# ---- block 1 ----
Figure 1. Where the registers sit (block 1).
Scale bar: 50 um. Other sequential cells in the stronger gray, the rest of the logic in the fainter gray.
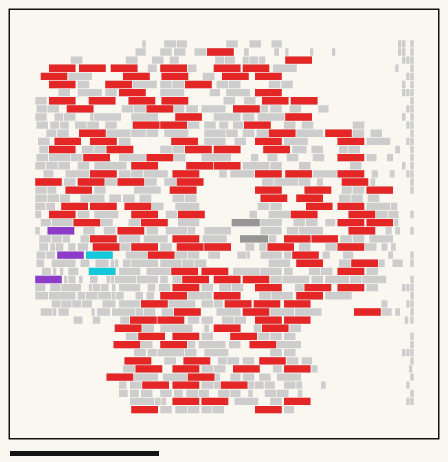
Figure 2. Signal wires by layer (block 1).
Scale bar: 50 um.
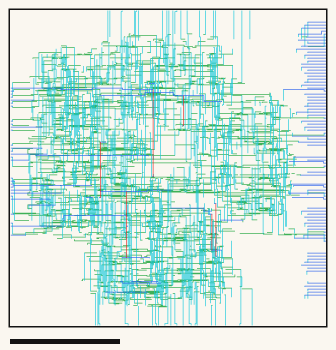
Figure 3. Selected gate families (block 1).
Scale bar: 50 um.
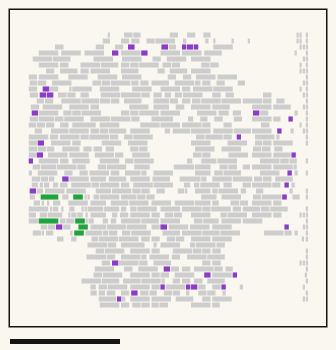
<file path="config.mk">
export PLATFORM = sky130hd
export DESIGN_NAME = regfile_wb_queue
export DESIGN_NICKNAME = d
export VERILOG_FILES = /design/src/rtl/rx32_wb_pkg.sv /design/src/rtl/regfile_wb_fifo.sv /design/src/rtl/regfile_wb_queue.sv
export SDC_FILE = /design/constraint.sdc
export NUM_CORES = 1
export LEC_CHECK = 0
export CORE_MARGIN = 8
export CORE_UTILIZATION = 47
export CTS_CLUSTER_DIAMETER = 50
export DETAILED_ROUTE_END_ITERATION = 10
export PLACE_DENSITY = 0.88
export SLEW_MARGIN = 20
export SYNTH_ARGS = -nofsm -noshare
export SYNTH_HDL_FRONTEND = slang
export SYNTH_SLANG_ARGS = --single-unit
export TNS_END_PERCENT = 5
</file>
<file path="constraint.sdc">
create_clock -name clk -period 2.2 [get_ports clk]
set_input_delay 0.66 -clock clk [delete_from_list [all_inputs] [get_ports clk]]
set_output_delay 0.66 -clock clk [all_outputs]
set_load 0.01 [all_outputs]
</file>
<file path="src/rtl/rx32_wb_pkg.sv">
// Shared types for the register-file write-back queue.
// Optional bypass search is enabled by defining RX32_WB_BYPASS_EN.
package rx32_wb_pkg;

   localparam int unsigned XLEN     = 32;
   localparam int unsigned AW       = 5;
   localparam int unsigned WB_DEPTH = 4;

   typedef struct packed {
      logic [AW-1:0]   rd;
      logic [XLEN-1:0] data;
   } wb_entry_t;

   function automatic logic is_x0(input logic [AW-1:0] rd);
      return (rd == '0);
   endfunction

endpackage

</file>
<file path="src/rtl/regfile_wb_fifo.sv">
// In-order storage for pending write-back entries: pointers, occupancy,
// full/empty, plus a per-slot valid vector for the bypass search.
module regfile_wb_fifo
   import rx32_wb_pkg::*;
#(
   parameter int unsigned DEPTH = WB_DEPTH
) (
   input  logic                       clk,
   input  logic                       rst_n,
   input  logic                       push_i,
   input  logic                       pop_i,
   input  wb_entry_t                  wdata_i,
   output wb_entry_t                  head_o,
   output logic                       full_o,
   output logic                       empty_o,
   output logic [DEPTH-1:0]           valid_o,
   output wb_entry_t [DEPTH-1:0]      entries_o,
   output logic [$clog2(DEPTH)-1:0]   rd_ptr_o
);

   localparam int unsigned PW = $clog2(DEPTH);
   localparam int unsigned CW = $clog2(DEPTH + 1);

   wb_entry_t [DEPTH-1:0] mem_q, mem_d;
   logic [PW-1:0]         wr_ptr_q, wr_ptr_d;
   logic [PW-1:0]         rd_ptr_q, rd_ptr_d;
   logic [CW-1:0]         count_q, count_d;
   logic                  push_ok, pop_ok;

   assign full_o  = (count_q == CW'(DEPTH));
   assign empty_o = (count_q == '0);
   assign push_ok = push_i && !full_o;
   assign pop_ok  = pop_i && !empty_o;

   always_comb begin
      mem_d    = mem_q;
      wr_ptr_d = wr_ptr_q;
      rd_ptr_d = rd_ptr_q;
      count_d  = count_q;
      if (push_ok) begin
         mem_d[wr_ptr_q] = wdata_i;
         wr_ptr_d        = wr_ptr_q + PW'(1);
      end
      if (pop_ok) begin
         rd_ptr_d = rd_ptr_q + PW'(1);
      end
      case ({push_ok, pop_ok})
         2'b10:   count_d = count_q + CW'(1);
         2'b01:   count_d = count_q - CW'(1);
         default: count_d = count_q;
      endcase
   end

   always_ff @(posedge clk or negedge rst_n) begin
      if (!rst_n) begin
         mem_q    <= '0;
         wr_ptr_q <= '0;
         rd_ptr_q <= '0;
         count_q  <= '0;
      end else begin
         mem_q    <= mem_d;
         wr_ptr_q <= wr_ptr_d;
         rd_ptr_q <= rd_ptr_d;
         count_q  <= count_d;
      end
   end

   // A slot is live when its distance from the head is below the occupancy.
   always_comb begin
      logic [PW-1:0] off;
      off     = '0;
      valid_o = '0;
      for (int unsigned i = 0; i < DEPTH; i++) begin
         off        = PW'(i) - rd_ptr_q;
         valid_o[i] = (CW'(off) < count_q);
      end
   end

   assign head_o    = mem_q[rd_ptr_q];
   assign entries_o = mem_q;
   assign rd_ptr_o  = rd_ptr_q;

endmodule

</file>
<file path="src/rtl/regfile_wb_queue.sv">
// Write-side front end of the 32x32 register file: in-order result queue
// retiring one entry per granted cycle. Bypass search under RX32_WB_BYPASS_EN.
module regfile_wb_queue
   import rx32_wb_pkg::*;
#(
   parameter int unsigned DEPTH = WB_DEPTH
) (
   input  logic            clk,
   input  logic            rst_n,
   input  logic            in_valid,
   output logic            in_ready,
   input  logic [AW-1:0]   in_rd,
   input  logic [XLEN-1:0] in_data,
   input  logic            rf_gnt,
   output logic            rf_we,
   output logic [AW-1:0]   rf_wa,
   output logic [XLEN-1:0] rf_wd,
   input  logic [AW-1:0]   q_ra1,
   input  logic [AW-1:0]   q_ra2,
   output logic            q_hit1,
   output logic            q_hit2,
   output logic [XLEN-1:0] q_data1,
   output logic [XLEN-1:0] q_data2,
   output logic            empty
);

   localparam int unsigned PW = $clog2(DEPTH);

   wb_entry_t             wdata, head;
   wb_entry_t [DEPTH-1:0] entries;
   logic [DEPTH-1:0]      valid;
   logic [PW-1:0]         rd_ptr;
   logic                  full, push;

   // Writes to x0 complete the handshake but are never queued.
   assign in_ready   = !full;
   assign push       = in_valid && in_ready && !is_x0(in_rd);
   assign wdata.rd   = in_rd;
   assign wdata.data = in_data;

   assign rf_we = !empty && rf_gnt;
   assign rf_wa = rf_we ? head.rd   : '0;
   assign rf_wd = rf_we ? head.data : '0;

   regfile_wb_fifo #(
      .DEPTH (DEPTH)
   ) u_fifo (
      .clk       (clk),
      .rst_n     (rst_n),
      .push_i    (push),
      .pop_i     (rf_we),
      .wdata_i   (wdata),
      .head_o    (head),
      .full_o    (full),
      .empty_o   (empty),
      .valid_o   (valid),
      .entries_o (entries),
      .rd_ptr_o  (rd_ptr)
   );

`ifdef RX32_WB_BYPASS_EN
   // Walk oldest to youngest so the youngest match overrides earlier ones.
   always_comb begin
      logic [PW-1:0] idx;
      idx     = '0;
      q_hit1  = 1'b0;
      q_hit2  = 1'b0;
      q_data1 = '0;
      q_data2 = '0;
      for (int unsigned k = 0; k < DEPTH; k++) begin
         idx = rd_ptr + PW'(k);
         if (valid[idx] && !is_x0(q_ra1) && (entries[idx].rd == q_ra1)) begin
            q_hit1  = 1'b1;
            q_data1 = entries[idx].data;
         end
         if (valid[idx] && !is_x0(q_ra2) && (entries[idx].rd == q_ra2)) begin
            q_hit2  = 1'b1;
            q_data2 = entries[idx].data;
         end
      end
   end
`else
   assign q_hit1  = 1'b0;
   assign q_hit2  = 1'b0;
   assign q_data1 = '0;
   assign q_data2 = '0;

   logic unused_bypass;
   assign unused_bypass = ^{q_ra1, q_ra2, valid, entries, rd_ptr};
`endif

endmodule

</file>
==> notes.md <==
The layout was made with Yosys and OpenROAD.

The run finished, with violations left. The final reports fail on negative setup slack. The start point of the critical path is u_fifo.rd_ptr_o[0]$_DFFE_PN0P_.

In this run, the synthesized area fraction spent on and/or/nand/nor cells is recorded as 3.85%. Across all setup checks in the final design, the least slack found is -381 ps. The number of hold buffers added after CTS was 0. The largest cell class by area is flip-flops and latches. By count the netlist is led by 155 x dfrtp_1, 149 x mux2_2, 66 x buf_4, 37 x and2_1, 37 x mux4_2. Of the total synthesized cell area, the portion taken by XOR and XNOR cells is 0.691%. The kind of cell with the highest combined delay on the critical path is multiplexers. The height of the die is 143 um. The net count reported at finish is 679. The non-clock buffering overhead in the final layout is 13.8%. After detailed placement, the design holds a cell count of 810. The arrival time of data at the worst endpoint is listed as 1920 ps. The dominant cell type by area after synthesis is dfrtp_1.

The aggregate global routing overflow is 0. The cell area power density is 1560 mW/mm2. Summing all placed instances gives a cell area of 0.00869 mm2. Global routing consumed, on the met3 layer, 4.91% of the routing resources.

The end-of-flow timing check tallies setup violations at 37. Global routing used 20.3% of the available met1 tracks. Yosys stat counts 505 cells in the synthesized netlist. Measured in cells, the most critical reg-to-reg path has a length of 9.

On met2, the global router reports a usage of 28.7%. The register area share after synthesis is 51.0%. After clock tree synthesis, the clock-pin slew on the worst setup and hold paths is 70 ps. After layout, the clock buffer instance count stands at 20.

The critical path in this run is classified as reg -> out. The antenna diode instance count is 0.
## Picture notes: Figure 1
[cyan] `u_fifo.wr_ptr_q` | sequential cells: 2
[purple] `u_fifo.count_q` | sequential cells: 3
[red] `u_fifo.entries_o` | sequential cells: 148
final core utilization: 59.5%
combined flip-flop and latch cell area: 0.00388 mm2
proportion of cell area occupied by registers: 41.1%

## Picture notes: Figure 2
[red] metal 4 | wire length: 148 um
[blue] metal 3 | wire length: 1270 um
[cyan] metal 2 | wire length: 8470 um
[green] metal 1 | wire length: 6730 um

## Picture notes: Figure 3
[purple] and/or cells | cells: 37 | where: widely spread
[green] fa/ha/maj cells | cells: 6

==> power breakdown <==
group | internal, W | switching [W] | leakage [nW]
Combinational | 0.00417 | 0.00255 | 1.98
Clock | 0.00174 | 0.00118 | 0.280
Sequential | 0.00434 | 0.000753 | 1.84
==> layer usage <==
layer  vias up  routed length (um)
met1      2262                6730
li1       1902                   -
met5         -                   0
met4         0                 148
met3        14                1270
met2       142                8470
==> sequential cells by signal (all words and copies together) (netlist names) <==
signal            flops
u_fifo.count_q        3
u_fifo.wr_ptr_q       2
u_fifo.rd_ptr_o       2
u_fifo.entries_o    148

# ---- block 2 ----
Figure 4. Selected gate families (block 2).
Scale bar: 20 um.
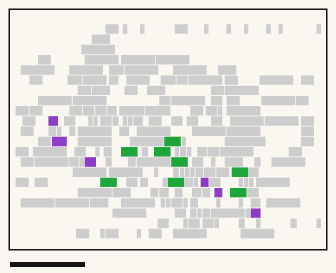
Figure 5. Where the registers sit (block 2).
Scale bar: 20 um. Other sequential cells in the stronger gray, the rest of the logic in the fainter gray.
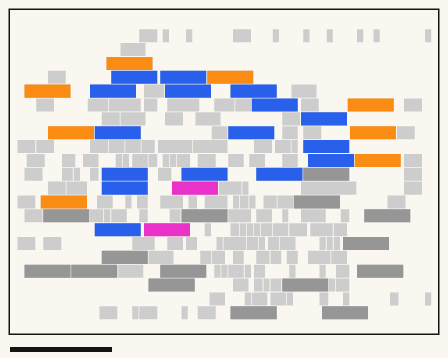
Figure 6. A small window of the routed layout (block 2).
Scale bar: 5 um. Region (32, 34) to (52, 54) um. Cells in gray, sequential cells in the stronger gray; small squares are vias.
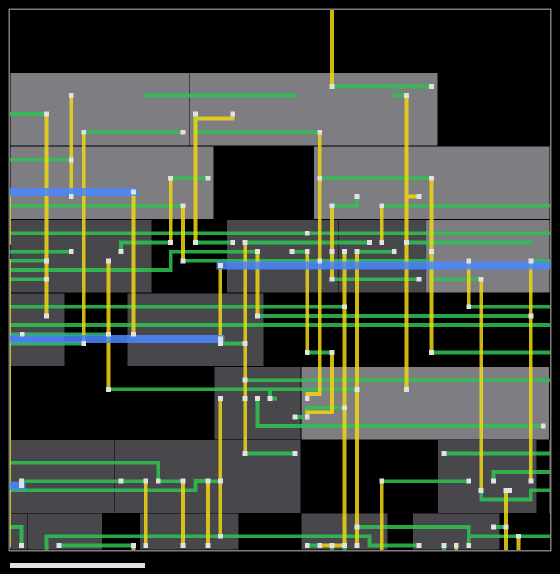
File: config.mk
export PLATFORM = sky130hd
export DESIGN_NAME = tt_um_decoder_tt10_digitallogic
export DESIGN_NICKNAME = d
export VERILOG_FILES = /design/src/rtl/digital_logic_pkg.sv /design/src/rtl/sync_edge.sv /design/src/rtl/tt_um_decoder_tt10_digitallogic.sv
export SDC_FILE = /design/constraint.sdc
export NUM_CORES = 1
export LEC_CHECK = 0
export ABC_CLOCK_PERIOD_IN_PS = 3340
export CAP_MARGIN = 20
export CORE_ASPECT_RATIO = 0.75
export CORE_UTILIZATION = 40
export DETAILED_ROUTE_END_ITERATION = 7
export PLACE_DENSITY = 0.76
export SYNTH_ARGS = -nofsm -noshare
export SYNTH_HDL_FRONTEND = slang
export SYNTH_HIERARCHICAL = 1
export SYNTH_SLANG_ARGS = --single-unit
File: constraint.sdc
create_clock -name clk -period 3.34 [get_ports clk]
set_clock_uncertainty 0.05 [all_clocks]
set_input_delay 1.002 -clock clk [delete_from_list [all_inputs] [get_ports clk]]
set_output_delay 1.002 -clock clk [all_outputs]
set_load 0.01 [all_outputs]
File: src/rtl/digital_logic_pkg.sv
// Shared constants and state encoding for the code-byte decoder.
package digital_logic_pkg;

  localparam logic [7:0] CODE_NONE  = 8'hF0;
  localparam int         MAX_IDX    = 14;
  localparam int         ENABLE_BIT = 15;

  typedef enum logic [1:0] {
    ST_IDLE = 2'd0,
    ST_LOW  = 2'd1,
    ST_HIGH = 2'd2
  } state_t;

endpackage

File: src/rtl/sync_edge.sv
// Two-flop synchronizer plus edge flop; rise pulses for one cycle per low-to-high transition.
module sync_edge (
  input  logic clk,
  input  logic rst_n,
  input  logic async_in,
  output logic rise
);

  logic s1, s2, s3;

  always_ff @(posedge clk or negedge rst_n) begin
    if (!rst_n) begin
      s1 <= 1'b0;
      s2 <= 1'b0;
      s3 <= 1'b0;
    end else begin
      s1 <= async_in;
      s2 <= s1;
      s3 <= s2;
    end
  end

  assign rise = s2 & ~s3;

endmodule

File: src/rtl/tt_um_decoder_tt10_digitallogic.sv
// Strobed code-byte decoder: emits the 16-bit one-hot word as a low then high byte, each held HOLD cycles.
import digital_logic_pkg::*;

module tt_um_decoder_tt10_digitallogic #(
  parameter int HOLD = 4
) (
  input  logic [7:0] ui_in,
  output logic [7:0] uo_out,
  input  logic [7:0] uio_in,
  output logic [7:0] uio_out,
  output logic [7:0] uio_oe,
  input  logic       ena,
  input  logic       clk,
  input  logic       rst_n
);

  localparam logic [7:0] HOLD_CNT = 8'(HOLD);

  state_t      state_q, state_d;
  logic [7:0]  cnt_q, cnt_d;
  logic [15:0] w_q, w_d, dec_w;
  logic        err_q, err_d, dec_err;
  logic        drop_q, drop_d;
  logic [7:0]  uo_q, uo_d;
  logic        busy_q, busy_d, half_q, half_d, vld_q, vld_d;
  logic        rise;
  logic        unused_in;

  assign unused_in = &{1'b0, ena, uio_in[7:1]};

  sync_edge u_sync_edge (
    .clk      (clk),
    .rst_n    (rst_n),
    .async_in (uio_in[0]),
    .rise     (rise)
  );

  always_comb begin
    dec_w   = 16'h0000;
    dec_err = 1'b1;
    if (ui_in <= 8'(MAX_IDX)) begin
      dec_w   = (16'd1 << ENABLE_BIT) | (16'd1 << ui_in[3:0]);
      dec_err = 1'b0;
    end else if (ui_in == CODE_NONE) begin
      dec_w   = 16'd1 << ENABLE_BIT;
      dec_err = 1'b0;
    end
  end

  always_comb begin
    state_d = state_q;
    cnt_d   = cnt_q;
    w_d     = w_q;
    err_d   = err_q;
    drop_d  = drop_q;
    case (state_q)
      ST_IDLE: begin
        if (rise) begin
          w_d     = dec_w;
          err_d   = dec_err;
          drop_d  = 1'b0;
          cnt_d   = HOLD_CNT;
          state_d = ST_LOW;
        end
      end
      ST_LOW: begin
        if (rise) drop_d = 1'b1;
        if (cnt_q <= 8'd1) begin
          cnt_d   = HOLD_CNT;
          state_d = ST_HIGH;
        end else begin
          cnt_d = cnt_q - 8'd1;
        end
      end
      ST_HIGH: begin
        // An edge landing on the final HIGH cycle is gone by IDLE, so it is dropped here.
        if (rise) drop_d = 1'b1;
        if (cnt_q <= 8'd1) begin
          cnt_d   = 8'd0;
          state_d = ST_IDLE;
        end else begin
          cnt_d = cnt_q - 8'd1;
        end
      end
      default: state_d = ST_IDLE;
    endcase

    uo_d   = 8'h00;
    busy_d = 1'b0;
    half_d = 1'b0;
    vld_d  = 1'b0;
    case (state_d)
      ST_LOW: begin
        uo_d   = w_d[7:0];
        busy_d = 1'b1;
        vld_d  = 1'b1;
      end
      ST_HIGH: begin
        uo_d   = w_d[15:8];
        busy_d = 1'b1;
        half_d = 1'b1;
        vld_d  = 1'b1;
      end
      default: ;
    endcase
  end

  always_ff @(posedge clk or negedge rst_n) begin
    if (!rst_n) begin
      state_q <= ST_IDLE;
      cnt_q   <= 8'd0;
      w_q     <= 16'h0000;
      err_q   <= 1'b0;
      drop_q  <= 1'b0;
      uo_q    <= 8'h00;
      busy_q  <= 1'b0;
      half_q  <= 1'b0;
      vld_q   <= 1'b0;
    end else begin
      state_q <= state_d;
      cnt_q   <= cnt_d;
      w_q     <= w_d;
      err_q   <= err_d;
      drop_q  <= drop_d;
      uo_q    <= uo_d;
      busy_q  <= busy_d;
      half_q  <= half_d;
      vld_q   <= vld_d;
    end
  end

  assign uo_out  = uo_q;
  assign uio_out = {2'b00, drop_q, err_q, vld_q, half_q, busy_q, 1'b0};
  assign uio_oe  = 8'b0011_1110;

endmodule
==> notes.md <==
The layout was made with Yosys and OpenROAD.

The run finished, with violations left. The checks that failed: design-rule violations. The height of the die is 63.5 um. The post-synthesis cell type with the largest instance count is dfrtp_1. STA lists the maximum fanout along the critical path as 8. The cell-mix breakdown from Yosys lists the simple-gate area share as 15.5%. The multi-input gate area in the final layout is 861 um2. The top flip-flop cell by instance count after synthesis is dfrtp_1. The floorplan has 21 rows. The routed length on met1 is 2020 um. The synthesized netlist devotes 18.4% of its cell area to compound gates.

The met2 wire length is 1480 um. The internal portion of the total power is 0.00112 W. Grouping stages by cell kind, the critical path spends the most delay in AND-OR/OR-AND gates. The worst register-to-register path begins at cnt_q[0]$_DFFE_PN0P_. Buffers outside the clock tree occupy 10.3% of the routed design's cell area. The design has 41 sequential cells. Counting the inverters off the clock network in the layout gives 7.

The number of detailed-route iterations in the first pass is 6. The register area share after synthesis is 50.8%. The cell count after synthesis is 176.

Looking at hold timing, the worst path starts from u_sync_edge/s1$_DFF_PN0_. The switching component of the power was reported as 0.000667 W. The final setup violation count is 0. The detailed router placed 1380 vias in this run.

Per the GRT log, the top usage layer is met1. Counting endpoints that fail hold in the final report gives 0. The maximum number of pins on one net before global-route repair is 42. The met2 usage in global routing is 19.9%. Yosys mapped a number of flops with a built-in enable equal to 0.

Counting tap cells, the placed design contains a total of 246 instances. The clock network area share is 4.97%. The register with the most flip-flops in the layout has 16 of them.

Port buffering added 23 buffers. TritonRoute reported its final design rule violation total as 3. The capture point of the worst register-to-register path is recorded as uo_out[0]$_DFF_PN0_. Yosys printed 6 warnings. After synthesis, the design contains 176 cells according to Yosys. The sequential group share of total power is 36.9%. Signal nets in the final route climb as high as met4.

Clock-pin slew was measured on the worst setup and hold paths at 70 ps.
Notes on Figure 4 above:
[green] fa/ha/maj cells | cells: 8
[purple] and/or cells | cells: 6
number of standard cells in the layout, taps in and fillers out: 254
most frequently placed logic cell in the final layout: dfrtp_1
fraction of area in multi-input gates: 36.8%

Notes on Figure 5 above:
[magenta] `state_q` | sequential cells: 2
[orange] `uo_out` | sequential cells: 8
[blue] `w_q` | sequential cells: 16

Notes on Figure 6 above:
[green] metal 1
[blue] metal 3
[yellow] metal 2
cells with their middle in the window: 19
sequential cells in the window: 6
netlist names of flops here include: `w_q` (5), `uo_out` (1)
most frequent: dfrtp_1 (6), a22o_1 (4), nor3b_4 (2)

[power groups by stage]
stage | Clock, W | Sequential, W | Combinational, W
2_1_floorplan | 0 | 0.000647 | 0.000536
3_3_place_gp | 0 | 0.000662 | 0.000692
3_5_place_dp | 0 | 0.000667 | 0.000701
4_1_cts | 0.000425 | 0.000658 | 0.000719
5_1_grt | 0.000445 | 0.000672 | 0.000802
6_report | 0.000415 | 0.000658 | 0.000712
[stage by stage]
step | hold slack (ps) | setup WS (ps)
final | 301 | 556
after floorplan | 281 | 863
after global placement | 281 | 523
after global routing | 315 | 345
after detailed placement | 285 | 500
after CTS | 302 | 539

# ---- block 3 ----
Figure 7. A small window of the routed layout (block 3).
Scale bar: 5 um. Region (17, 28) to (37, 48) um. Cells in gray, sequential cells in the stronger gray; small squares are vias.
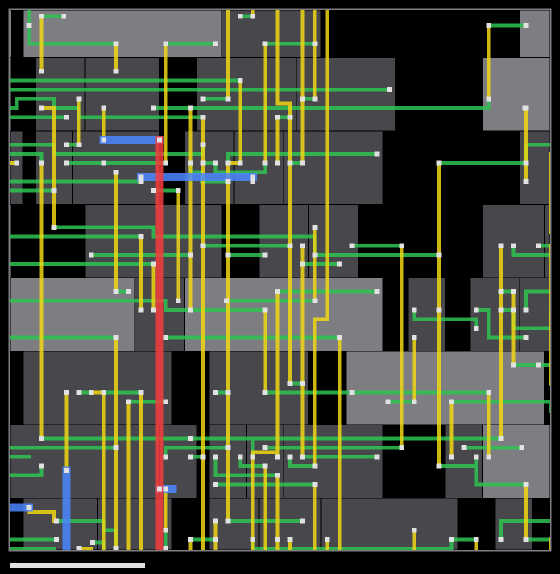
Figure 8. Where the registers sit (block 3).
Scale bar: 20 um. Other sequential cells in the stronger gray, the rest of the logic in the fainter gray.
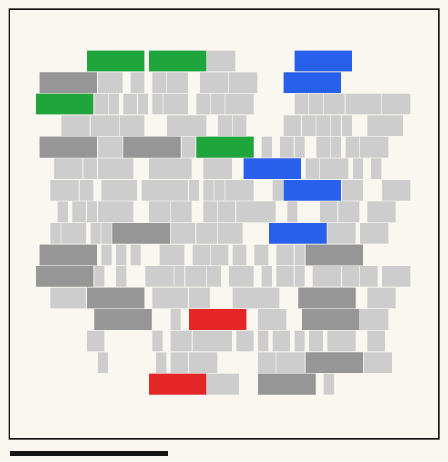
$ cat config.mk
export PLATFORM = sky130hd
export DESIGN_NAME = sbox_inv_search
export DESIGN_NICKNAME = d
export VERILOG_FILES = /design/src/rtl/sbox_inv_search.sv
export SDC_FILE = /design/constraint.sdc
export NUM_CORES = 1
export LEC_CHECK = 0
export CORE_MARGIN = 3
export CORE_UTILIZATION = 56
export CTS_CLUSTER_SIZE = 16
export DETAILED_ROUTE_END_ITERATION = 7
export HOLD_SLACK_MARGIN = 0.03
export PLACE_DENSITY = 0.85
export RECOVER_POWER = 25
export SLEW_MARGIN = 0
export SYNTH_ARGS = -nofsm -noshare
export SYNTH_HDL_FRONTEND = slang
export SYNTH_SLANG_ARGS = --single-unit
$ cat constraint.sdc
create_clock -name clk -period 5.1 [get_ports clk]
set_input_delay 1.275 -clock clk [delete_from_list [all_inputs] [get_ports clk]]
set_output_delay 1.275 -clock clk [all_outputs]
set_load 0.005 [all_outputs]
$ cat src/rtl/sbox_inv_search.sv
// Inverse search over the 4-bit forward S-box: scans all candidates through a
// combinational copy of the forward map and reports the smallest preimage and the preimage count.
module sbox_inv_search #(
  parameter bit EARLY_EXIT = 1'b0
) (
  input  logic       clk,
  input  logic       rst,
  input  logic       req_valid,
  output logic       req_ready,
  input  logic [3:0] req_data,
  output logic       resp_valid,
  input  logic       resp_ready,
  output logic [3:0] resp_data,
  output logic       resp_found,
  output logic [4:0] resp_count
);

  localparam int DATA_W = 4;
  localparam int CNT_W  = DATA_W + 1;
  localparam logic [DATA_W-1:0] CAND_LAST = '1;
  localparam logic [CNT_W-1:0]  CNT_MAX   = CNT_W'(1 << DATA_W);

  typedef enum logic [1:0] {
    IDLE = 2'd0,
    SCAN = 2'd1,
    DONE = 2'd2
  } state_t;

  state_t            state;
  state_t            state_nxt;
  logic [DATA_W-1:0] target;
  logic [DATA_W-1:0] cand;
  logic [DATA_W-1:0] first;
  logic [CNT_W-1:0]  count;
  logic              found;
  logic              match;

  // Must stay bit-exact with the forward substitution network.
  function automatic logic [DATA_W-1:0] sbox_fwd(input logic [DATA_W-1:0] x);
    logic [DATA_W-1:0] y;
    case (x)
      4'h0:    y = 4'hF;
      4'h1:    y = 4'h3;
      4'h2:    y = 4'h2;
      4'h3:    y = 4'hF;
      4'h4:    y = 4'h6;
      4'h5:    y = 4'hA;
      4'h6:    y = 4'hD;
      4'h7:    y = 4'h2;
      4'h8:    y = 4'h5;
      4'h9:    y = 4'h8;
      4'hA:    y = 4'hC;
      4'hB:    y = 4'h1;
      4'hC:    y = 4'hC;
      4'hD:    y = 4'h9;
      4'hE:    y = 4'h3;
      default: y = 4'h4;
    endcase
    return y;
  endfunction

  function automatic logic [CNT_W-1:0] sat_inc(input logic [CNT_W-1:0] v);
    return (v >= CNT_MAX) ? CNT_MAX : v + CNT_W'(1);
  endfunction

  assign match = (sbox_fwd(cand) == target);

  always_comb begin
    state_nxt  = state;
    req_ready  = 1'b0;
    resp_valid = 1'b0;
    case (state)
      IDLE: begin
        req_ready = 1'b1;
        if (req_valid) state_nxt = SCAN;
      end
      SCAN: begin
        if ((EARLY_EXIT && match) || (cand == CAND_LAST)) state_nxt = DONE;
      end
      DONE: begin
        resp_valid = 1'b1;
        if (resp_ready) state_nxt = IDLE;
      end
      default: state_nxt = IDLE;
    endcase
  end

  // Search state: target latched at accept, one candidate evaluated per SCAN cycle.
  always_ff @(posedge clk) begin
    if (rst) begin
      state  <= IDLE;
      cand   <= '0;
      target <= '0;
      count  <= '0;
      found  <= 1'b0;
      first  <= '0;
    end else begin
      state <= state_nxt;
      case (state)
        IDLE: begin
          if (req_valid) begin
            target <= req_data;
            cand   <= '0;
            count  <= '0;
            found  <= 1'b0;
            first  <= '0;
          end
        end
        SCAN: begin
          if (match) begin
            count <= sat_inc(count);
            if (!found) begin
              first <= cand;
              found <= 1'b1;
            end
          end
          if (cand != CAND_LAST) cand <= cand + DATA_W'(1);
        end
        default: ;
      endcase
    end
  end

  // first stays 0 unless a match was recorded, so it doubles as the no-hit value.
  assign resp_data  = found ? first : '0;
  assign resp_found = found;
  assign resp_count = count;

endmodule

==> notes.md <==
The layout was made with Yosys and OpenROAD.

The flow ran to the end, and the final reports show no timing, DRC or antenna violations. The maximum buffer depth of the clock tree is 2. The number of antenna diodes in the final layout is 0. The final weighted congestion in routability-driven placement is 0.784. The DRC violation count after routing is 0. The total area inside the core boundary comes to 0.00206 mm2. The detailed router reports a met3 wire length of 109 um. The clock net sink count is 24. The measured slew at the worst slew-check pin is 829 ps. The die outline area is 0.00292 mm2. The class of the tightest hold or removal check is reg -> reg. The via count of the first global-routing pass was 1015. The total CTS buffers is 3.

Per the post-run analysis, buffers plus inverters along the critical path come to 1. Detailed routing placed a total of 1350 um of wire on met2. The global-route usage over all layers is 21.7%.

Fill cells in the final layout number 167. According to the timing report, the critical path is launched from req_valid. The count of endpoints failing hold in the final timing report is 0.

After clock tree synthesis, the flow added hold-fix buffers numbering 0. The average wire length per cell after detail routing is 14.0 um. The unique cell type count in the Yosys netlist is 42. The hold-critical path depth is 2. From left edge to right edge, the die measures 54.0 um. The share of flip-flops with an asynchronous set or reset after synthesis is 0%. From bottom edge to top edge, the die measures 54.0 um. In the hold report, the worst path ends at target[1]$_SDFFE_PP0P_.

The global routing usage on met1 is 23.9%. The path length in cells of the critical path is 8. The synthesized netlist devotes 20.0% of its cell area to compound gates. The cell count after synthesis is 146.

Synthesis produced a netlist with a net count of 159. Among all cell types in the netlist, the one instantiated most often is dfxtp_1. In the layout the commonest cells are 24 x dfxtp_1, 19 x nor2_1, 17 x clkdlybuf4s50_1, 11 x a21oi_1, 10 x nand2_1. In this run the critical path is formed by dlygate4sd3_1 > o21bai_1 > a21o_1 > a32oi_1 > nor2_1 > ha_1 > nor3_1 > a211oi_2. Power attributed to sequential cells is 0.000197 W. The finished design was reported to have a net count of 174.

Yosys stat counts 146 cells in the synthesized netlist. TritonCTS built the clock tree. For reference, the top cells by count after synthesis are 24 x dfxtp_1, 18 x nor2_1, 11 x a21oi_1, 10 x nand2_1, 8 x nand3_1. The aggregate global routing overflow is 0.
## Picture notes: Figure 7
[red] metal 4
[yellow] metal 2
[blue] metal 3
[green] metal 1
netlist names of flops here include: `target` (2), `resp_count` (1)
sequential cells in the window: 4
cells with their middle in the window: 37
most frequent: nor2_1 (5), a21oi_1 (5), clkdlybuf4s50_1 (5)

## Picture notes: Figure 8
[green] `target` | sequential cells: 4
[red] `state` | sequential cells: 2
[blue] `resp_count` | sequential cells: 5
not colored: 13

-- stage by stage --
stage | instance area (um2) | power (W) | setup WS, ps
2_1_floorplan | 1290 | 0.000226 | 2580
3_3_place_gp | 1450 | 0.000234 | 1770
3_5_place_dp | 1450 | 0.000236 | 1680
4_1_cts | 1490 | 0.000334 | 2030
5_1_grt | 1480 | 0.000346 | 1810
6_report | 1480 | 0.000331 | 1960
-- layout make-up --
type	instances	area (um2)	share of cell area [%]
tap	27	33.8	2.28
sequential	24	480	32.5
clock buffer	4	36.3	2.45
inverter	7	26.3	1.78
timing repair buffer	19	190	12.8
multi-input combinational	106	713	48.2

# ---- block 4 ----
Figure 9. Where the registers sit (block 4).
Scale bar: 10 um. Other cells in gray.
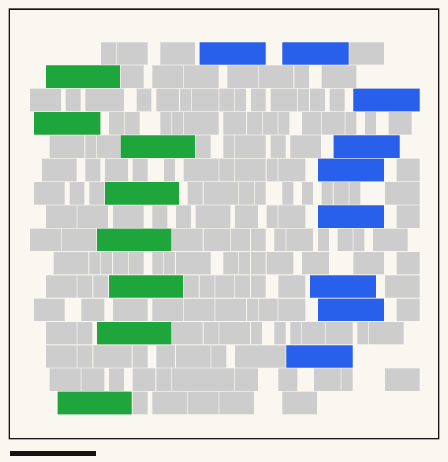
Figure 10. Signal wires by layer (block 4).
Scale bar: 10 um.
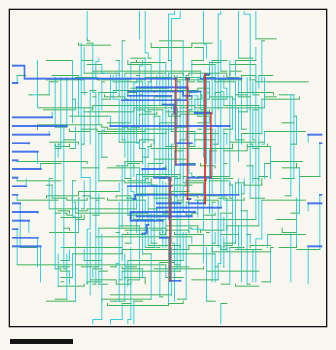
==> config.mk <==
export PLATFORM = sky130hd
export DESIGN_NAME = xbar_pipe_nxw
export DESIGN_NICKNAME = d
export VERILOG_FILES = /design/src/rtl/xbar_pkg.sv /design/src/rtl/xbar_pipe_nxw_stage.sv /design/src/rtl/xbar_pipe_nxw.sv
export SDC_FILE = /design/constraint.sdc
export NUM_CORES = 1
export LEC_CHECK = 0
export ABC_AREA = 1
export ABC_CLOCK_PERIOD_IN_PS = 1000
export CAP_MARGIN = 5
export CORE_MARGIN = 2
export CORE_UTILIZATION = 40
export DETAILED_ROUTE_END_ITERATION = 16
export PLACE_DENSITY = 0.76
export REMOVE_ABC_BUFFERS = 1
export SLEW_MARGIN = 0
export SYNTH_ARGS = -nofsm -noshare
export SYNTH_HDL_FRONTEND = slang
export SYNTH_SLANG_ARGS = --single-unit
==> constraint.sdc <==
create_clock -name clk -period 1 [get_ports clk]
set_clock_uncertainty 0.05 [all_clocks]
set_input_delay 0.2 -clock clk [delete_from_list [all_inputs] [get_ports clk]]
set_output_delay 0.2 -clock clk [all_outputs]
set_load 0.03 [all_outputs]
==> src/rtl/xbar_pkg.sv <==
// Shared helpers for the pipelined crossbar: select-field width and the
// identity select table loaded at reset.
package xbar_pkg;

  localparam int unsigned IDSEL_MAXW = 1024;

  function automatic int unsigned selw_of(input int unsigned nch);
    return (nch < 2) ? 1 : $clog2(nch);
  endfunction

  // Field i of the returned table holds the value i; upper bits are zero.
  function automatic logic [IDSEL_MAXW-1:0] idsel(input int unsigned nch);
    logic [IDSEL_MAXW-1:0] r;
    int unsigned           sw;
    r  = '0;
    sw = selw_of(nch);
    for (int unsigned i = 0; i < nch; i++) begin
      for (int unsigned b = 0; b < sw; b++) begin
        if ((i * sw + b) < IDSEL_MAXW) r[10'(i * sw + b)] = i[5'(b)];
      end
    end
    return r;
  endfunction

endpackage

==> src/rtl/xbar_pipe_nxw_stage.sv <==
// One pipeline stage: a DW-bit register with load enable and synchronous reset.
module xbar_pipe_stage #(
  parameter int unsigned DW = 9
) (
  input  logic          clk,
  input  logic          reset,
  input  logic          i_en,
  input  logic [DW-1:0] i_d,
  output logic [DW-1:0] o_q
);

  logic [DW-1:0] r_q;

  always_ff @(posedge clk) begin
    if (reset)     r_q <= '0;
    else if (i_en) r_q <= i_d;
  end

  assign o_q = r_q;

endmodule

==> src/rtl/xbar_pipe_nxw.sv <==
// NCH x W runtime-programmable crossbar feeding a LAT-deep stallable pipeline
// carrying a valid bit alongside the routed data.
module xbar_pipe_nxw
  import xbar_pkg::*;
#(
  parameter int unsigned NCH  = 4,
  parameter int unsigned W    = 2,
  parameter int unsigned LAT  = 1,
  parameter int unsigned SELW = selw_of(NCH)
) (
  input  logic                clk,
  input  logic                reset,
  input  logic                en,
  input  logic                in_val,
  input  logic [NCH*W-1:0]    in_data,
  input  logic                sel_wen,
  input  logic [NCH*SELW-1:0] sel_wdata,
  output logic                out_val,
  output logic [NCH*W-1:0]    out_data,
  output logic [NCH*SELW-1:0] sel_q
);

  localparam int unsigned DW     = NCH * W;
  localparam int unsigned SW_TOT = NCH * SELW;
  localparam logic [IDSEL_MAXW-1:0] ID_FULL = idsel(NCH);
  localparam logic [SW_TOT-1:0]     ID_SEL  = ID_FULL[SW_TOT-1:0];

  logic [SW_TOT-1:0] r_sel;
  logic [DW-1:0]     w_routed;
  logic [DW:0]       w_stage_q [LAT];

  // Select table; a write lands at the edge, so a same-cycle capture sees the old table.
  always_ff @(posedge clk) begin
    if (reset)        r_sel <= ID_SEL;
    else if (sel_wen) r_sel <= sel_wdata;
  end

  // Crossbar: out-of-range select values match no input and leave the channel at zero.
  always_comb begin
    w_routed = '0;
    for (int unsigned i = 0; i < NCH; i++) begin
      for (int unsigned j = 0; j < NCH; j++) begin
        if (r_sel[i*SELW +: SELW] == SELW'(j)) w_routed[i*W +: W] = in_data[j*W +: W];
      end
    end
  end

  for (genvar k = 0; k < LAT; k++) begin : g_stage
    logic [DW:0] w_d;
    if (k == 0) begin : g_first
      assign w_d = {in_val, w_routed};
    end else begin : g_next
      assign w_d = w_stage_q[k-1];
    end
    xbar_pipe_stage #(.DW(DW + 1)) u_stage (
      .clk   (clk),
      .reset (reset),
      .i_en  (en),
      .i_d   (w_d),
      .o_q   (w_stage_q[k])
    );
  end

  assign out_val  = w_stage_q[LAT-1][DW];
  assign out_data = w_stage_q[LAT-1][DW-1:0];
  assign sel_q    = r_sel;

endmodule

==> notes.md <==
The layout was made with Yosys and OpenROAD.

Summing the areas of all fa, ha and maj instances in the mapped netlist gives 0% of the synthesized area. The DRC violation count after routing is 0. The worst setup path is captured at a register. The final worst slack is -120 ps. Setup slack on the worst path after placement came out at -273 ps. The maximum number of pins on one net before global-route repair is 15. The area of the mapped netlist is 845 um2. The critical path's slowest stage uses the library cell clkdlybuf4s50_1. The post-route cell area is 0.00161 mm2.

The clock-pin slew of the registers on the worst-case setup and hold paths is 100 ps. For reference, compound AND-OR and OR-AND cells occupy 24.3% of the area reported after synthesis. The library cells used most frequently in the layout, excluding fill and tap cells, are 22 x buf_6, 18 x nand3_1, 18 x clkdlybuf4s50_1, 14 x buf_4, 13 x o21ai_0. The layout report lists the non-clock buffer share of cell area as 36.0%. The run finished, with violations left.

The power group with the largest share is sequential cells. The final reports fail on negative setup slack. In this design, the largest share of critical-path delay is due to buffers and inverters. The post-CTS hold buffer count recorded in the log is 0. After layout, the clock buffer instance count stands at 3.

The post-route non-filler standard cell count is 208. The final weighted congestion in routability-driven placement is 0.840. The pre-antenna-repair detailed-routing pass consisted of 4 iterations. In the final design database the tool counted 203 nets. The final setup violation count is 24. The final critical path takes up 112% of the cycle.
## Picture notes: Figure 9
[green] `sel_q` | sequential cells: 8
[blue] `g_stage.u_stage.o_q` | sequential cells: 9
sequential power: 0.000779 W
final core utilization: 81.0%
proportion of cell area occupied by registers: 23.6%
combined flip-flop and latch cell area: 379 um2

## Picture notes: Figure 10
[cyan] metal 2 | wire length: 1650 um
[red] metal 4 | wire length: 79.6 um
[blue] metal 3 | wire length: 244 um
[green] metal 1 | wire length: 1170 um

==> worst paths after layout <==
kind	from	end	slack (ps)	cells after the start
max	in_data[4]	g_stage[0].u_stage.o_q[2]$_SDFFE_PP0P_	-120	5
min	in_data[1]	g_stage[0].u_stage.o_q[5]$_SDFFE_PP0P_	360	5
max reg2reg	sel_q[6]$_SDFFE_PP1P_	g_stage[0].u_stage.o_q[7]$_SDFFE_PP0P_	-110	5
min reg2reg	g_stage[0].u_stage.o_q[5]$_SDFFE_PP0P_	g_stage[0].u_stage.o_q[5]$_SDFFE_PP0P_	430	2

# ---- block 5 ----
--- src/rtl/alu_pkg.sv ---
// rtl/alu_pkg.sv - ALU_Ctrl encodings, sequencer states and legality check shared by the ALU arbiter

package alu_pkg;

    localparam logic [3:0] ALU_ADD  = 4'b0000;
    localparam logic [3:0] ALU_SUB  = 4'b1000;
    localparam logic [3:0] ALU_OR   = 4'b0110;
    localparam logic [3:0] ALU_AND  = 4'b0111;
    localparam logic [3:0] ALU_XOR  = 4'b0100;
    localparam logic [3:0] ALU_SLT  = 4'b0010;
    localparam logic [3:0] ALU_SLTU = 4'b0011;
    localparam logic [3:0] ALU_SLL  = 4'b0001;
    localparam logic [3:0] ALU_SRL  = 4'b0101;
    localparam logic [3:0] ALU_SRA  = 4'b1101;

    typedef enum logic [1:0] {
        IDLE,
        EXEC,
        RESP
    } arb_state_t;

    function automatic logic alu_ctrl_legal(input logic [3:0] ctrl);
        logic legal;
        case (ctrl)
            ALU_ADD, ALU_SUB, ALU_OR, ALU_AND, ALU_XOR,
            ALU_SLT, ALU_SLTU, ALU_SLL, ALU_SRL, ALU_SRA: legal = 1'b1;
            default:                                      legal = 1'b0;
        endcase
        return legal;
    endfunction

endpackage

--- src/rtl/alu_share_arb_if.sv ---
// rtl/alu_share_arb_if.sv - requester/response channels and ALU drive bundle for alu_share_arb

interface alu_share_arb_if #(
    parameter int XLEN = 32
);
    logic            req0_valid;
    logic            req0_ready;
    logic [XLEN-1:0] req0_src1;
    logic [XLEN-1:0] req0_src2;
    logic [3:0]      req0_ctrl;
    logic            req1_valid;
    logic            req1_ready;
    logic [XLEN-1:0] req1_src1;
    logic [XLEN-1:0] req1_src2;
    logic [3:0]      req1_ctrl;

    logic            rsp0_valid;
    logic            rsp0_ready;
    logic [XLEN-1:0] rsp0_result;
    logic            rsp0_zero;
    logic            rsp0_err;
    logic            rsp1_valid;
    logic            rsp1_ready;
    logic [XLEN-1:0] rsp1_result;
    logic            rsp1_zero;
    logic            rsp1_err;

    logic [XLEN-1:0] alu_src1;
    logic [XLEN-1:0] alu_src2;
    logic [3:0]      ALU_Ctrl;
    logic [XLEN-1:0] ALU_result;
    logic            zero;

    // Requesters plus the ALU instance on one side.
    modport master (
        output req0_valid, req0_src1, req0_src2, req0_ctrl,
        output req1_valid, req1_src1, req1_src2, req1_ctrl,
        input  req0_ready, req1_ready,
        input  rsp0_valid, rsp0_result, rsp0_zero, rsp0_err,
        input  rsp1_valid, rsp1_result, rsp1_zero, rsp1_err,
        output rsp0_ready, rsp1_ready,
        input  alu_src1, alu_src2, ALU_Ctrl,
        output ALU_result, zero
    );

    modport slave (
        input  req0_valid, req0_src1, req0_src2, req0_ctrl,
        input  req1_valid, req1_src1, req1_src2, req1_ctrl,
        output req0_ready, req1_ready,
        output rsp0_valid, rsp0_result, rsp0_zero, rsp0_err,
        output rsp1_valid, rsp1_result, rsp1_zero, rsp1_err,
        input  rsp0_ready, rsp1_ready,
        output alu_src1, alu_src2, ALU_Ctrl,
        input  ALU_result, zero
    );
endinterface

--- src/rtl/rr_pick2.sv ---
// rtl/rr_pick2.sv - combinational two-way round-robin picker

module rr_pick2 (
    input  logic [1:0] valid,
    input  logic       prio,
    output logic [1:0] grant,
    output logic       grant_idx
);
    always_comb begin
        grant_idx = (valid == 2'b11) ? prio : valid[1];
        grant     = 2'b00;
        if (|valid) begin
            grant[grant_idx] = 1'b1;
        end
    end
endmodule

--- src/rtl/alu_share_arb.sv ---
// rtl/alu_share_arb.sv - round-robin sharing of one combinational ALU between two requesters

module alu_share_arb
    import alu_pkg::*;
#(
    parameter int XLEN = 32
) (
    input logic            clk,
    input logic            reset,
    alu_share_arb_if.slave bus
);
    arb_state_t      state, state_nxt;
    logic            prio;
    logic            gidx;
    logic [1:0]      grant;
    logic            pick_idx;
    logic            accept;
    logic            done;
    logic [XLEN-1:0] op_src1;
    logic [XLEN-1:0] op_src2;
    logic [3:0]      op_ctrl;
    logic [XLEN-1:0] res_q;
    logic            zero_q;
    logic            err_q;

    rr_pick2 u_pick (
        .valid     ({bus.req1_valid, bus.req0_valid}),
        .prio      (prio),
        .grant     (grant),
        .grant_idx (pick_idx)
    );

    assign bus.alu_src1 = op_src1;
    assign bus.alu_src2 = op_src2;
    assign bus.ALU_Ctrl = op_ctrl;

    always_comb begin
        state_nxt       = state;
        accept          = 1'b0;
        done            = 1'b0;
        bus.req0_ready  = 1'b0;
        bus.req1_ready  = 1'b0;
        bus.rsp0_valid  = 1'b0;
        bus.rsp0_result = '0;
        bus.rsp0_zero   = 1'b0;
        bus.rsp0_err    = 1'b0;
        bus.rsp1_valid  = 1'b0;
        bus.rsp1_result = '0;
        bus.rsp1_zero   = 1'b0;
        bus.rsp1_err    = 1'b0;
        case (state)
            IDLE: begin
                // Ready is combinational from valid, so hold it off while reset is applied.
                if (!reset) begin
                    bus.req0_ready = grant[0];
                    bus.req1_ready = grant[1];
                    if (|grant) begin
                        accept    = 1'b1;
                        state_nxt = EXEC;
                    end
                end
            end
            EXEC: state_nxt = RESP;
            RESP: begin
                if (gidx == 1'b0) begin
                    bus.rsp0_valid  = 1'b1;
                    bus.rsp0_result = res_q;
                    bus.rsp0_zero   = zero_q;
                    bus.rsp0_err    = err_q;
                    done            = bus.rsp0_ready;
                end else begin
                    bus.rsp1_valid  = 1'b1;
                    bus.rsp1_result = res_q;
                    bus.rsp1_zero   = zero_q;
                    bus.rsp1_err    = err_q;
                    done            = bus.rsp1_ready;
                end
                if (done) begin
                    state_nxt = IDLE;
                end
            end
            default: state_nxt = IDLE;
        endcase
    end

    always_ff @(posedge clk or posedge reset) begin
        if (reset) begin
            state <= IDLE;
        end else begin
            state <= state_nxt;
        end
    end

    always_ff @(posedge clk or posedge reset) begin
        if (reset) begin
            prio    <= 1'b0;
            gidx    <= 1'b0;
            op_src1 <= '0;
            op_src2 <= '0;
            op_ctrl <= '0;
            res_q   <= '0;
            zero_q  <= 1'b0;
            err_q   <= 1'b0;
        end else begin
            if (accept) begin
                gidx    <= pick_idx;
                op_src1 <= pick_idx ? bus.req1_src1 : bus.req0_src1;
                op_src2 <= pick_idx ? bus.req1_src2 : bus.req0_src2;
                op_ctrl <= pick_idx ? bus.req1_ctrl : bus.req0_ctrl;
            end
            if (state == EXEC) begin
                res_q  <= alu_ctrl_legal(op_ctrl) ? bus.ALU_result : '0;
                zero_q <= bus.zero;
                err_q  <= !alu_ctrl_legal(op_ctrl);
            end
            if (done) begin
                prio <= ~gidx;
            end
        end
    end
endmodule

--- src/flat_wrapper.sv ---
// flat-port wrapper written by rule: the top's interface ports become plain ports
module alu_share_arb_flat import alu_pkg::*;
#(
    parameter int XLEN = 32
)
  (clk, reset, bus_req0_valid, bus_req0_src1, bus_req0_src2, bus_req0_ctrl, bus_req1_valid, bus_req1_src1, bus_req1_src2, bus_req1_ctrl, bus_req0_ready, bus_req1_ready, bus_rsp0_valid, bus_rsp0_result, bus_rsp0_zero, bus_rsp0_err, bus_rsp1_valid, bus_rsp1_result, bus_rsp1_zero, bus_rsp1_err, bus_rsp0_ready, bus_rsp1_ready, bus_alu_src1, bus_alu_src2, bus_ALU_Ctrl, bus_ALU_result, bus_zero);
  alu_share_arb_if #(.XLEN(XLEN)) bus_i ();
  input logic clk;
  input logic reset;
  input wire logic [$bits(bus_i.req0_valid)-1:0] bus_req0_valid;
  input wire logic [$bits(bus_i.req0_src1)-1:0] bus_req0_src1;
  input wire logic [$bits(bus_i.req0_src2)-1:0] bus_req0_src2;
  input wire logic [$bits(bus_i.req0_ctrl)-1:0] bus_req0_ctrl;
  input wire logic [$bits(bus_i.req1_valid)-1:0] bus_req1_valid;
  input wire logic [$bits(bus_i.req1_src1)-1:0] bus_req1_src1;
  input wire logic [$bits(bus_i.req1_src2)-1:0] bus_req1_src2;
  input wire logic [$bits(bus_i.req1_ctrl)-1:0] bus_req1_ctrl;
  output wire logic [$bits(bus_i.req0_ready)-1:0] bus_req0_ready;
  output wire logic [$bits(bus_i.req1_ready)-1:0] bus_req1_ready;
  output wire logic [$bits(bus_i.rsp0_valid)-1:0] bus_rsp0_valid;
  output wire logic [$bits(bus_i.rsp0_result)-1:0] bus_rsp0_result;
  output wire logic [$bits(bus_i.rsp0_zero)-1:0] bus_rsp0_zero;
  output wire logic [$bits(bus_i.rsp0_err)-1:0] bus_rsp0_err;
  output wire logic [$bits(bus_i.rsp1_valid)-1:0] bus_rsp1_valid;
  output wire logic [$bits(bus_i.rsp1_result)-1:0] bus_rsp1_result;
  output wire logic [$bits(bus_i.rsp1_zero)-1:0] bus_rsp1_zero;
  output wire logic [$bits(bus_i.rsp1_err)-1:0] bus_rsp1_err;
  input wire logic [$bits(bus_i.rsp0_ready)-1:0] bus_rsp0_ready;
  input wire logic [$bits(bus_i.rsp1_ready)-1:0] bus_rsp1_ready;
  output wire logic [$bits(bus_i.alu_src1)-1:0] bus_alu_src1;
  output wire logic [$bits(bus_i.alu_src2)-1:0] bus_alu_src2;
  output wire logic [$bits(bus_i.ALU_Ctrl)-1:0] bus_ALU_Ctrl;
  input wire logic [$bits(bus_i.ALU_result)-1:0] bus_ALU_result;
  input wire logic [$bits(bus_i.zero)-1:0] bus_zero;
  assign bus_i.req0_valid = bus_req0_valid;
  assign bus_i.req0_src1 = bus_req0_src1;
  assign bus_i.req0_src2 = bus_req0_src2;
  assign bus_i.req0_ctrl = bus_req0_ctrl;
  assign bus_i.req1_valid = bus_req1_valid;
  assign bus_i.req1_src1 = bus_req1_src1;
  assign bus_i.req1_src2 = bus_req1_src2;
  assign bus_i.req1_ctrl = bus_req1_ctrl;
  assign bus_req0_ready = bus_i.req0_ready;
  assign bus_req1_ready = bus_i.req1_ready;
  assign bus_rsp0_valid = bus_i.rsp0_valid;
  assign bus_rsp0_result = bus_i.rsp0_result;
  assign bus_rsp0_zero = bus_i.rsp0_zero;
  assign bus_rsp0_err = bus_i.rsp0_err;
  assign bus_rsp1_valid = bus_i.rsp1_valid;
  assign bus_rsp1_result = bus_i.rsp1_result;
  assign bus_rsp1_zero = bus_i.rsp1_zero;
  assign bus_rsp1_err = bus_i.rsp1_err;
  assign bus_i.rsp0_ready = bus_rsp0_ready;
  assign bus_i.rsp1_ready = bus_rsp1_ready;
  assign bus_alu_src1 = bus_i.alu_src1;
  assign bus_alu_src2 = bus_i.alu_src2;
  assign bus_ALU_Ctrl = bus_i.ALU_Ctrl;
  assign bus_i.ALU_result = bus_ALU_result;
  assign bus_i.zero = bus_zero;
  alu_share_arb #(.XLEN(XLEN)) u_core (.clk(clk), .reset(reset), .bus(bus_i));
endmodule
--- config.mk ---
export PLATFORM = sky130hd
export DESIGN_NAME = alu_share_arb_flat
export DESIGN_NICKNAME = d
export VERILOG_FILES = /design/src/rtl/alu_pkg.sv /design/src/rtl/alu_share_arb_if.sv /design/src/rtl/rr_pick2.sv /design/src/rtl/alu_share_arb.sv /design/src/flat_wrapper.sv
export SDC_FILE = /design/constraint.sdc
export NUM_CORES = 1
export LEC_CHECK = 0
export CORE_AREA = 2 2 121 152
export CTS_CLUSTER_SIZE = 20
export DETAILED_ROUTE_END_ITERATION = 6
export DIE_AREA = 0 0 123 154
export PLACE_DENSITY_LB_ADDON = 0.25
export SLEW_MARGIN = 20
export SYNTH_ARGS = -nofsm -noshare
export SYNTH_HDL_FRONTEND = slang
export SYNTH_SLANG_ARGS = --single-unit
--- constraint.sdc ---
create_clock -name clk -period 4.5 [get_ports clk]
set_clock_uncertainty 0.1 [all_clocks]
set_input_delay 0.9 -clock clk [delete_from_list [all_inputs] [get_ports clk]]
set_output_delay 0.9 -clock clk [all_outputs]
set_load 0.01 [all_outputs]
Figure 11. Signal wires by layer (block 5).
Scale bar: 20 um.
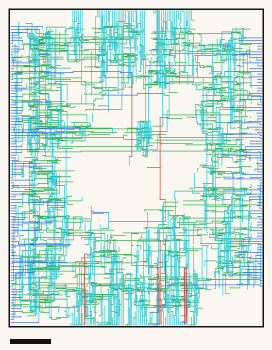
[cyan] metal 2 | wire length: 8650 um
[blue] metal 3 | wire length: 1470 um
[red] metal 4 | wire length: 263 um
[green] metal 1 | wire length: 7220 um

==> notes.md <==
The layout was made with Yosys and OpenROAD.

The endpoint kind of the worst setup timing path is an output port. In this run, the synthesized area fraction spent on AND-OR/OR-AND gates is recorded as 28.6%. The final worst slack is 935 ps.

The total of cells resized after clock tree synthesis is 0. The placement summary gives the final routability congestion estimate as 0.807. The kind of cell with the highest combined delay on the critical path is buffers and inverters. The wire length recorded after detailed routing is 17600 um. The script reports the combined buffer and inverter count of the critical path as 2. Per the final report, max-transition violations number 0. TritonCTS built the clock tree.

By area, the combinational part of the netlist is dominated by AND-OR/OR-AND gates. The commonest cells after synthesis are 106 x dfrtp_1, 68 x and2_1, 68 x o32ai_1, 67 x nand2_1, 58 x a2bb2oi_1. The number of cell instances after yosys synthesis is 492. The synthesized design contains 106 register bits. The path length in cells of the critical path is 4. The layer carrying the most global-route usage is met2.

The die covers 0.0189 mm2. The synthesis area per yosys is 0.00515 mm2. Post-synth the commonest register cell is dfrtp_1. The signal on the critical path passes through clkdlybuf4s50_1 > or3_4 > nor3_1 > clkdlybuf4s50_1. The launch point of the worst reg-to-reg path is u_core.state[0]$_DFFE_PP0P_. The setup fix buffers added after clock tree synthesis is 0. The count of synthesis-stage warnings from yosys is 0. The final power report lists total power as 0.00459 W.

The count of endpoints failing hold in the final timing report is 0. The worst setup slack before clock tree synthesis is 932 ps. The flow ran to the end, and the final reports show no timing, DRC or antenna violations. For this run, the number of standard cells in the final layout without fillers is 1001. The clock root buffer master is clkbuf_16.

The timing report shows the most common cell along the critical path to be clkdlybuf4s50_1. The setup slack of the most critical reg-to-reg path is 2390 ps.
==> area by class of cell <==
class                   instances  share of cell area [%]
inverters                       4                   0.201
clock inverters                 5                   0.446
multi-input cells             327                    26.0
repair buffers                324                    37.0
clock buffers                  11                    2.67
well taps                     224                    3.22
flip-flops and latches        106                    30.5
==> power breakdown <==
group          total [W]  switching [W]  internal [W]
Combinational    0.00218       0.000948       0.00123
Sequential       0.00168       0.000306       0.00137
Clock           0.000730       0.000349      0.000380
Total            0.00459        0.00160       0.00299

# ---- block 6 ----
Figure 12. Signal wires by layer (block 6).
Scale bar: 100 um.
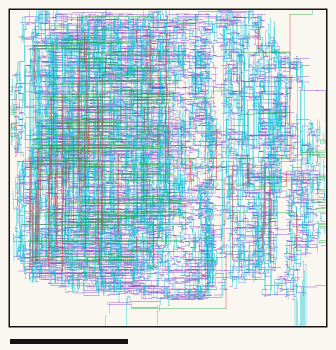
Figure 13. A small window of the routed layout (block 6).
Scale bar: 5 um. Region (124, 178) to (144, 198) um. Cells in gray, sequential cells in the stronger gray; small squares are vias.
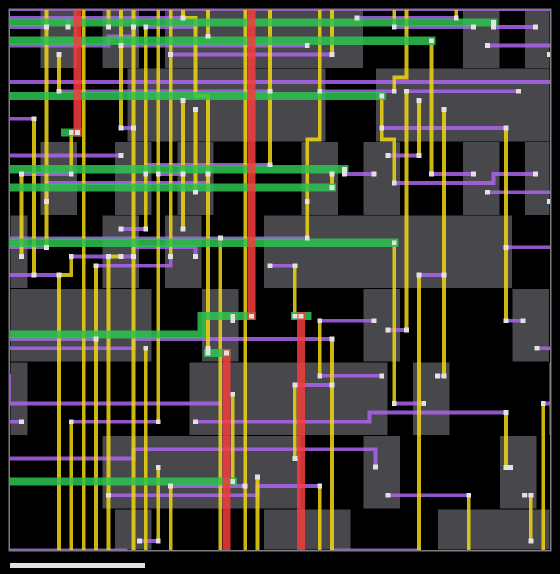
===== config.mk =====
export PLATFORM = sky130hd
export DESIGN_NAME = fp_mult_param
export DESIGN_NICKNAME = d
export VERILOG_FILES = /design/src/rtl/fp_mult_param.sv
export SDC_FILE = /design/constraint.sdc
export NUM_CORES = 2
export LEC_CHECK = 0
export ABC_CLOCK_PERIOD_IN_PS = 9700
export CELL_PAD_IN_SITES_DETAIL_PLACEMENT = 1
export CELL_PAD_IN_SITES_GLOBAL_PLACEMENT = 2
export CORE_UTILIZATION = 41
export DETAILED_ROUTE_END_ITERATION = 6
export GPL_TIMING_DRIVEN = 0
export PLACE_DENSITY = 0.89
export SYNTH_ARGS = -nofsm -noshare
export SYNTH_HDL_FRONTEND = slang
export SYNTH_SLANG_ARGS = --single-unit

===== constraint.sdc =====
create_clock -name clk -period 9.7 [get_ports clk]
set_clock_uncertainty 0.05 [all_clocks]
set_input_delay 1.455 -clock clk [delete_from_list [all_inputs] [get_ports clk]]
set_output_delay 1.455 -clock clk [all_outputs]
set_load 0.1 [all_outputs]

===== src/rtl/fp_mult_param.sv =====
// fp_mult_param: multi-cycle IEEE-754 multiplier with parametrised widths and round-to-nearest-even.
// Define FPMUL_SUBNORMAL_EN for gradual underflow; otherwise subnormals flush to zero.
module fp_mult_param #(
    parameter int EXP_W = 8,
    parameter int MAN_W = 23
) (
    input  logic                   clk,
    input  logic                   reset,
    input  logic [EXP_W+MAN_W:0]   A,
    input  logic [EXP_W+MAN_W:0]   B,
    input  logic                   En,
    output logic [EXP_W+MAN_W:0]   Result,
    output logic                   Ready,
    output logic                   Busy,
    output logic                   NaN,
    output logic                   Overflow,
    output logic                   Underflow,
    output logic                   Inexact
);
    localparam int W  = 1 + EXP_W + MAN_W;
    localparam int M  = MAN_W + 1;
    localparam int P  = 2 * M;
    localparam int XW = EXP_W + 2;
    localparam logic signed [XW-1:0] BIAS = XW'((1 << (EXP_W - 1)) - 1);
    localparam logic signed [XW-1:0] EMAX = XW'((1 << EXP_W) - 1);
    localparam logic signed [XW-1:0] ONE  = XW'(1);
    localparam logic [W-1:0] QNAN = {1'b0, {EXP_W{1'b1}}, 1'b1, {(MAN_W-1){1'b0}}};

    typedef enum logic [2:0] {IDLE, CHECK, MULT, MULT_WAIT, NORM, ROUND, DONE} state_t;
    state_t state_q, state_d;

    logic [W-1:0]           a_q, b_q;
    logic [M-1:0]           mul_a, mul_b;
    logic [P-1:0]           prod_mul;
    logic [P-1:0]           prod_q;
    logic                   sign_q;
    logic signed [XW-1:0]   exp_q;
    logic                   sticky_q;
    logic [W-1:0]           res_q;
    logic                   nan_q, ovf_q, unf_q, inx_q;

    // Returns {rounded mantissa with carry, inexact}.
    function automatic logic [M+1:0] round_rne(input logic [M-1:0] mant, input logic guard,
                                               input logic sticky);
        logic       up;
        logic [M:0] sum;
        up  = guard & (sticky | mant[0]);
        sum = {1'b0, mant} + {{M{1'b0}}, up};
        return {sum, guard | sticky};
    endfunction

    logic                 a_s, b_s, sgn;
    logic [EXP_W-1:0]     a_e, b_e;
    logic [MAN_W-1:0]     a_f, b_f;
    logic                 a_nan, b_nan, a_inf, b_inf, a_zero, b_zero;
    logic signed [XW-1:0] a_ex, b_ex;

    assign a_s = a_q[W-1];
    assign b_s = b_q[W-1];
    assign sgn = a_s ^ b_s;
    assign a_e = a_q[W-2 -: EXP_W];
    assign b_e = b_q[W-2 -: EXP_W];
    assign a_f = a_q[MAN_W-1:0];
    assign b_f = b_q[MAN_W-1:0];
    assign a_nan = (&a_e) & (|a_f);
    assign b_nan = (&b_e) & (|b_f);
    assign a_inf = (&a_e) & ~(|a_f);
    assign b_inf = (&b_e) & ~(|b_f);
`ifdef FPMUL_SUBNORMAL_EN
    assign a_zero = ~(|a_e) & ~(|a_f);
    assign b_zero = ~(|b_e) & ~(|b_f);
`else
    assign a_zero = ~(|a_e);
    assign b_zero = ~(|b_e);
`endif
    // Subnormal encodings carry exponent 1 with hidden bit 0.
    assign a_ex = (|a_e) ? $signed({2'b00, a_e}) : ONE;
    assign b_ex = (|b_e) ? $signed({2'b00, b_e}) : ONE;

    logic         chk_special, chk_nan;
    logic [W-1:0] chk_res;

    always_comb begin
        chk_special = a_nan | b_nan | a_inf | b_inf | a_zero | b_zero;
        chk_nan     = a_nan | b_nan | (a_inf & b_zero) | (b_inf & a_zero);
        if (chk_nan)
            chk_res = QNAN;
        else if (a_inf | b_inf)
            chk_res = {sgn, {EXP_W{1'b1}}, {MAN_W{1'b0}}};
        else
            chk_res = {sgn, {(W-1){1'b0}}};
    end

    logic [P-1:0]         norm_prod;
    logic signed [XW-1:0] norm_exp;
    logic                 norm_sticky, norm_stay;

    always_comb begin
        norm_prod   = prod_q;
        norm_exp    = exp_q;
        norm_sticky = sticky_q;
        norm_stay   = 1'b0;
        if (prod_q[P-1]) begin
            norm_prod   = prod_q >> 1;
            norm_sticky = sticky_q | prod_q[0];
            norm_exp    = exp_q + ONE;
`ifdef FPMUL_SUBNORMAL_EN
            norm_stay   = 1'b1;
        end else if (exp_q < ONE) begin
            // Denormalise toward exponent 1, keeping shifted-out bits in sticky.
            norm_prod   = prod_q >> 1;
            norm_sticky = sticky_q | prod_q[0];
            norm_exp    = exp_q + ONE;
            norm_stay   = 1'b1;
        end else if (!prod_q[P-2] && (exp_q > ONE)) begin
            norm_prod   = prod_q << 1;
            norm_exp    = exp_q - ONE;
            norm_stay   = 1'b1;
`endif
        end
    end

    logic [M+1:0]         rnd;
    logic [M-1:0]         mant_r;
    logic signed [XW-1:0] exp_r;
    logic [EXP_W-1:0]     e_fld;
    logic [W-1:0]         rnd_res;
    logic                 rnd_ovf, rnd_unf, rnd_inx;
`ifdef FPMUL_SUBNORMAL_EN
    logic                 tiny;
    assign tiny = (exp_q == ONE) && !prod_q[P-2];
`endif

    always_comb begin
        rnd     = round_rne(prod_q[P-2 -: M], prod_q[M-2], sticky_q | (|prod_q[M-3:0]));
        mant_r  = rnd[M+1] ? rnd[M+1:2] : rnd[M:1];
        exp_r   = rnd[M+1] ? exp_q + ONE : exp_q;
        e_fld   = mant_r[M-1] ? exp_r[EXP_W-1:0] : {EXP_W{1'b0}};
        rnd_res = {sign_q, e_fld, mant_r[MAN_W-1:0]};
        rnd_ovf = 1'b0;
        rnd_unf = 1'b0;
        rnd_inx = rnd[0];
        if (exp_r >= EMAX) begin
            rnd_res = {sign_q, {EXP_W{1'b1}}, {MAN_W{1'b0}}};
            rnd_ovf = 1'b1;
            rnd_inx = 1'b1;
        end
`ifdef FPMUL_SUBNORMAL_EN
        else begin
            rnd_unf = tiny & rnd[0];
        end
`else
        else if (exp_r < ONE) begin
            rnd_res = {sign_q, {(W-1){1'b0}}};
            rnd_unf = 1'b1;
            rnd_inx = 1'b1;
        end
`endif
    end

    always_comb begin
        state_d = state_q;
        case (state_q)
            IDLE:      if (En) state_d = CHECK;
            CHECK:     state_d = chk_special ? DONE : MULT;
            MULT:      state_d = MULT_WAIT;
            MULT_WAIT: state_d = NORM;
            NORM:      state_d = norm_stay ? NORM : ROUND;
            ROUND:     state_d = DONE;
            DONE:      state_d = IDLE;
            default:   state_d = IDLE;
        endcase
    end

    // Control and architectural outputs
    always_ff @(posedge clk or negedge reset) begin
        if (!reset) begin
            state_q   <= IDLE;
            Result    <= '0;
            Ready     <= 1'b0;
            Busy      <= 1'b0;
            NaN       <= 1'b0;
            Overflow  <= 1'b0;
            Underflow <= 1'b0;
            Inexact   <= 1'b0;
        end else begin
            state_q <= state_d;
            Ready   <= 1'b0;
            case (state_q)
                IDLE: begin
                    Busy <= En;
                    if (En) begin
                        NaN       <= 1'b0;
                        Overflow  <= 1'b0;
                        Underflow <= 1'b0;
                        Inexact   <= 1'b0;
                    end
                end
                DONE: begin
                    Result    <= res_q;
                    NaN       <= nan_q;
                    Overflow  <= ovf_q;
                    Underflow <= unf_q;
                    Inexact   <= inx_q;
                    Ready     <= 1'b1;
                end
                default: ;
            endcase
        end
    end

    // Multiplier register, left without reset for DSP mapping
    always_ff @(posedge clk) begin
        prod_mul <= P'(mul_a) * P'(mul_b);
    end

    // Datapath registers
    always_ff @(posedge clk) begin
        case (state_q)
            IDLE: if (En) begin
                a_q   <= A;
                b_q   <= B;
                mul_a <= {|A[W-2 -: EXP_W], A[MAN_W-1:0]};
                mul_b <= {|B[W-2 -: EXP_W], B[MAN_W-1:0]};
            end
            CHECK: begin
                sign_q <= sgn;
                res_q  <= chk_res;
                nan_q  <= chk_nan;
                ovf_q  <= 1'b0;
                unf_q  <= 1'b0;
                inx_q  <= 1'b0;
            end
            MULT:      exp_q <= a_ex + b_ex - BIAS;
            MULT_WAIT: begin
                prod_q   <= prod_mul;
                sticky_q <= 1'b0;
            end
            NORM: begin
                prod_q   <= norm_prod;
                exp_q    <= norm_exp;
                sticky_q <= norm_sticky;
            end
            ROUND: begin
                res_q <= rnd_res;
                ovf_q <= rnd_ovf;
                unf_q <= rnd_unf;
                inx_q <= rnd_inx;
            end
            default: ;
        endcase
    end
endmodule

==> notes.md <==
The layout was made with Yosys and OpenROAD.

The flow ran to the end, and the final reports show no timing, DRC or antenna violations. For this run, the slowest stage of the critical path takes 850 ps. Counting instances in the post-synthesis netlist gives the leading cell types as 588 x nand2_1, 567 x inv_1, 483 x fa_1, 303 x and2_1, 192 x ha_1. The total I/O pin count is 105. The last element of the critical path is prod_mul[47]$_DFF_P_. The H-tree depth is 1. The post-route non-filler standard cell count is 4154. Setup slack on the worst reg-to-reg path comes out at 1130 ps. In the routed design, unresolved DRC markers number 0. The most frequent logic cell in the layout is nand2_1.

The total CTS buffers is 31. The number of placed instances, taps included, is 4094. The kind of cell with the highest combined delay on the critical path is adder cells. The clock root buffer master is clkbuf_16. Per the final layout report, the fraction of cells sized above drive strength 1 comes to 2.93%.

On met3, the global router reports a usage of 5.98%. The clock network area share is 3.01%. The buffer and inverter count on the worst path is 6. The number of maximum-capacitance violations recorded for the run is 0. The core region is 0.0701 mm2. In the synthesized netlist the async set-or-reset flop fraction comes to 16.3%.
Notes on Figure 12 above:
[cyan] metal 2 | wire length: 47.5 mm
[green] metal 3 | wire length: 7500 um
[red] metal 4 | wire length: 4410 um
[blue] metal 5 | wire length: 10.1 um
[purple] metal 1 | wire length: 37.3 mm

Notes on Figure 13 above:
[green] metal 3
[red] metal 4
[purple] metal 1
[yellow] metal 2
cells with their middle in the window: 29
most frequent: inv_1 (11), fa_1 (7), nand2_1 (5)
sequential cells in the window: 0

flip-flops by register name, summed over array words and instances, names as in the netlist, 3 cells and up:
register	cells
exp_q	10
prod_mul	48
res_q	32
a_q	32
Result	32
b_q	32
prod_q	48
state_q	3
through the flow:
stage               util, %  setup WS [ps]
finish                 46.2           1130
global route           46.2            858
CTS                    46.2           1230
detailed placement     44.8           1320
global placement       44.7           1450
floorplan                 -           2940

# ---- block 7 ----
Figure 14. I/O nets highlighted (block 7).
Scale bar: 50 um.
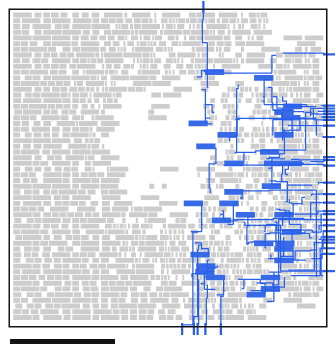
Figure 15. Selected gate families (block 7).
Scale bar: 50 um.
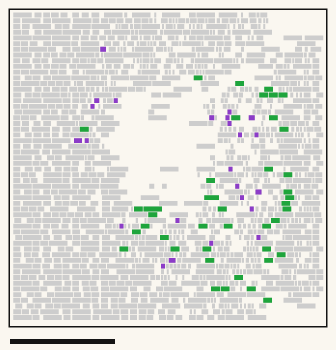
Figure 16. A small window of the routed layout (block 7).
Scale bar: 5 um. Region (65, 95) to (85, 115) um. Cells in gray, sequential cells in the stronger gray; small squares are vias.
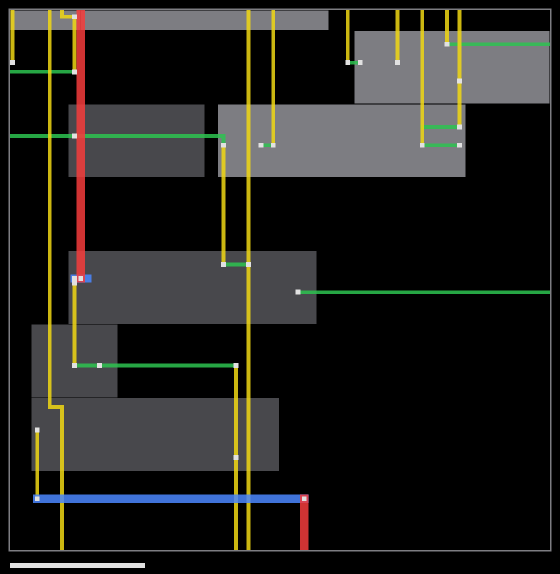
===== src/rtl/gen_drain_if.sv =====
// Generator-side handshake bundle for gen_drain.
// master = consumer (gen_drain), slave = generator.
interface gen_drain_if #(
  parameter int WIDTH = 32
);
  logic             gen_start;
  logic [WIDTH-1:0] gen_base;
  logic [WIDTH-1:0] gen_limit;
  logic [WIDTH-1:0] gen_step;
  logic             gen_ready;
  logic             gen_valid;
  logic             gen_done;
  logic [WIDTH-1:0] gen_out0;
  logic [WIDTH-1:0] gen_out1;

  modport master (
    output gen_start, gen_base, gen_limit, gen_step, gen_ready,
    input  gen_valid, gen_done, gen_out0, gen_out1
  );

  modport slave (
    input  gen_start, gen_base, gen_limit, gen_step, gen_ready,
    output gen_valid, gen_done, gen_out0, gen_out1
  );
endinterface


===== src/rtl/gen_drain.sv =====
// Consumer for two-output generators: launches one run,
// drains the tuple stream under a ready pattern, keeps stats.
module gen_drain #(
  parameter int WIDTH   = 32,
  parameter int CNT_W   = 16,
  parameter int TIMEOUT = 64
) (
  input  logic             _clock,
  input  logic             _reset_n,
  input  logic             cmd_start,
  input  logic [WIDTH-1:0] cmd_base,
  input  logic [WIDTH-1:0] cmd_limit,
  input  logic [WIDTH-1:0] cmd_step,
  input  logic [7:0]       ready_mask,
  gen_drain_if.master      gen,
  output logic             busy,
  output logic             run_done,
  output logic [CNT_W-1:0] count,
  output logic [WIDTH-1:0] sum0,
  output logic [WIDTH-1:0] last0,
  output logic [WIDTH-1:0] last1,
  output logic             timeout
);
  localparam int IW = $clog2(TIMEOUT + 1);

  typedef enum logic [1:0] {
    S_IDLE,
    S_LAUNCH,
    S_COLLECT,
    S_FINISH
  } state_e;

  state_e           state_q;
  logic [7:0]       mask_q;
  logic [2:0]       phase_q;
  logic [IW-1:0]    idle_q;
  logic             start_q;
  logic             ready_q;
  logic             busy_q;
  logic             done_q;
  logic             tmo_q;
  logic [WIDTH-1:0] base_q;
  logic [WIDTH-1:0] limit_q;
  logic [WIDTH-1:0] step_q;
  logic [WIDTH-1:0] sum_q;
  logic [WIDTH-1:0] last0_q;
  logic [WIDTH-1:0] last1_q;
  logic [CNT_W-1:0] cnt_q;

  logic             xfer;
  logic [CNT_W-1:0] cnt_d;
  logic [WIDTH-1:0] sum_d;

  assign xfer  = (state_q == S_COLLECT) && ready_q && gen.gen_valid;
  assign cnt_d = (&cnt_q) ? cnt_q : cnt_q + CNT_W'(1);
  assign sum_d = sum_q + gen.gen_out0;

  // Run FSM; all outputs registered, phase 0 is consumed in LAUNCH
  always_ff @(posedge _clock or negedge _reset_n) begin
    if (!_reset_n) begin
      state_q <= S_IDLE;
      mask_q  <= '0;
      phase_q <= '0;
      idle_q  <= '0;
      start_q <= 1'b0;
      ready_q <= 1'b0;
      busy_q  <= 1'b0;
      done_q  <= 1'b0;
      tmo_q   <= 1'b0;
      base_q  <= '0;
      limit_q <= '0;
      step_q  <= '0;
      sum_q   <= '0;
      last0_q <= '0;
      last1_q <= '0;
      cnt_q   <= '0;
    end else begin
      start_q <= 1'b0;
      done_q  <= 1'b0;
      unique case (state_q)
        S_IDLE: begin
          if (cmd_start) begin
            base_q  <= cmd_base;
            limit_q <= cmd_limit;
            step_q  <= cmd_step;
            mask_q  <= ready_mask;
            cnt_q   <= '0;
            sum_q   <= '0;
            last0_q <= '0;
            last1_q <= '0;
            tmo_q   <= 1'b0;
            phase_q <= '0;
            idle_q  <= '0;
            start_q <= 1'b1;
            busy_q  <= 1'b1;
            state_q <= S_LAUNCH;
          end
        end
        S_LAUNCH: begin
          ready_q <= mask_q[0];
          phase_q <= 3'd1;
          state_q <= S_COLLECT;
        end
        S_COLLECT: begin
          ready_q <= mask_q[phase_q];
          phase_q <= phase_q + 3'd1;
          if (xfer) begin
            cnt_q   <= cnt_d;
            sum_q   <= sum_d;
            last0_q <= gen.gen_out0;
            last1_q <= gen.gen_out1;
            idle_q  <= '0;
          end
          if (gen.gen_done) begin
            ready_q <= 1'b0;
            done_q  <= 1'b1;
            state_q <= S_FINISH;
          end else if (!xfer) begin
            if (idle_q == IW'(TIMEOUT)) begin
              tmo_q   <= 1'b1;
              ready_q <= 1'b0;
              done_q  <= 1'b1;
              state_q <= S_FINISH;
            end else begin
              idle_q <= idle_q + IW'(1);
            end
          end
        end
        S_FINISH: begin
          busy_q  <= 1'b0;
          state_q <= S_IDLE;
        end
        default: state_q <= S_IDLE;
      endcase
    end
  end

  assign gen.gen_start = start_q;
  assign gen.gen_base  = base_q;
  assign gen.gen_limit = limit_q;
  assign gen.gen_step  = step_q;
  assign gen.gen_ready = ready_q;
  assign busy          = busy_q;
  assign run_done      = done_q;
  assign count         = cnt_q;
  assign sum0          = sum_q;
  assign last0         = last0_q;
  assign last1         = last1_q;
  assign timeout       = tmo_q;
endmodule


===== src/flat_wrapper.sv =====
// flat-port wrapper written by rule: the top's interface ports become plain ports
module gen_drain_flat 
#(
  parameter int WIDTH   = 32,
  parameter int CNT_W   = 16,
  parameter int TIMEOUT = 64
)
  (_clock, _reset_n, cmd_start, cmd_base, cmd_limit, cmd_step, ready_mask, busy, run_done, count, sum0, last0, last1, timeout, gen_gen_start, gen_gen_base, gen_gen_limit, gen_gen_step, gen_gen_ready, gen_gen_valid, gen_gen_done, gen_gen_out0, gen_gen_out1);
  gen_drain_if #(.WIDTH(WIDTH)) gen_i ();
  input  logic _clock;
  input  logic _reset_n;
  input  logic cmd_start;
  input  logic [WIDTH-1:0] cmd_base;
  input  logic [WIDTH-1:0] cmd_limit;
  input  logic [WIDTH-1:0] cmd_step;
  input  logic [7:0] ready_mask;
  output logic busy;
  output logic run_done;
  output logic [CNT_W-1:0] count;
  output logic [WIDTH-1:0] sum0;
  output logic [WIDTH-1:0] last0;
  output logic [WIDTH-1:0] last1;
  output logic timeout;
  output wire logic [$bits(gen_i.gen_start)-1:0] gen_gen_start;
  output wire logic [$bits(gen_i.gen_base)-1:0] gen_gen_base;
  output wire logic [$bits(gen_i.gen_limit)-1:0] gen_gen_limit;
  output wire logic [$bits(gen_i.gen_step)-1:0] gen_gen_step;
  output wire logic [$bits(gen_i.gen_ready)-1:0] gen_gen_ready;
  input wire logic [$bits(gen_i.gen_valid)-1:0] gen_gen_valid;
  input wire logic [$bits(gen_i.gen_done)-1:0] gen_gen_done;
  input wire logic [$bits(gen_i.gen_out0)-1:0] gen_gen_out0;
  input wire logic [$bits(gen_i.gen_out1)-1:0] gen_gen_out1;
  assign gen_gen_start = gen_i.gen_start;
  assign gen_gen_base = gen_i.gen_base;
  assign gen_gen_limit = gen_i.gen_limit;
  assign gen_gen_step = gen_i.gen_step;
  assign gen_gen_ready = gen_i.gen_ready;
  assign gen_i.gen_valid = gen_gen_valid;
  assign gen_i.gen_done = gen_gen_done;
  assign gen_i.gen_out0 = gen_gen_out0;
  assign gen_i.gen_out1 = gen_gen_out1;
  gen_drain #(.WIDTH(WIDTH), .CNT_W(CNT_W), .TIMEOUT(TIMEOUT)) u_core (._clock(_clock), ._reset_n(_reset_n), .cmd_start(cmd_start), .cmd_base(cmd_base), .cmd_limit(cmd_limit), .cmd_step(cmd_step), .ready_mask(ready_mask), .gen(gen_i), .busy(busy), .run_done(run_done), .count(count), .sum0(sum0), .last0(last0), .last1(last1), .timeout(timeout));
endmodule

===== config.mk =====
export PLATFORM = sky130hd
export DESIGN_NAME = gen_drain_flat
export DESIGN_NICKNAME = d
export VERILOG_FILES = /design/src/rtl/gen_drain_if.sv /design/src/rtl/gen_drain.sv /design/src/flat_wrapper.sv
export SDC_FILE = /design/constraint.sdc
export NUM_CORES = 1
export LEC_CHECK = 0
export ABC_CLOCK_PERIOD_IN_PS = 6100
export CORE_UTILIZATION = 49
export CTS_CLUSTER_SIZE = 10
export DETAILED_ROUTE_END_ITERATION = 7
export PLACE_DENSITY = 0.95
export SLEW_MARGIN = 30
export SYNTH_ARGS = -nofsm -noshare
export SYNTH_HDL_FRONTEND = slang
export SYNTH_SLANG_ARGS = --single-unit

===== constraint.sdc =====
create_clock -name _clock -period 6.1 [get_ports _clock]
set_clock_uncertainty 0.1 [all_clocks]
set_input_delay 1.22 -clock _clock [delete_from_list [all_inputs] [get_ports _clock]]
set_output_delay 1.22 -clock _clock [all_outputs]
set_load 0.01 [all_outputs]

==> notes.md <==
The layout was made with Yosys and OpenROAD.

The post-route antenna net violation count is 0. The proportion of netlist area held by the largest area contributor is 53.8%. The area share of and-or/or-and cells after synthesis is 9.83%. The sequential cell area is 0.00583 mm2.

STA reports a reg2reg setup slack of 2710 ps. The mux contribution to synthesized area is 11.4%. Endpoints with negative setup slack in the final report add up to 0. The share of flip-flops with an asynchronous set or reset after synthesis is 100%.

The global-route usage over all layers is 30.8%. The simple-gate share of the synthesized area is 15.7%. The global route stage reports its total congestion overflow as 0. The first global-routing pass estimated 53600 um of wire.

The run finished with clean final reports. The adder-cell share of the synthesized area is 4.81%. The number of warnings in the stage logs is 36. The layer carrying the most global-route usage is met2. Per report_power, the Clock row totals 0.00141 W. The worst setup slack before clock tree synthesis is 1780 ps. The combinational power reported by the tool is 0.00386 W. The post-synth tally of flip-flops with integrated enable is 0.

Data on the critical path arrives at its endpoint at 4100 ps. The total area inside the core boundary comes to 0.0218 mm2. The endpoint kind of the worst setup timing path is a register. The area of the mapped netlist is 0.0108 mm2.
Notes on Figure 14 above:
[blue] `sum0` | bits: 32 | direction: output | edge: 26 right, 5 bottom, 1 top | end cells: 32 | buffers: 32 | wire: 1700 um

Notes on Figure 15 above:
[purple] and/or cells | cells: 24
[green] fa/ha/maj cells | cells: 41
most frequently placed logic cell in the final layout: clkdlybuf4s50_1
fraction of area in multi-input gates: 30.6%
number of standard cells in the layout, taps in and fillers out: 1672

Notes on Figure 16 above:
[red] metal 4
[blue] metal 3
[yellow] metal 2
[green] metal 1
cells with their middle in the window: 6
sequential cells in the window: 2
most frequent: clkbuf_16 (2), dfrtp_1 (2)
netlist names of flops here include: `u_core.last1` (2)

[registers in the layout, summed over array words and instances, names as in the netlist, 7 cells and up]
name,count
u_core.sum0,32
u_core.last0,32
u_core.count,16
u_core.mask_q,8
u_core.gen.gen_step,32
u_core.idle_q,7
u_core.gen.gen_limit,32
u_core.last1,32
u_core.gen.gen_base,32
[critical path: cells and delay by family]
family          cells  cell delay [ps]
fa+ha+maj           2              620
compound gates      8             1500
simple gates        1              190
buf+inv             2              560

# ---- block 8 ----
Figure 17. Selected gate families (block 8).
Scale bar: 20 um.
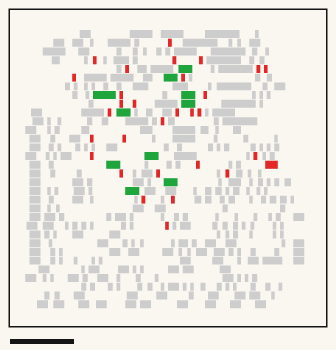
Figure 18. A small window of the routed layout (block 8).
Scale bar: 5 um. Region (39, 59) to (59, 79) um. Cells in gray, sequential cells in the stronger gray; small squares are vias.
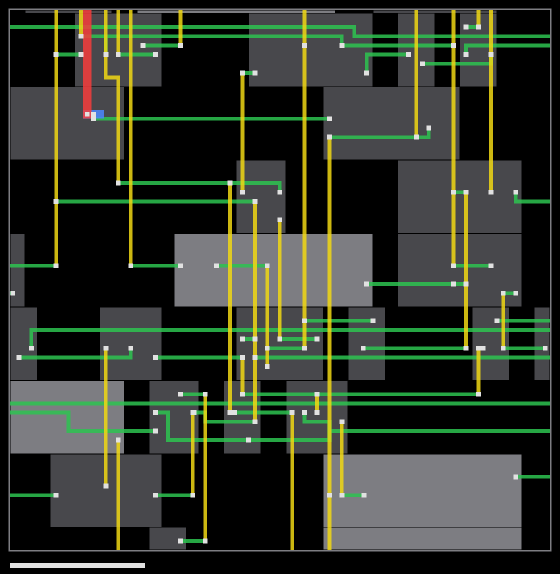
## config.mk

```make
export PLATFORM = sky130hd
export DESIGN_NAME = quire_window_arbiter
export DESIGN_NICKNAME = d
export VERILOG_FILES = /design/src/rtl/quire_window_arbiter.sv
export SDC_FILE = /design/constraint.sdc
export NUM_CORES = 1
export LEC_CHECK = 0
export ABC_AREA = 1
export CAP_MARGIN = 10
export CELL_PAD_IN_SITES_DETAIL_PLACEMENT = 1
export CELL_PAD_IN_SITES_GLOBAL_PLACEMENT = 2
export CORE_MARGIN = 4
export CORE_UTILIZATION = 23
export DETAILED_ROUTE_END_ITERATION = 10
export PLACE_DENSITY_LB_ADDON = 0.1
export RECOVER_POWER = 25
export SLEW_MARGIN = 10
export SYNTH_ARGS = -nofsm -noshare
export SYNTH_HDL_FRONTEND = slang
export SYNTH_SLANG_ARGS = --single-unit
```

## constraint.sdc

```tcl
create_clock -name clk -period 4.2 [get_ports clk]
set_clock_uncertainty 0.15 [all_clocks]
set_input_delay 0.42 -clock clk [delete_from_list [all_inputs] [get_ports clk]]
set_output_delay 0.42 -clock clk [all_outputs]
set_load 0.01 [all_outputs]
```

## src/rtl/quire_window_arbiter.sv

```systemverilog
// quire_window_arbiter
// Lets NUM_REQ decoded-posit term streams share one quire accumulator, one
// complete window (sow..eow) at a time, using round-robin ownership. Every
// granted window is tagged with its requester id in a small FIFO. That id is
// released in order when the quire reports the window's eow result beat.
//
// state | meaning
// IDLE  | no owner; choose the next sow-bearing requester (one decision cycle)
// OWN   | owner's beats go through to the quire until an eow beat transfers
module quire_window_arbiter #(
    parameter int NUM_REQ   = 4,
    parameter int ID_W      = 2,
    parameter int TAG_DEPTH = 4
) (
    input  logic                 clk,
    input  logic                 rst_n,
    input  logic [NUM_REQ-1:0]   req_rts_i,
    output logic [NUM_REQ-1:0]   req_rtr_o,
    input  logic [NUM_REQ-1:0]   req_sow_i,
    input  logic [NUM_REQ-1:0]   req_eow_i,
    input  logic [4*NUM_REQ-1:0] req_fraction_i,
    input  logic [4*NUM_REQ-1:0] req_scale_i,
    input  logic [NUM_REQ-1:0]   req_sign_i,
    input  logic [NUM_REQ-1:0]   req_zero_i,
    input  logic [NUM_REQ-1:0]   req_NaR_i,
    output logic                 q_rts_o,
    input  logic                 q_rtr_i,
    output logic                 q_sow_o,
    output logic                 q_eow_o,
    output logic [3:0]           q_fraction_o,
    output logic [3:0]           q_scale_o,
    output logic                 q_sign_o,
    output logic                 q_zero_o,
    output logic                 q_NaR_o,
    input  logic                 res_beat_i,
    input  logic                 res_eow_i,
    output logic [ID_W-1:0]      res_id_o,
    output logic                 res_id_valid_o,
    output logic                 busy_o,
    output logic                 err_o
);

    localparam int PTR_W = $clog2(TAG_DEPTH);
    localparam int CNT_W = PTR_W + 1;

    typedef enum logic {
        IDLE = 1'b0,
        OWN  = 1'b1
    } state_t;

    state_t            state_q, state_d;
    logic [ID_W-1:0]   owner_q, owner_d;
    logic [ID_W-1:0]   rr_ptr_q, rr_ptr_d;
    logic [ID_W-1:0]   tag_mem_q [TAG_DEPTH];
    logic [PTR_W-1:0]  wr_ptr_q, rd_ptr_q;
    logic [CNT_W-1:0]  count_q;
    logic              err_q;

    logic [NUM_REQ-1:0] eligible;
    logic               found;
    logic [ID_W-1:0]    pick;
    logic [ID_W-1:0]    cand;
    logic               fifo_full;
    logic               fifo_empty;
    logic               push;
    logic               pop;
    logic               underflow;
    logic               owner_rts;
    logic               owner_eow;
    logic               xfer;

    // The requester index base+off wraps modulo NUM_REQ. NUM_REQ does not have to be a power of two.
    function automatic logic [ID_W-1:0] wrap_add(input logic [ID_W-1:0] base, input int off);
        int sum;
        sum = int'(base) + off;
        if (sum >= NUM_REQ) begin
            sum = sum - NUM_REQ;
        end
        return ID_W'(sum);
    endfunction

    assign eligible   = req_rts_i & req_sow_i;
    assign fifo_full  = (count_q == CNT_W'(TAG_DEPTH));
    assign fifo_empty = (count_q == '0);
    assign owner_rts  = req_rts_i[owner_q];
    assign owner_eow  = req_eow_i[owner_q];
    assign xfer       = (state_q == OWN) && owner_rts && q_rtr_i;
    assign pop        = res_beat_i && res_eow_i && !fifo_empty;
    assign underflow  = res_beat_i && res_eow_i && fifo_empty;

    // Round-robin search: pick the first eligible requester at or after rr_ptr.
    always_comb begin
        found = 1'b0;
        pick  = '0;
        cand  = '0;
        for (int i = 0; i < NUM_REQ; i++) begin
            cand = wrap_add(rr_ptr_q, i);
            if (!found && eligible[cand]) begin
                found = 1'b1;
                pick  = cand;
            end
        end
    end

    // Next state. A grant happens only when the tag FIFO has room. Ownership ends on a transferred eow beat.
    always_comb begin
        state_d  = state_q;
        owner_d  = owner_q;
        rr_ptr_d = rr_ptr_q;
        push     = 1'b0;
        case (state_q)
            IDLE: begin
                if (found && !fifo_full) begin
                    state_d = OWN;
                    owner_d = pick;
                    push    = 1'b1;
                end
            end
            OWN: begin
                if (xfer && owner_eow) begin
                    state_d  = IDLE;
                    rr_ptr_d = wrap_add(owner_q, 1);
                end
            end
            default: state_d = IDLE;
        endcase
    end

    // Output mux. Only the owner can see the quire; every output stays 0 while idle.
    always_comb begin
        req_rtr_o    = '0;
        q_rts_o      = 1'b0;
        q_sow_o      = 1'b0;
        q_eow_o      = 1'b0;
        q_fraction_o = '0;
        q_scale_o    = '0;
        q_sign_o     = 1'b0;
        q_zero_o     = 1'b0;
        q_NaR_o      = 1'b0;
        if (state_q == OWN) begin
            req_rtr_o[owner_q] = q_rtr_i;
            q_rts_o            = owner_rts;
            q_sow_o            = req_sow_i[owner_q];
            q_eow_o            = owner_eow;
            q_fraction_o       = req_fraction_i[{owner_q, 2'b00} +: 4];
            q_scale_o          = req_scale_i[{owner_q, 2'b00} +: 4];
            q_sign_o           = req_sign_i[owner_q];
            q_zero_o           = req_zero_i[owner_q];
            q_NaR_o            = req_NaR_i[owner_q];
        end
    end

    // FSM registers and the round-robin pointer.
    always_ff @(posedge clk) begin
        if (!rst_n) begin
            state_q  <= IDLE;
            owner_q  <= '0;
            rr_ptr_q <= '0;
        end else begin
            state_q  <= state_d;
            owner_q  <= owner_d;
            rr_ptr_q <= rr_ptr_d;
        end
    end

    // Tag FIFO pointers and count. If a push and a pop happen together, the count does not change.
    always_ff @(posedge clk) begin
        if (!rst_n) begin
            wr_ptr_q <= '0;
            rd_ptr_q <= '0;
            count_q  <= '0;
        end else begin
            if (push) begin
                wr_ptr_q <= wr_ptr_q + 1'b1;
            end
            if (pop) begin
                rd_ptr_q <= rd_ptr_q + 1'b1;
            end
            if (push && !pop) begin
                count_q <= count_q + 1'b1;
            end else if (pop && !push) begin
                count_q <= count_q - 1'b1;
            end
        end
    end

    // Tag storage. It has no reset because the count qualifies every read.
    always_ff @(posedge clk) begin
        if (push) begin
            tag_mem_q[wr_ptr_q] <= owner_d;
        end
    end

    // Sticky flag: the quire returned a result eow that no granted window accounts for.
    always_ff @(posedge clk) begin
        if (!rst_n) begin
            err_q <= 1'b0;
        end else if (underflow) begin
            err_q <= 1'b1;
        end
    end

    assign res_id_valid_o = !fifo_empty;
    assign res_id_o       = fifo_empty ? '0 : tag_mem_q[rd_ptr_q];
    assign busy_o         = (state_q == OWN);
    assign err_o          = err_q;

endmodule

```

==> notes.md <==
The layout was made with Yosys and OpenROAD.

The ratio of routed vias to standard cells is 4.41. Clock network power for this build is 0.000138 W. Per STA, the endpoint of the critical path is q_scale_o[0]. The cell count after synthesis is 293. The cell sitting at the root of the clock tree is a clkbuf_8. For the worst reg-to-reg path, the endpoint reported by OpenROAD is count_q[1]$_SDFFE_PN0P_. Measured along the y axis, the die boundary spans 98.6 um. After synthesis, the share of flip-flops with an asynchronous set or reset is 0%.

The proportion of netlist area held by the largest area contributor is 15.9%. The post-synth tally of flip-flops with integrated enable is 8. The core area is 0.00785 mm2. Pin placement for this block handled 84 I/O pins. The leakage power figure is 1.15 nW. The top layer reached by signal wires is met4.

The post-synthesis cell type with the largest instance count is nor2_1. In this run the critical path is formed by buf_4 > inv_1 > buf_4 > o21ai_0 > a21oi_1 > clkdlybuf4s50_1. The xor and xnor area share after synthesis is 0%.

The clock share of power is 9.0%. The global routing met3 resource utilization is 3.40%. In this run the remaining antenna-violating nets after routing total 0.

The most common cell type on the critical path is buf_4. The DRC violation total left in the routed layout is recorded as 0. The flow ran to the end, and the final reports show no timing, DRC or antenna violations. Per the detailed-route log, wirelength across all metal layers totals 6360 um. The clock latency at the later pin of the worst-skew pair is 260 ps. The count of hold-fix buffers inserted at cts is 0.

Measured on the finished design, the core utilization comes to 36.1%. The port buffer count is 83. The buffer and inverter count on the worst path is 4. The post-layout period usage of the worst path is 72.5%. The maximum buffer depth of the clock tree is 2. For the worst flop-to-flop path, the logic depth is 12. The count of endpoints failing hold in the final timing report is 0. The number of nets in the synthesized netlist is 364.

The detailed-routed wire length on met3 is 303 um. The measured slew at the worst slew-check pin is 709 ps. The peak supply drop is 0.157 mV.
## Picture notes: Figure 17
[green] fa/ha/maj cells | cells: 10
[red] inv cells | cells: 30
most frequently placed logic cell in the final layout: clkdlybuf4s50_1
fraction of area in multi-input gates: 40.4%
number of standard cells in the layout, taps in and fillers out: 473

## Picture notes: Figure 18
[blue] metal 3
[green] metal 1
[red] metal 4
[yellow] metal 2
sequential cells in the window: 3
most frequent: inv_1 (4), ha_1 (3), dfxtp_1 (3)
cells with their middle in the window: 21

-- worst min-delay path: stages, from the launching register on --
cell	delay (ps)
dfxtp_1	310
inv_1	60
a21oi_1	70
-- layout make-up --
type / count / area (um2)
Fill cell: 1017 / 5010
Multi-Input combinational cell: 228 / 1140
Timing Repair Buffer: 86 / 853
Sequential cell: 23 / 541
Tap cell: 102 / 128
Inverter: 30 / 120
Clock buffer: 3 / 41.3
Clock inverter: 1 / 5.00
-- stage by stage --
step / cells / area (um2)
after floorplan: 293 / 1890
after global placement: 469 / 2800
after detailed placement: 469 / 2800
after CTS: 473 / 2850
after global routing: 473 / 2830
final: 473 / 2830

# ---- block 9 ----
Figure 19. Signal wires on met3 (block 9).
Scale bar: 20 um.
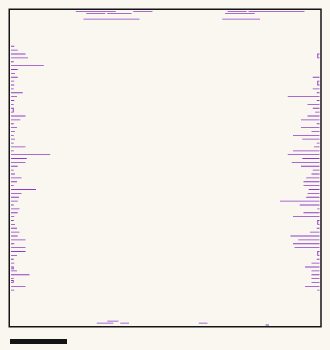
Figure 20. Selected gate families (block 9).
Scale bar: 20 um.
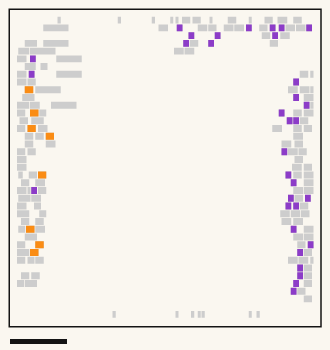
`src/rtl/algo_2r2w_b752_pkg.sv`:
```
// algo_2r2w_b752_pkg: shared port counts, counter width and parity helper
package algo_2r2w_b752_pkg;
    localparam int NUMRDPRT = 2;
    localparam int NUMWRPRT = 2;
    localparam int PERRW    = 16;

    function automatic logic par_calc(input logic [63:0] word);
        return ^word;
    endfunction
endpackage

```
`src/rtl/algo_2r2w_b752_rdtrack.sv`:
```
// algo_2r2w_b752_rdtrack: per-port read-return tracking, parity check and optional output register
module algo_2r2w_b752_rdtrack
    import algo_2r2w_b752_pkg::*;
#(
    parameter int WIDTH     = 15,
    parameter int T1_DELAY  = 2,
    parameter int FLOPOUT   = 0,
    parameter int IP_ENAPAR = 0,
    parameter int MWIDTH    = WIDTH + IP_ENAPAR
) (
    input  logic              clk,
    input  logic              rst,
    input  logic              flopoutEn,
    input  logic              issue,
    input  logic [MWIDTH-1:0] memDout,
    output logic [WIDTH-1:0]  rdDout,
    output logic              rdVld,
    output logic              rdPerr,
    output logic              perrEvt
);
    logic [T1_DELAY-1:0] vldPipe;
    logic                tail;
    logic                bad;
    logic [WIDTH-1:0]    retData;

    assign tail    = vldPipe[T1_DELAY-1];
    assign bad     = (IP_ENAPAR != 0) && tail && par_calc(64'(memDout));
    assign retData = tail ? memDout[WIDTH-1:0] : '0;

    // one bit per issued read; the tail bit is set in the cycle its data sits on memDout
    always_ff @(posedge clk or negedge rst) begin
        if (!rst) vldPipe <= '0;
        else      vldPipe <= (vldPipe << 1) | T1_DELAY'(issue);
    end

    generate
        if (FLOPOUT != 0) begin : genFlopOut
            // output register loads only on flopoutEn; perrEvt pulses once per newly loaded error
            always_ff @(posedge clk or negedge rst) begin
                if (!rst) begin
                    rdVld   <= 1'b0;
                    rdDout  <= '0;
                    rdPerr  <= 1'b0;
                    perrEvt <= 1'b0;
                end else begin
                    perrEvt <= flopoutEn && bad;
                    if (flopoutEn) begin
                        rdVld  <= tail;
                        rdDout <= retData;
                        rdPerr <= bad;
                    end
                end
            end
        end else begin : genPassOut
            logic unused;
            assign unused  = flopoutEn;
            assign rdVld   = tail;
            assign rdDout  = retData;
            assign rdPerr  = bad;
            assign perrEvt = bad;
        end
    endgenerate
endmodule

```
`src/rtl/algo_2r2w_b752_rdwr_path.sv`:
```
// algo_2r2w_b752_rdwr_path: client-to-t1 port datapath with write arbitration, parity and read tracking
module algo_2r2w_b752_rdwr_path
    import algo_2r2w_b752_pkg::*;
#(
    parameter int WIDTH     = 15,
    parameter int BITADDR   = 8,
    parameter int T1_DELAY  = 2,
    parameter int FLOPIN    = 0,
    parameter int FLOPOUT   = 0,
    parameter int IP_ENAPAR = 0,
    parameter int MWIDTH    = WIDTH + IP_ENAPAR
) (
    input  logic                        clk,
    input  logic                        rst,
    input  logic                        flopout_en,
    input  logic [NUMRDPRT-1:0]         read,
    input  logic [NUMRDPRT*BITADDR-1:0] rd_adr,
    input  logic [NUMWRPRT-1:0]         write,
    input  logic [NUMWRPRT*BITADDR-1:0] wr_adr,
    input  logic [NUMWRPRT*WIDTH-1:0]   din,
    input  logic [NUMWRPRT*WIDTH-1:0]   bw,
    output logic [NUMRDPRT*WIDTH-1:0]   rd_dout,
    output logic [NUMRDPRT-1:0]         rd_vld,
    output logic [NUMRDPRT-1:0]         rd_perr,
    output logic [PERRW-1:0]            perr_cnt,
    output logic                        t1_readC,
    output logic                        t1_readD,
    output logic [BITADDR-1:0]          t1_addrC,
    output logic [BITADDR-1:0]          t1_addrD,
    input  logic [MWIDTH-1:0]           t1_doutC,
    input  logic [MWIDTH-1:0]           t1_doutD,
    output logic                        t1_writeA,
    output logic                        t1_writeB,
    output logic [BITADDR-1:0]          t1_addrA,
    output logic [BITADDR-1:0]          t1_addrB,
    output logic [MWIDTH-1:0]           t1_dinA,
    output logic [MWIDTH-1:0]           t1_dinB,
    output logic [MWIDTH-1:0]           t1_bwA,
    output logic [MWIDTH-1:0]           t1_bwB
);
    localparam int CW = PERRW + 1;

    logic [NUMRDPRT-1:0]         readS;
    logic [NUMWRPRT-1:0]         writeS;
    logic [NUMRDPRT*BITADDR-1:0] rdAdrS;
    logic [NUMWRPRT*BITADDR-1:0] wrAdrS;
    logic [NUMWRPRT*WIDTH-1:0]   dinS;
    logic [NUMWRPRT*WIDTH-1:0]   bwS;
    logic                        sameAdr;
    logic [MWIDTH-1:0]           memDout [NUMRDPRT];
    logic [NUMRDPRT-1:0]         perrEvt;
    logic [CW-1:0]               cntSum;

    generate
        if (FLOPIN != 0) begin : genFlopIn
            // stage client commands one cycle; valids clear on reset so nothing issues from reset state
            always_ff @(posedge clk or negedge rst) begin
                if (!rst) begin
                    readS  <= '0;
                    writeS <= '0;
                    rdAdrS <= '0;
                    wrAdrS <= '0;
                    dinS   <= '0;
                    bwS    <= '0;
                end else begin
                    readS  <= read;
                    writeS <= write;
                    rdAdrS <= rd_adr;
                    wrAdrS <= wr_adr;
                    dinS   <= din;
                    bwS    <= bw;
                end
            end
        end else begin : genPassIn
            assign readS  = read & {NUMRDPRT{rst}};
            assign writeS = write & {NUMWRPRT{rst}};
            assign rdAdrS = rd_adr;
            assign wrAdrS = wr_adr;
            assign dinS   = din;
            assign bwS    = bw;
        end
    endgenerate

    assign t1_readC = readS[0];
    assign t1_readD = readS[1];
    assign t1_addrC = rdAdrS[BITADDR-1:0];
    assign t1_addrD = rdAdrS[2*BITADDR-1:BITADDR];

    assign sameAdr   = writeS[0] && writeS[1] && (wrAdrS[BITADDR-1:0] == wrAdrS[2*BITADDR-1:BITADDR]);
    assign t1_writeA = writeS[0] && !sameAdr;
    assign t1_writeB = writeS[1];
    assign t1_addrA  = wrAdrS[BITADDR-1:0];
    assign t1_addrB  = wrAdrS[2*BITADDR-1:BITADDR];
    assign t1_dinA   = MWIDTH'({par_calc(64'(dinS[WIDTH-1:0])), dinS[WIDTH-1:0]});
    assign t1_dinB   = MWIDTH'({par_calc(64'(dinS[2*WIDTH-1:WIDTH])), dinS[2*WIDTH-1:WIDTH]});
    assign t1_bwA    = MWIDTH'({|bwS[WIDTH-1:0], bwS[WIDTH-1:0]});
    assign t1_bwB    = MWIDTH'({|bwS[2*WIDTH-1:WIDTH], bwS[2*WIDTH-1:WIDTH]});

    assign memDout[0] = t1_doutC;
    assign memDout[1] = t1_doutD;

    for (genvar i = 0; i < NUMRDPRT; i++) begin : genTrack
        algo_2r2w_b752_rdtrack #(
            .WIDTH    (WIDTH),
            .T1_DELAY (T1_DELAY),
            .FLOPOUT  (FLOPOUT),
            .IP_ENAPAR(IP_ENAPAR),
            .MWIDTH   (MWIDTH)
        ) uTrack (
            .clk      (clk),
            .rst      (rst),
            .flopoutEn(flopout_en),
            .issue    (readS[i]),
            .memDout  (memDout[i]),
            .rdDout   (rd_dout[i*WIDTH +: WIDTH]),
            .rdVld    (rd_vld[i]),
            .rdPerr   (rd_perr[i]),
            .perrEvt  (perrEvt[i])
        );
    end

    assign cntSum = CW'(perr_cnt) + CW'(perrEvt[0]) + CW'(perrEvt[1]);

    // saturating parity-error count, lagging the rd_perr it counts by one cycle
    always_ff @(posedge clk or negedge rst) begin
        if (!rst) perr_cnt <= '0;
        else      perr_cnt <= cntSum[PERRW] ? '1 : cntSum[PERRW-1:0];
    end
endmodule

```
`config.mk`:
```
export PLATFORM = sky130hd
export DESIGN_NAME = algo_2r2w_b752_rdwr_path
export DESIGN_NICKNAME = d
export VERILOG_FILES = /design/src/rtl/algo_2r2w_b752_pkg.sv /design/src/rtl/algo_2r2w_b752_rdtrack.sv /design/src/rtl/algo_2r2w_b752_rdwr_path.sv
export SDC_FILE = /design/constraint.sdc
export NUM_CORES = 1
export LEC_CHECK = 0
export CORE_AREA = 2 2 107 109
export CTS_BUF_LIST = sky130_fd_sc_hd__clkbuf_16
export CTS_CLUSTER_DIAMETER = 100
export CTS_CLUSTER_SIZE = 30
export DETAILED_ROUTE_END_ITERATION = 10
export DIE_AREA = 0 0 109 111
export PLACE_DENSITY = 0.62
export SYNTH_ARGS = -nofsm -noshare
export SYNTH_HDL_FRONTEND = slang
export SYNTH_SLANG_ARGS = --single-unit
```
`constraint.sdc`:
```
create_clock -name clk -period 2.6 [get_ports clk]
set_input_delay 0.78 -clock clk [delete_from_list [all_inputs] [get_ports clk]]
set_output_delay 0.78 -clock clk [all_outputs]
set_load 0.02 [all_outputs]
```
==> notes.md <==
The layout was made with Yosys and OpenROAD.

Ranked by power, first place goes to clock. The placement-stage cell area is 0.00173 mm2. The tally of max-capacitance violations is 0. For this design the static power due to leakage is 0.924 nW. In this run the deepest clock path goes through 2 buffers. In the post-synthesis netlist, the biggest area contributors are buf_4 67%, and2_1 16%, dfrtp_1 8.0%.

OpenROAD emitted warnings numbering 28. The layout filler cell count is 1253. The clock latency at the later pin of the worst-skew pair is 220 ps. The area share of and-or/or-and cells after synthesis is 0.699%. The critical path arrival is 1750 ps. For this run, the final setup violation count is recorded as 0.

Entering global routing, the biggest net connects 17 pins. Cell internal power was estimated by the tool at 0.000382 W. The register area share after synthesis is 7.99%. Counting endpoints that fail hold in the final report gives 0.

The worst hold path begins at genTrack[0].uTrack.vldPipe[0]$_DFF_PN0_. The largest registers in the layout are genTrack.uTrack.vldPipe: 4 flops. The net switching power of the design is 0.000159 W. The average wire length per cell after detail routing is 8.64 um. The sum of negative setup slack is 0 ps. The DRC violation count after routing is 0. After detailed routing, the number of vias per cell comes to 2.85. The clock net sink count is 4. The flow ran to the end, and the final reports show no timing, DRC or antenna violations. The setup slack of the most critical reg-to-reg path is 2130 ps.

The combinational family with the most area after synthesis is buffers and inverters. In the detailed route, the total length drawn on met2 is 1300 um. Ranking logic cells in the layout by count gives the top entries 48 x dlygate4sd2_1, 40 x clkdlybuf4s50_1, 33 x and2_1, 18 x conb_1, 8 x dlymetal6s2s_1. The post-layout period usage of the worst path is 97.3%. The die outline area is 0.0121 mm2. Per the final report, the share of cell area in clock cells is 4.23%. The layout report gives the register share of total cell area as 5.64%.
Notes on Figure 19 above:
share of all routed wire: 19%
nets with wire on the layer: 119
aggregate routed wire length: 2790 um
vias after detailed routing: 919
M3 GR Usage: 2.35%

Notes on Figure 20 above:
[purple] and/or cells | cells: 33
[orange] xor and xnor cells | cells: 8
most frequently placed logic cell in the final layout: dlygate4sd2_1
number of standard cells in the layout, taps in and fillers out: 323
fraction of area in multi-input gates: 21.4%

==> per-stage QoR <==
stage | worst slack (ps) | power, W | std cells
2_1_floorplan | 361 | 0.000379 | 181
3_3_place_gp | -617 | 0.000330 | 320
3_5_place_dp | -616 | 0.000332 | 320
4_1_cts | -97.9 | 0.000551 | 323
5_1_grt | 4.50 | 0.000569 | 323
6_report | 71.3 | 0.000541 | 323
==> cell usage after synthesis (all sizes together) <==
cell type / number
a41oi: 1
buf: 112
xnor2: 1
conb: 1
dfrtp: 4
nor4: 1
and2: 33
clkbuf: 2
xor2: 7
nand2: 1
nor3: 1

# ---- block 10 ----
Figure 21. Where the registers sit (block 10).
Scale bar: 100 um. Other sequential cells in the stronger gray, the rest of the logic in the fainter gray.
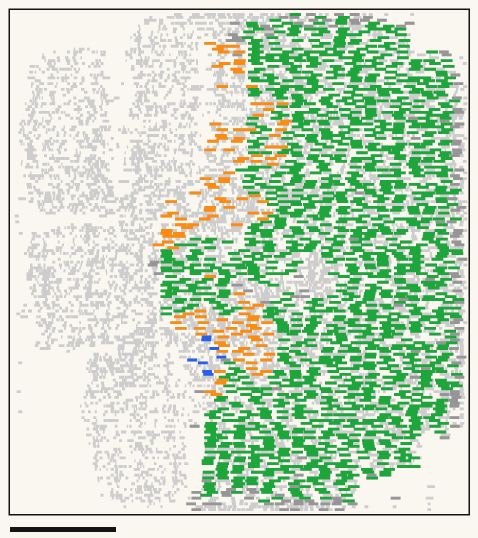
Figure 22. Signal wires by layer (block 10).
Scale bar: 100 um.
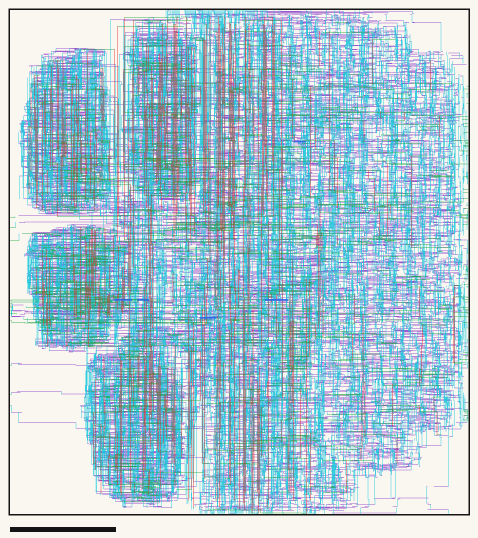
Figure 23. Routing congestion (block 10).
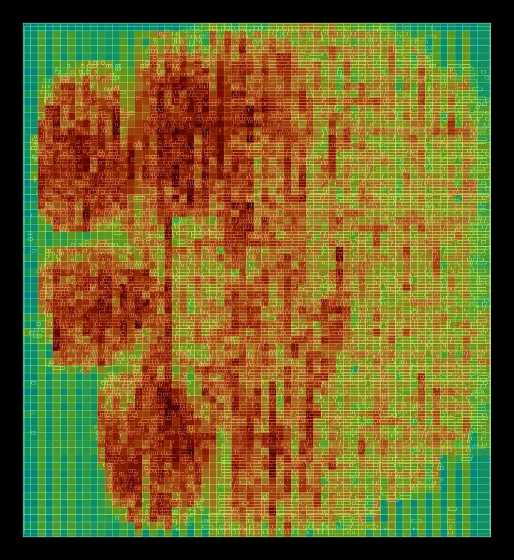
$ cat src/rtl/key_schedule_engine_if.sv
// Handshake and round-key read bus between the AES key-schedule engine and its user.
// Nk must match the engine it connects to.
interface key_schedule_engine_if #(
    parameter int Nk = 4
);
    logic              start;
    logic [32*Nk-1:0]  keyIn;
    logic              busy;
    logic              done;
    logic              ready;
    logic [3:0]        rdRound;
    logic [127:0]      rdKey;

    modport master (output start, keyIn, rdRound, input busy, done, ready, rdKey);
    modport slave  (input start, keyIn, rdRound, output busy, done, ready, rdKey);
endinterface

$ cat src/rtl/key_schedule_engine.sv
// Iterative AES-128/192/256 key expansion: one schedule word per cycle into
// four word-lane memories, with a registered round-key read port.
module key_schedule_engine #(
    parameter int Nk = 4
) (
    input  logic                 clk,
    input  logic                 reset,
    key_schedule_engine_if.slave bus
);
    localparam int Nr = Nk + 6;
    localparam int NumWords = 4 * (Nr + 1);
    localparam logic [5:0] LastIdx = 6'(NumWords - 1);
    localparam logic [5:0] NkIdx = 6'(Nk);
    localparam logic [2:0] NkLast = 3'(Nk - 1);
    localparam logic [3:0] NrIdx = 4'(Nr);

    generate
        if (Nk != 4 && Nk != 6 && Nk != 8) begin : gBadNk
            $error("key_schedule_engine: Nk must be 4, 6 or 8");
        end
    endgenerate

    localparam logic [0:255][7:0] SubTable = {
        128'h637c777bf26b6fc53001672bfed7ab76, 128'hca82c97dfa5947f0add4a2af9ca472c0,
        128'hb7fd9326363ff7cc34a5e5f171d83115, 128'h04c723c31896059a071280e2eb27b275,
        128'h09832c1a1b6e5aa0523bd6b329e32f84, 128'h53d100ed20fcb15b6acbbe394a4c58cf,
        128'hd0efaafb434d338545f9027f503c9fa8, 128'h51a3408f929d38f5bcb6da2110fff3d2,
        128'hcd0c13ec5f974417c4a77e3d645d1973, 128'h60814fdc222a908846eeb814de5e0bdb,
        128'he0323a0a4906245cc2d3ac629195e479, 128'he7c8376d8dd54ea96c56f4ea657aae08,
        128'hba78252e1ca6b4c6e8dd741f4bbd8b8a, 128'h703eb5664803f60e613557b986c11d9e,
        128'he1f8981169d98e949b1e87e9ce5528df, 128'h8ca1890dbfe6426841992d0fb054bb16
    };

    typedef enum logic {IDLE, EXPAND} state_t;
    state_t stateReg, stateNext;

    logic        loadKey, writeWord, lastWord;
    logic [5:0]  idxReg;
    logic [2:0]  subIdxReg;
    logic [7:0]  rconReg;
    logic        doneReg, readyReg;
    logic [31:0] window [0:Nk-1];
    logic [31:0] temp, sboxIn, sboxOut, mixed, newWord;
    logic        rdOk;

    always_ff @(posedge clk or posedge reset) begin
        if (reset) stateReg <= IDLE;
        else       stateReg <= stateNext;
    end

    always_comb begin
        stateNext = stateReg;
        loadKey   = 1'b0;
        writeWord = 1'b0;
        lastWord  = 1'b0;
        case (stateReg)
            IDLE: begin
                if (bus.start) begin
                    loadKey   = 1'b1;
                    stateNext = EXPAND;
                end
            end
            EXPAND: begin
                writeWord = 1'b1;
                if (idxReg == LastIdx) begin
                    lastWord  = 1'b1;
                    stateNext = IDLE;
                end
            end
            default: stateNext = IDLE;
        endcase
    end

    // window[0] is w[idx-Nk], window[Nk-1] is w[idx-1]
    assign temp   = window[Nk-1];
    assign sboxIn = (subIdxReg == 3'd0) ? {temp[23:0], temp[31:24]} : temp;

    generate
        for (genvar gi = 0; gi < 4; gi++) begin : gSbox
            assign sboxOut[8*gi +: 8] = SubTable[sboxIn[8*gi +: 8]];
        end
    endgenerate

    always_comb begin
        mixed = temp;
        if (subIdxReg == 3'd0)
            mixed = sboxOut ^ {rconReg, 24'h0};
        else if (Nk == 8 && subIdxReg == 3'd4)
            mixed = sboxOut;
    end
    assign newWord = window[0] ^ mixed;

    always_ff @(posedge clk or posedge reset) begin
        if (reset) begin
            idxReg    <= 6'd0;
            subIdxReg <= 3'd0;
            rconReg   <= 8'h01;
            doneReg   <= 1'b0;
            readyReg  <= 1'b0;
        end else begin
            doneReg <= lastWord;
            if (loadKey) begin
                idxReg    <= NkIdx;
                subIdxReg <= 3'd0;
                rconReg   <= 8'h01;
                readyReg  <= 1'b0;
            end else if (writeWord) begin
                idxReg    <= idxReg + 6'd1;
                subIdxReg <= (subIdxReg == NkLast) ? 3'd0 : subIdxReg + 3'd1;
                if (subIdxReg == 3'd0)
                    rconReg <= {rconReg[6:0], 1'b0} ^ (rconReg[7] ? 8'h1b : 8'h00);
                if (lastWord)
                    readyReg <= 1'b1;
            end
        end
    end

    generate
        for (genvar gi = 0; gi < Nk; gi++) begin : gWindow
            always_ff @(posedge clk) begin
                if (loadKey)
                    window[gi] <= bus.keyIn[32*(Nk-gi)-1 -: 32];
                else if (writeWord) begin
                    if (gi == Nk - 1) window[gi] <= newWord;
                    else              window[gi] <= window[(gi+1) % Nk];
                end
            end
        end
    endgenerate

    assign rdOk = readyReg && (bus.rdRound <= NrIdx);

    // Word w[i] lives in lane i%4, row i/4, so a round key is one row across all lanes
    generate
        for (genvar gi = 0; gi < 4; gi++) begin : gLane
            logic [31:0] laneMem [0:Nr];
            logic [31:0] rdLaneReg;

            always_ff @(posedge clk) begin
                if (loadKey) begin
                    for (int j = 0; j < Nk; j++)
                        if (j % 4 == gi)
                            laneMem[4'(j/4)] <= bus.keyIn[32*(Nk-j)-1 -: 32];
                end else if (writeWord && idxReg[1:0] == 2'(gi)) begin
                    laneMem[idxReg[5:2]] <= newWord;
                end
            end

            always_ff @(posedge clk or posedge reset) begin
                if (reset)     rdLaneReg <= 32'h0;
                else if (rdOk) rdLaneReg <= laneMem[bus.rdRound];
                else           rdLaneReg <= 32'h0;
            end

            assign bus.rdKey[127-32*gi -: 32] = rdLaneReg;
        end
    endgenerate

    assign bus.busy  = (stateReg == EXPAND);
    assign bus.done  = doneReg;
    assign bus.ready = readyReg;
endmodule

$ cat src/flat_wrapper.sv
// flat-port wrapper written by rule: the top's interface ports become plain ports
module key_schedule_engine_flat 
#(
    parameter int Nk = 4
)
  (clk, reset, bus_start, bus_keyIn, bus_rdRound, bus_busy, bus_done, bus_ready, bus_rdKey);
  key_schedule_engine_if #(.Nk(Nk)) bus_i ();
  input  logic clk;
  input  logic reset;
  input wire logic [$bits(bus_i.start)-1:0] bus_start;
  input wire logic [$bits(bus_i.keyIn)-1:0] bus_keyIn;
  input wire logic [$bits(bus_i.rdRound)-1:0] bus_rdRound;
  output wire logic [$bits(bus_i.busy)-1:0] bus_busy;
  output wire logic [$bits(bus_i.done)-1:0] bus_done;
  output wire logic [$bits(bus_i.ready)-1:0] bus_ready;
  output wire logic [$bits(bus_i.rdKey)-1:0] bus_rdKey;
  assign bus_i.start = bus_start;
  assign bus_i.keyIn = bus_keyIn;
  assign bus_i.rdRound = bus_rdRound;
  assign bus_busy = bus_i.busy;
  assign bus_done = bus_i.done;
  assign bus_ready = bus_i.ready;
  assign bus_rdKey = bus_i.rdKey;
  key_schedule_engine #(.Nk(Nk)) u_core (.clk(clk), .reset(reset), .bus(bus_i));
endmodule
$ cat config.mk
export PLATFORM = sky130hd
export DESIGN_NAME = key_schedule_engine_flat
export DESIGN_NICKNAME = d
export VERILOG_FILES = /design/src/rtl/key_schedule_engine_if.sv /design/src/rtl/key_schedule_engine.sv /design/src/flat_wrapper.sv
export SDC_FILE = /design/constraint.sdc
export NUM_CORES = 2
export LEC_CHECK = 0
export ABC_CLOCK_PERIOD_IN_PS = 4720
export CAP_MARGIN = 20
export CORE_ASPECT_RATIO = 1.1
export CORE_MARGIN = 1
export CORE_UTILIZATION = 40
export CTS_CLUSTER_DIAMETER = 150
export DETAILED_ROUTE_END_ITERATION = 6
export SLEW_MARGIN = 15
export SYNTH_ARGS = -nofsm -noshare
export SYNTH_HDL_FRONTEND = slang
export SYNTH_SLANG_ARGS = --single-unit
$ cat constraint.sdc
create_clock -name clk -period 4.72 [get_ports clk]
set_input_delay 0.944 -clock clk [delete_from_list [all_inputs] [get_ports clk]]
set_output_delay 0.944 -clock clk [all_outputs]
set_load 0.02 [all_outputs]
==> notes.md <==
The layout was made with Yosys and OpenROAD.

The maximum buffer depth of the clock tree is 3. The core area is 0.203 mm2. The total CTS buffers is 153. Summed over all nets, wire length on met2 after detailed routing comes to 158000 um. TritonCTS built the clock tree. Summing all placed instances gives a cell area of 0.0945 mm2. The adder-cell share of the synthesized area is 0.857%. The launch point of the worst hold path is u_core.rconReg[0]$_DFFE_PP1P_. Summing the sequential cell areas from Yosys gives 60.9% of the chip area. The synthesized netlist devotes 0.332% of its cell area to XOR and XNOR gates. The hold-critical path endpoint is u_core.rconReg[0]$_DFFE_PP1P_.

The report lists the cells along the critical path as inv_1 > ha_1 > nor2b_4 > buf_4 > mux2_2 > inv_1 > ha_1 > buf_4 > nand2_1 > a311oi_1 > or3_1 > a31oi_1 > a311oi_1 > buf_4 > xor2_1 > buf_4 > o21ai_0 > buf_4. The endpoint kind of the worst setup timing path is a register.

The first global-routing pass estimated 471000 um of wire. In this run the post-CTS setup repair buffer count came out at 3. The biggest area contributor in the post-synthesis netlist is edfxtp_1. The run finished with clean final reports. The class of the tightest hold or removal check is reg -> reg. The number of warnings in the stage logs is 76. The count of endpoints failing hold in the final timing report is 0. The H-tree depth is 4.

For this design, the sink count on the clock tree is 1684.
About Figure 21:
[blue] `u_core.rconReg` | sequential cells: 8
[green] `u_core.gLane.laneMem` | sequential cells: 1408
[orange] `u_core.window` | sequential cells: 128
not colored: 140
final core utilization: 49.8%
combined flip-flop and latch cell area: 0.0498 mm2
proportion of cell area occupied by registers: 49.4%

About Figure 22:
[cyan] metal 2 | wire length: 158 mm
[red] metal 4 | wire length: 25.7 mm
[green] metal 3 | wire length: 25.1 mm
[purple] metal 1 | wire length: 130 mm
[blue] metal 5 | wire length: 69.0 um

About Figure 23:
met1 Usage GRT: 41.1%
M3 GR Usage: 4.92%

-- layout make-up --
| cell class | instances | area share (%) |
|---|---|---|
| Timing Repair Buffer | 1264 | 11.6 |
| Tap cell | 2712 | 3.36 |
| Clock inverter | 74 | 0.817 |
| Sequential cell | 1684 | 49.4 |
| Multi-Input combinational cell | 3769 | 30.3 |
| Antenna cell | 18 | 0.0446 |
| Clock buffer | 207 | 4.26 |
| Inverter | 64 | 0.254 |
-- worst min-delay path, cell delays in order, from the launching register on --
cell and delay (ps):
dfstp_2 400, nand2_1 60, nand3_1 70

# ---- block 11 ----
`src/rtl/sr_request_sequencer.sv`:
```
// sr_request_sequencer: turns bouncy async set/clear requests into clean, mutually exclusive
// one-cycle s/r pulses for a downstream SR flip-flop. Define SR_CLR_PRIORITY_EN for clear-first arbitration.
module sr_request_sequencer #(
   parameter int DEBOUNCE_CYCLES = 4,
   parameter int GAP_CYCLES      = 2
) (
   input  logic clk,
   input  logic rst,
   input  logic set_req,
   input  logic clr_req,
   output logic s,
   output logic r,
   output logic q_model,
   output logic busy,
   output logic overrun
);

   localparam int CW = $clog2(DEBOUNCE_CYCLES + 1);
   localparam int GW = $clog2(GAP_CYCLES + 1);

   localparam logic [CW-1:0] DEB_LAST = CW'(DEBOUNCE_CYCLES - 1);
   localparam logic [CW-1:0] CNT_ONE  = CW'(1);
   localparam logic [GW-1:0] GAP_LOAD = GW'(GAP_CYCLES);
   localparam logic [GW-1:0] GAP_ONE  = GW'(1);

   localparam logic [1:0] IDLE    = 2'd0;
   localparam logic [1:0] PULSE_S = 2'd1;
   localparam logic [1:0] PULSE_R = 2'd2;
   localparam logic [1:0] GUARD   = 2'd3;

   // Bit 0 of every per-path vector is the set path, bit 1 the clear path.
   logic [1:0]    req;
   logic [1:0]    sync1;
   logic [1:0]    sync2;
   logic [1:0]    deb;
   logic [1:0]    deb_d;
   logic [1:0]    ev;
   logic [CW-1:0] cnt [2];

   logic [1:0]    state;
   logic [1:0]    state_n;
   logic [GW-1:0] gap;
   logic [1:0]    pend;
   logic [1:0]    pend_n;
   logic [1:0]    cand;
   logic [1:0]    take;
   logic          is_idle;
   logic          expire;
   logic          ov_n;

   assign req = {clr_req, set_req};

   always_ff @(posedge clk or posedge rst) begin
      if (rst) begin
         sync1  <= '0;
         sync2  <= '0;
         deb    <= '0;
         deb_d  <= '0;
         cnt[0] <= '0;
         cnt[1] <= '0;
      end else begin
         sync1 <= req;
         sync2 <= sync1;
         deb_d <= deb;
         for (int unsigned i = 0; i < 2; i++) begin
            if (sync2[i] == deb[i]) begin
               cnt[i] <= '0;
            end else if (cnt[i] == DEB_LAST) begin
               deb[i] <= sync2[i];
               cnt[i] <= '0;
            end else begin
               cnt[i] <= cnt[i] + CNT_ONE;
            end
         end
      end
   end

   assign ev = deb & ~deb_d;

   always_comb begin
      is_idle = (state == IDLE);
      expire  = (state == GUARD) && (gap == GAP_ONE);
      cand    = '0;
      if (is_idle) begin
         cand = pend | ev;
      end else if (expire) begin
         cand = pend;
      end
`ifdef SR_CLR_PRIORITY_EN
      take = cand[1] ? 2'b10 : cand;
`else
      take = cand[0] ? 2'b01 : cand;
`endif
      // In IDLE a fresh event is consumed directly; elsewhere it only fills its slot.
      pend_n = (pend & ~take) | (ev & ~(is_idle ? take : 2'b00));
      ov_n   = |(ev & pend & ~take);

      state_n = state;
      case (state)
         PULSE_S, PULSE_R: state_n = GUARD;
         GUARD:            if (expire) state_n = IDLE;
         default:          state_n = state;
      endcase
      if (take[0]) begin
         state_n = PULSE_S;
      end else if (take[1]) begin
         state_n = PULSE_R;
      end
   end

   always_ff @(posedge clk or posedge rst) begin
      if (rst) begin
         state   <= IDLE;
         pend    <= '0;
         gap     <= '0;
         s       <= 1'b0;
         r       <= 1'b0;
         q_model <= 1'b0;
         overrun <= 1'b0;
      end else begin
         state   <= state_n;
         pend    <= pend_n;
         overrun <= ov_n;
         s       <= (state_n == PULSE_S);
         r       <= (state_n == PULSE_R);
         if (state_n == PULSE_S) begin
            q_model <= 1'b1;
         end else if (state_n == PULSE_R) begin
            q_model <= 1'b0;
         end
         if (state == PULSE_S || state == PULSE_R) begin
            gap <= GAP_LOAD;
         end else if (state == GUARD && !expire) begin
            gap <= gap - GAP_ONE;
         end
      end
   end

   assign busy = (state != IDLE);

endmodule

```
`config.mk`:
```
export PLATFORM = sky130hd
export DESIGN_NAME = sr_request_sequencer
export DESIGN_NICKNAME = d
export VERILOG_FILES = /design/src/rtl/sr_request_sequencer.sv
export SDC_FILE = /design/constraint.sdc
export NUM_CORES = 1
export LEC_CHECK = 0
export CAP_MARGIN = 40
export CORE_AREA = 2 2 47 49
export CTS_CLUSTER_DIAMETER = 80
export CTS_CLUSTER_SIZE = 8
export DETAILED_ROUTE_END_ITERATION = 10
export DIE_AREA = 0 0 49 51
export GPL_TIMING_DRIVEN = 0
export PLACE_DENSITY_LB_ADDON = 0.15
export SYNTH_ARGS = -nofsm -noshare
export SYNTH_HDL_FRONTEND = slang
export SYNTH_SLANG_ARGS = --single-unit
export TNS_END_PERCENT = 1
```
`constraint.sdc`:
```
create_clock -name clk -period 2.3 [get_ports clk]
set_input_delay 0.46 -clock clk [delete_from_list [all_inputs] [get_ports clk]]
set_output_delay 0.46 -clock clk [all_outputs]
set_load 0.03 [all_outputs]
```
Figure 24. Selected gate families (block 11).
Scale bar: 10 um.
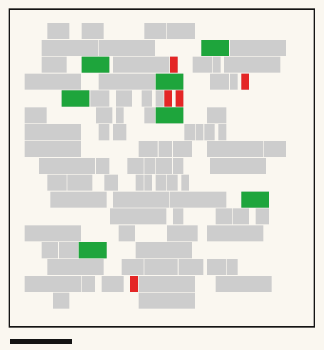
[green] fa/ha/maj cells | cells: 7
[red] inv cells | cells: 5

Figure 25. A small window of the routed layout (block 11).
Scale bar: 5 um. Region (14, 26) to (34, 46) um. Cells in gray, sequential cells in the stronger gray; small squares are vias.
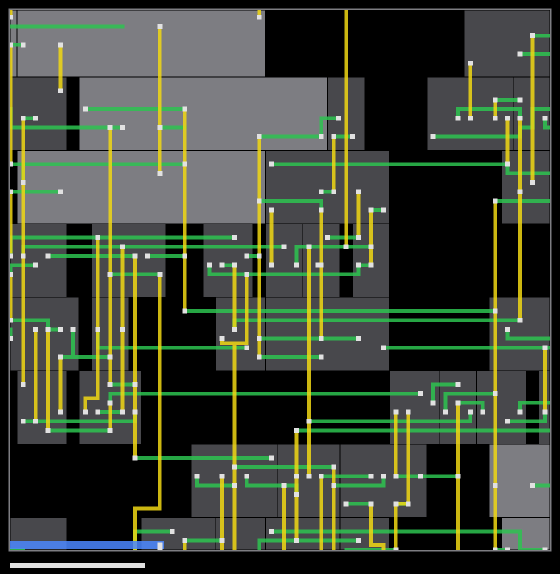
[green] metal 1
[yellow] metal 2
[blue] metal 3
netlist names of flops here include: `state` (2), `r` (1)
sequential cells in the window: 3
cells with their middle in the window: 28

==> notes.md <==
The layout was made with Yosys and OpenROAD.

The standard cell with the maximum stage delay on the critical path is dfrtp_1. The setup fix buffers added after clock tree synthesis is 0. Across the routed clock network, the largest skew measured is 4.28 ps. The sum of negative setup slack is 0 ps. For reference, simple AND, OR, NAND and NOR cells occupy 14.1% of the area reported after synthesis. The measured slew at the worst slew-check pin is 466 ps. Dividing the final minimum period by the clock period gives 88.3%.

The critical path in the final layout is reported with a setup slack of 270 ps. The clock period minus worst slack is 2030 ps. The proportion of netlist area held by the largest area contributor is 59.8%. The maximum number of pins on one net before global-route repair is 14. The worst setup path is launched from a register. The register name with the most flops is cnt. Setup repair after global routing left no endpoint under its margin.

The count of endpoints failing hold in the final timing report is 0. The flow ran to the end, and the final reports show no timing, DRC or antenna violations. During placement, the flow inserted port buffers numbering 8.

The CTS tree is done. The script extracted a net switching power of 0.000601 W. The timing report gives the worst reg2reg path a setup slack of 270 ps. For this run, the slowest stage of the critical path takes 380 ps. The worst setup path is captured at a register.

The placement-stage cell area is 0.00113 mm2. The dominant cell type by area after synthesis is dfrtp_1. Sequential cells consume a total of 0.000660 W. The first global-routing pass estimated 2510 um of wire. The clock latency at the later pin of the worst-skew pair is 300 ps.

The aggregate global routing overflow is 0. 0 antenna diodes ended up in the layout. Global routing consumed, on the met2 layer, 26.0% of the routing resources. The xor and xnor area share after synthesis is 2.62%. The sequential group share of total power is 41.0%. The vertical die dimension reported for this design is 51 um. The clock network takes up 1.94% of total cell area after layout.

The ratio of routed vias to standard cells is 4.98. The combinational family with the most area after synthesis is simple AND/OR/NAND/NOR gates. The clock root buffer master is clkbuf_4.

The post-synthesis cell type with the largest instance count is dfrtp_1. Of all the cell area in the finished design, non-clock buffers hold 8.41%. The logic gate share of total power is 48.5%. The number of cell instances after yosys synthesis is 81.
## cell families after synthesis
group / after synthesis
xor gates and xnor gates: 3
DFF: 24
muxes: 3
and+or+nand+nor: 24
adders and majority gates: 7
AOI/OAI and AO/OA: 15
buffers and inverters: 5
## worst max-delay path: cells and delay by family (launching register included)
| kind | cells | cell delay [ps] |
|---|---|---|
| multiplexers | 1 | 270 |
| AND-OR/OR-AND | 2 | 480 |
| AND/OR/NAND/NOR | 1 | 60 |
| flip-flops | 1 | 380 |
| buffers and inverters | 2 | 170 |
| adder cells (fa/ha/maj) | 2 | 560 |


==> screenshots <==
Routing congestion.
picture 1
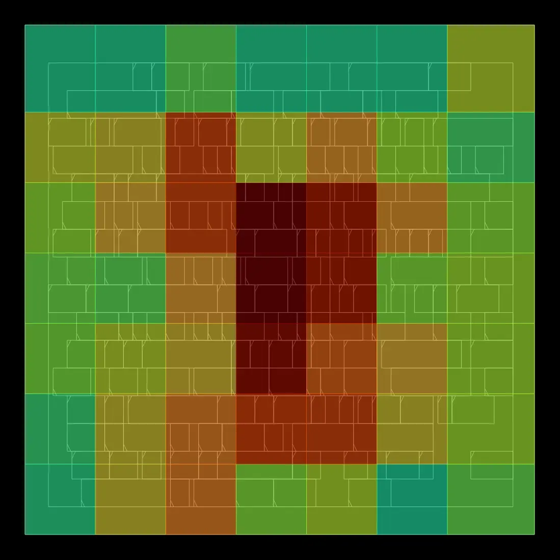
picture 2
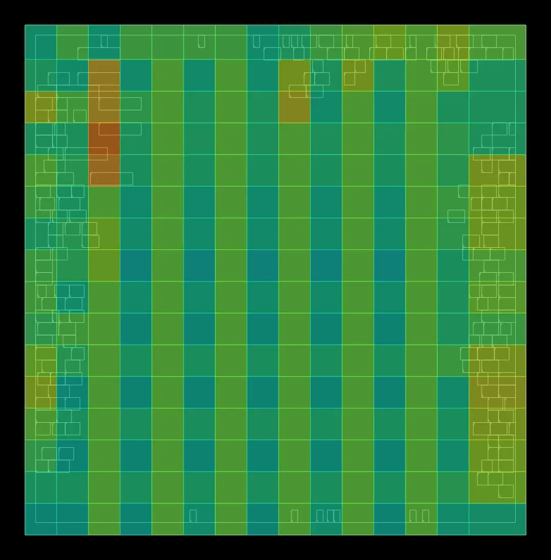
picture 3
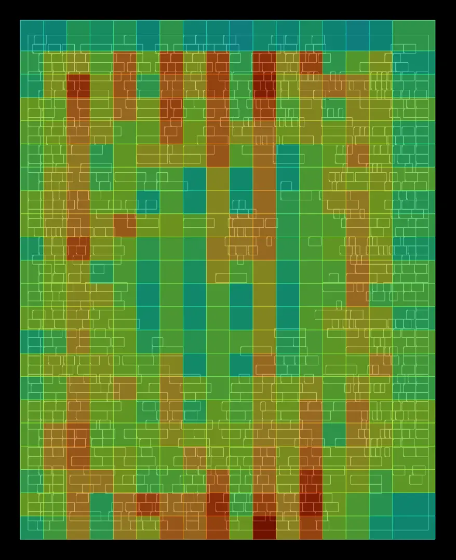
picture 4
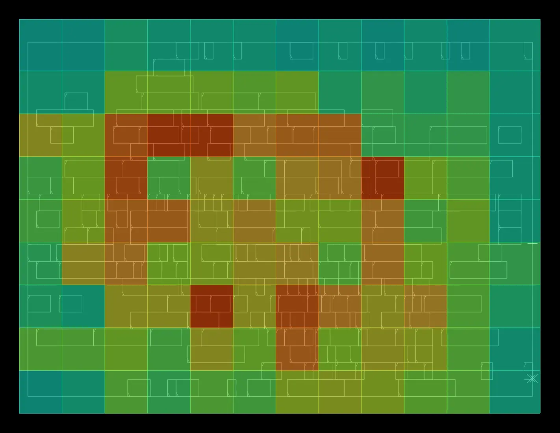
picture 5
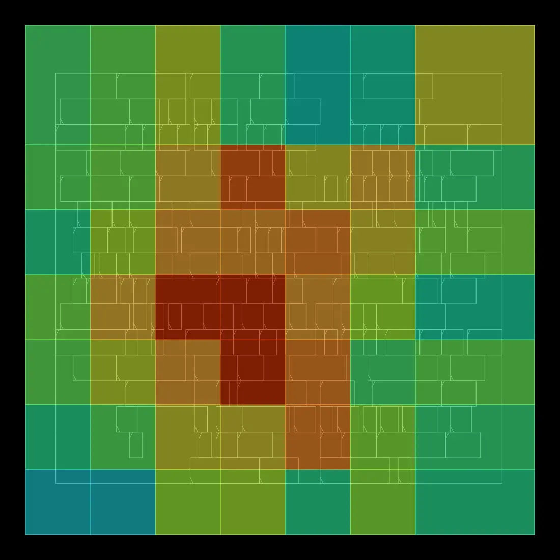
picture 6
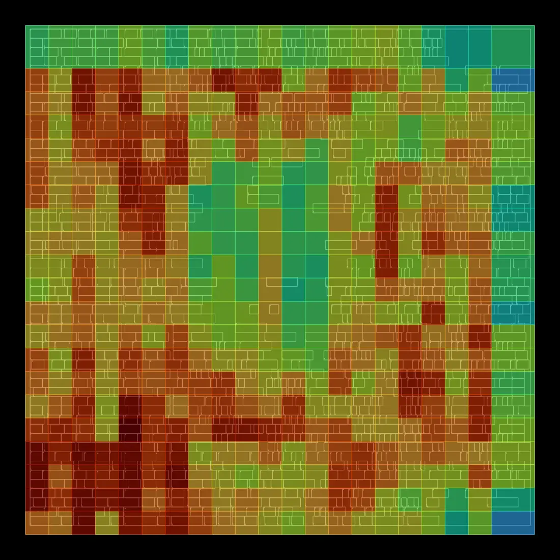
The one with the least wire per cell is picture 2.
The one with the highest track usage is picture 6.
picture 2: block 9
picture 4: block 2
picture 5: block 3
picture 3: block 5
picture 1: block 4
picture 6: block 7


==> layout pictures side by side <==
Where the registers sit.
shot_01.png
Scale bar: 20 um. Other sequential cells in the stronger gray, the rest of the logic in the fainter gray.
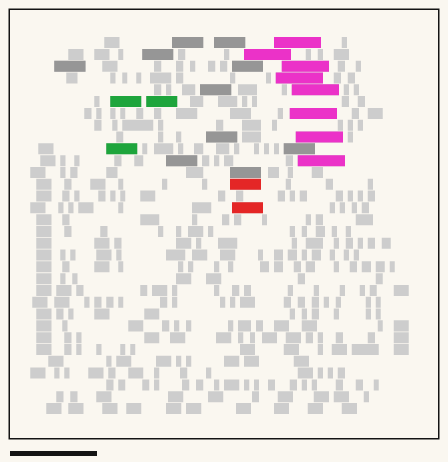
shot_02.png
Scale bar: 10 um. Other sequential cells in the stronger gray, the rest of the logic in the fainter gray.
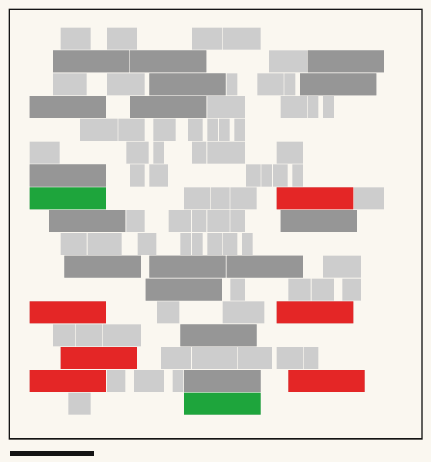
shot_03.png
Scale bar: 100 um. Other sequential cells in the stronger gray, the rest of the logic in the fainter gray.
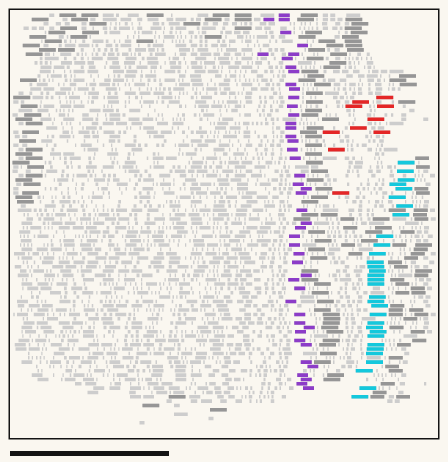
shot_04.png
Scale bar: 20 um. Other sequential cells in the stronger gray, the rest of the logic in the fainter gray.
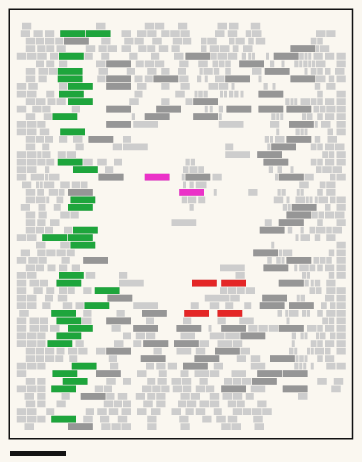
shot_01.png -> block 8
shot_03.png -> block 6
shot_02.png -> block 11
shot_04.png -> block 5

Power figures rest on the tool's default switching activity, not on a simulated workload.
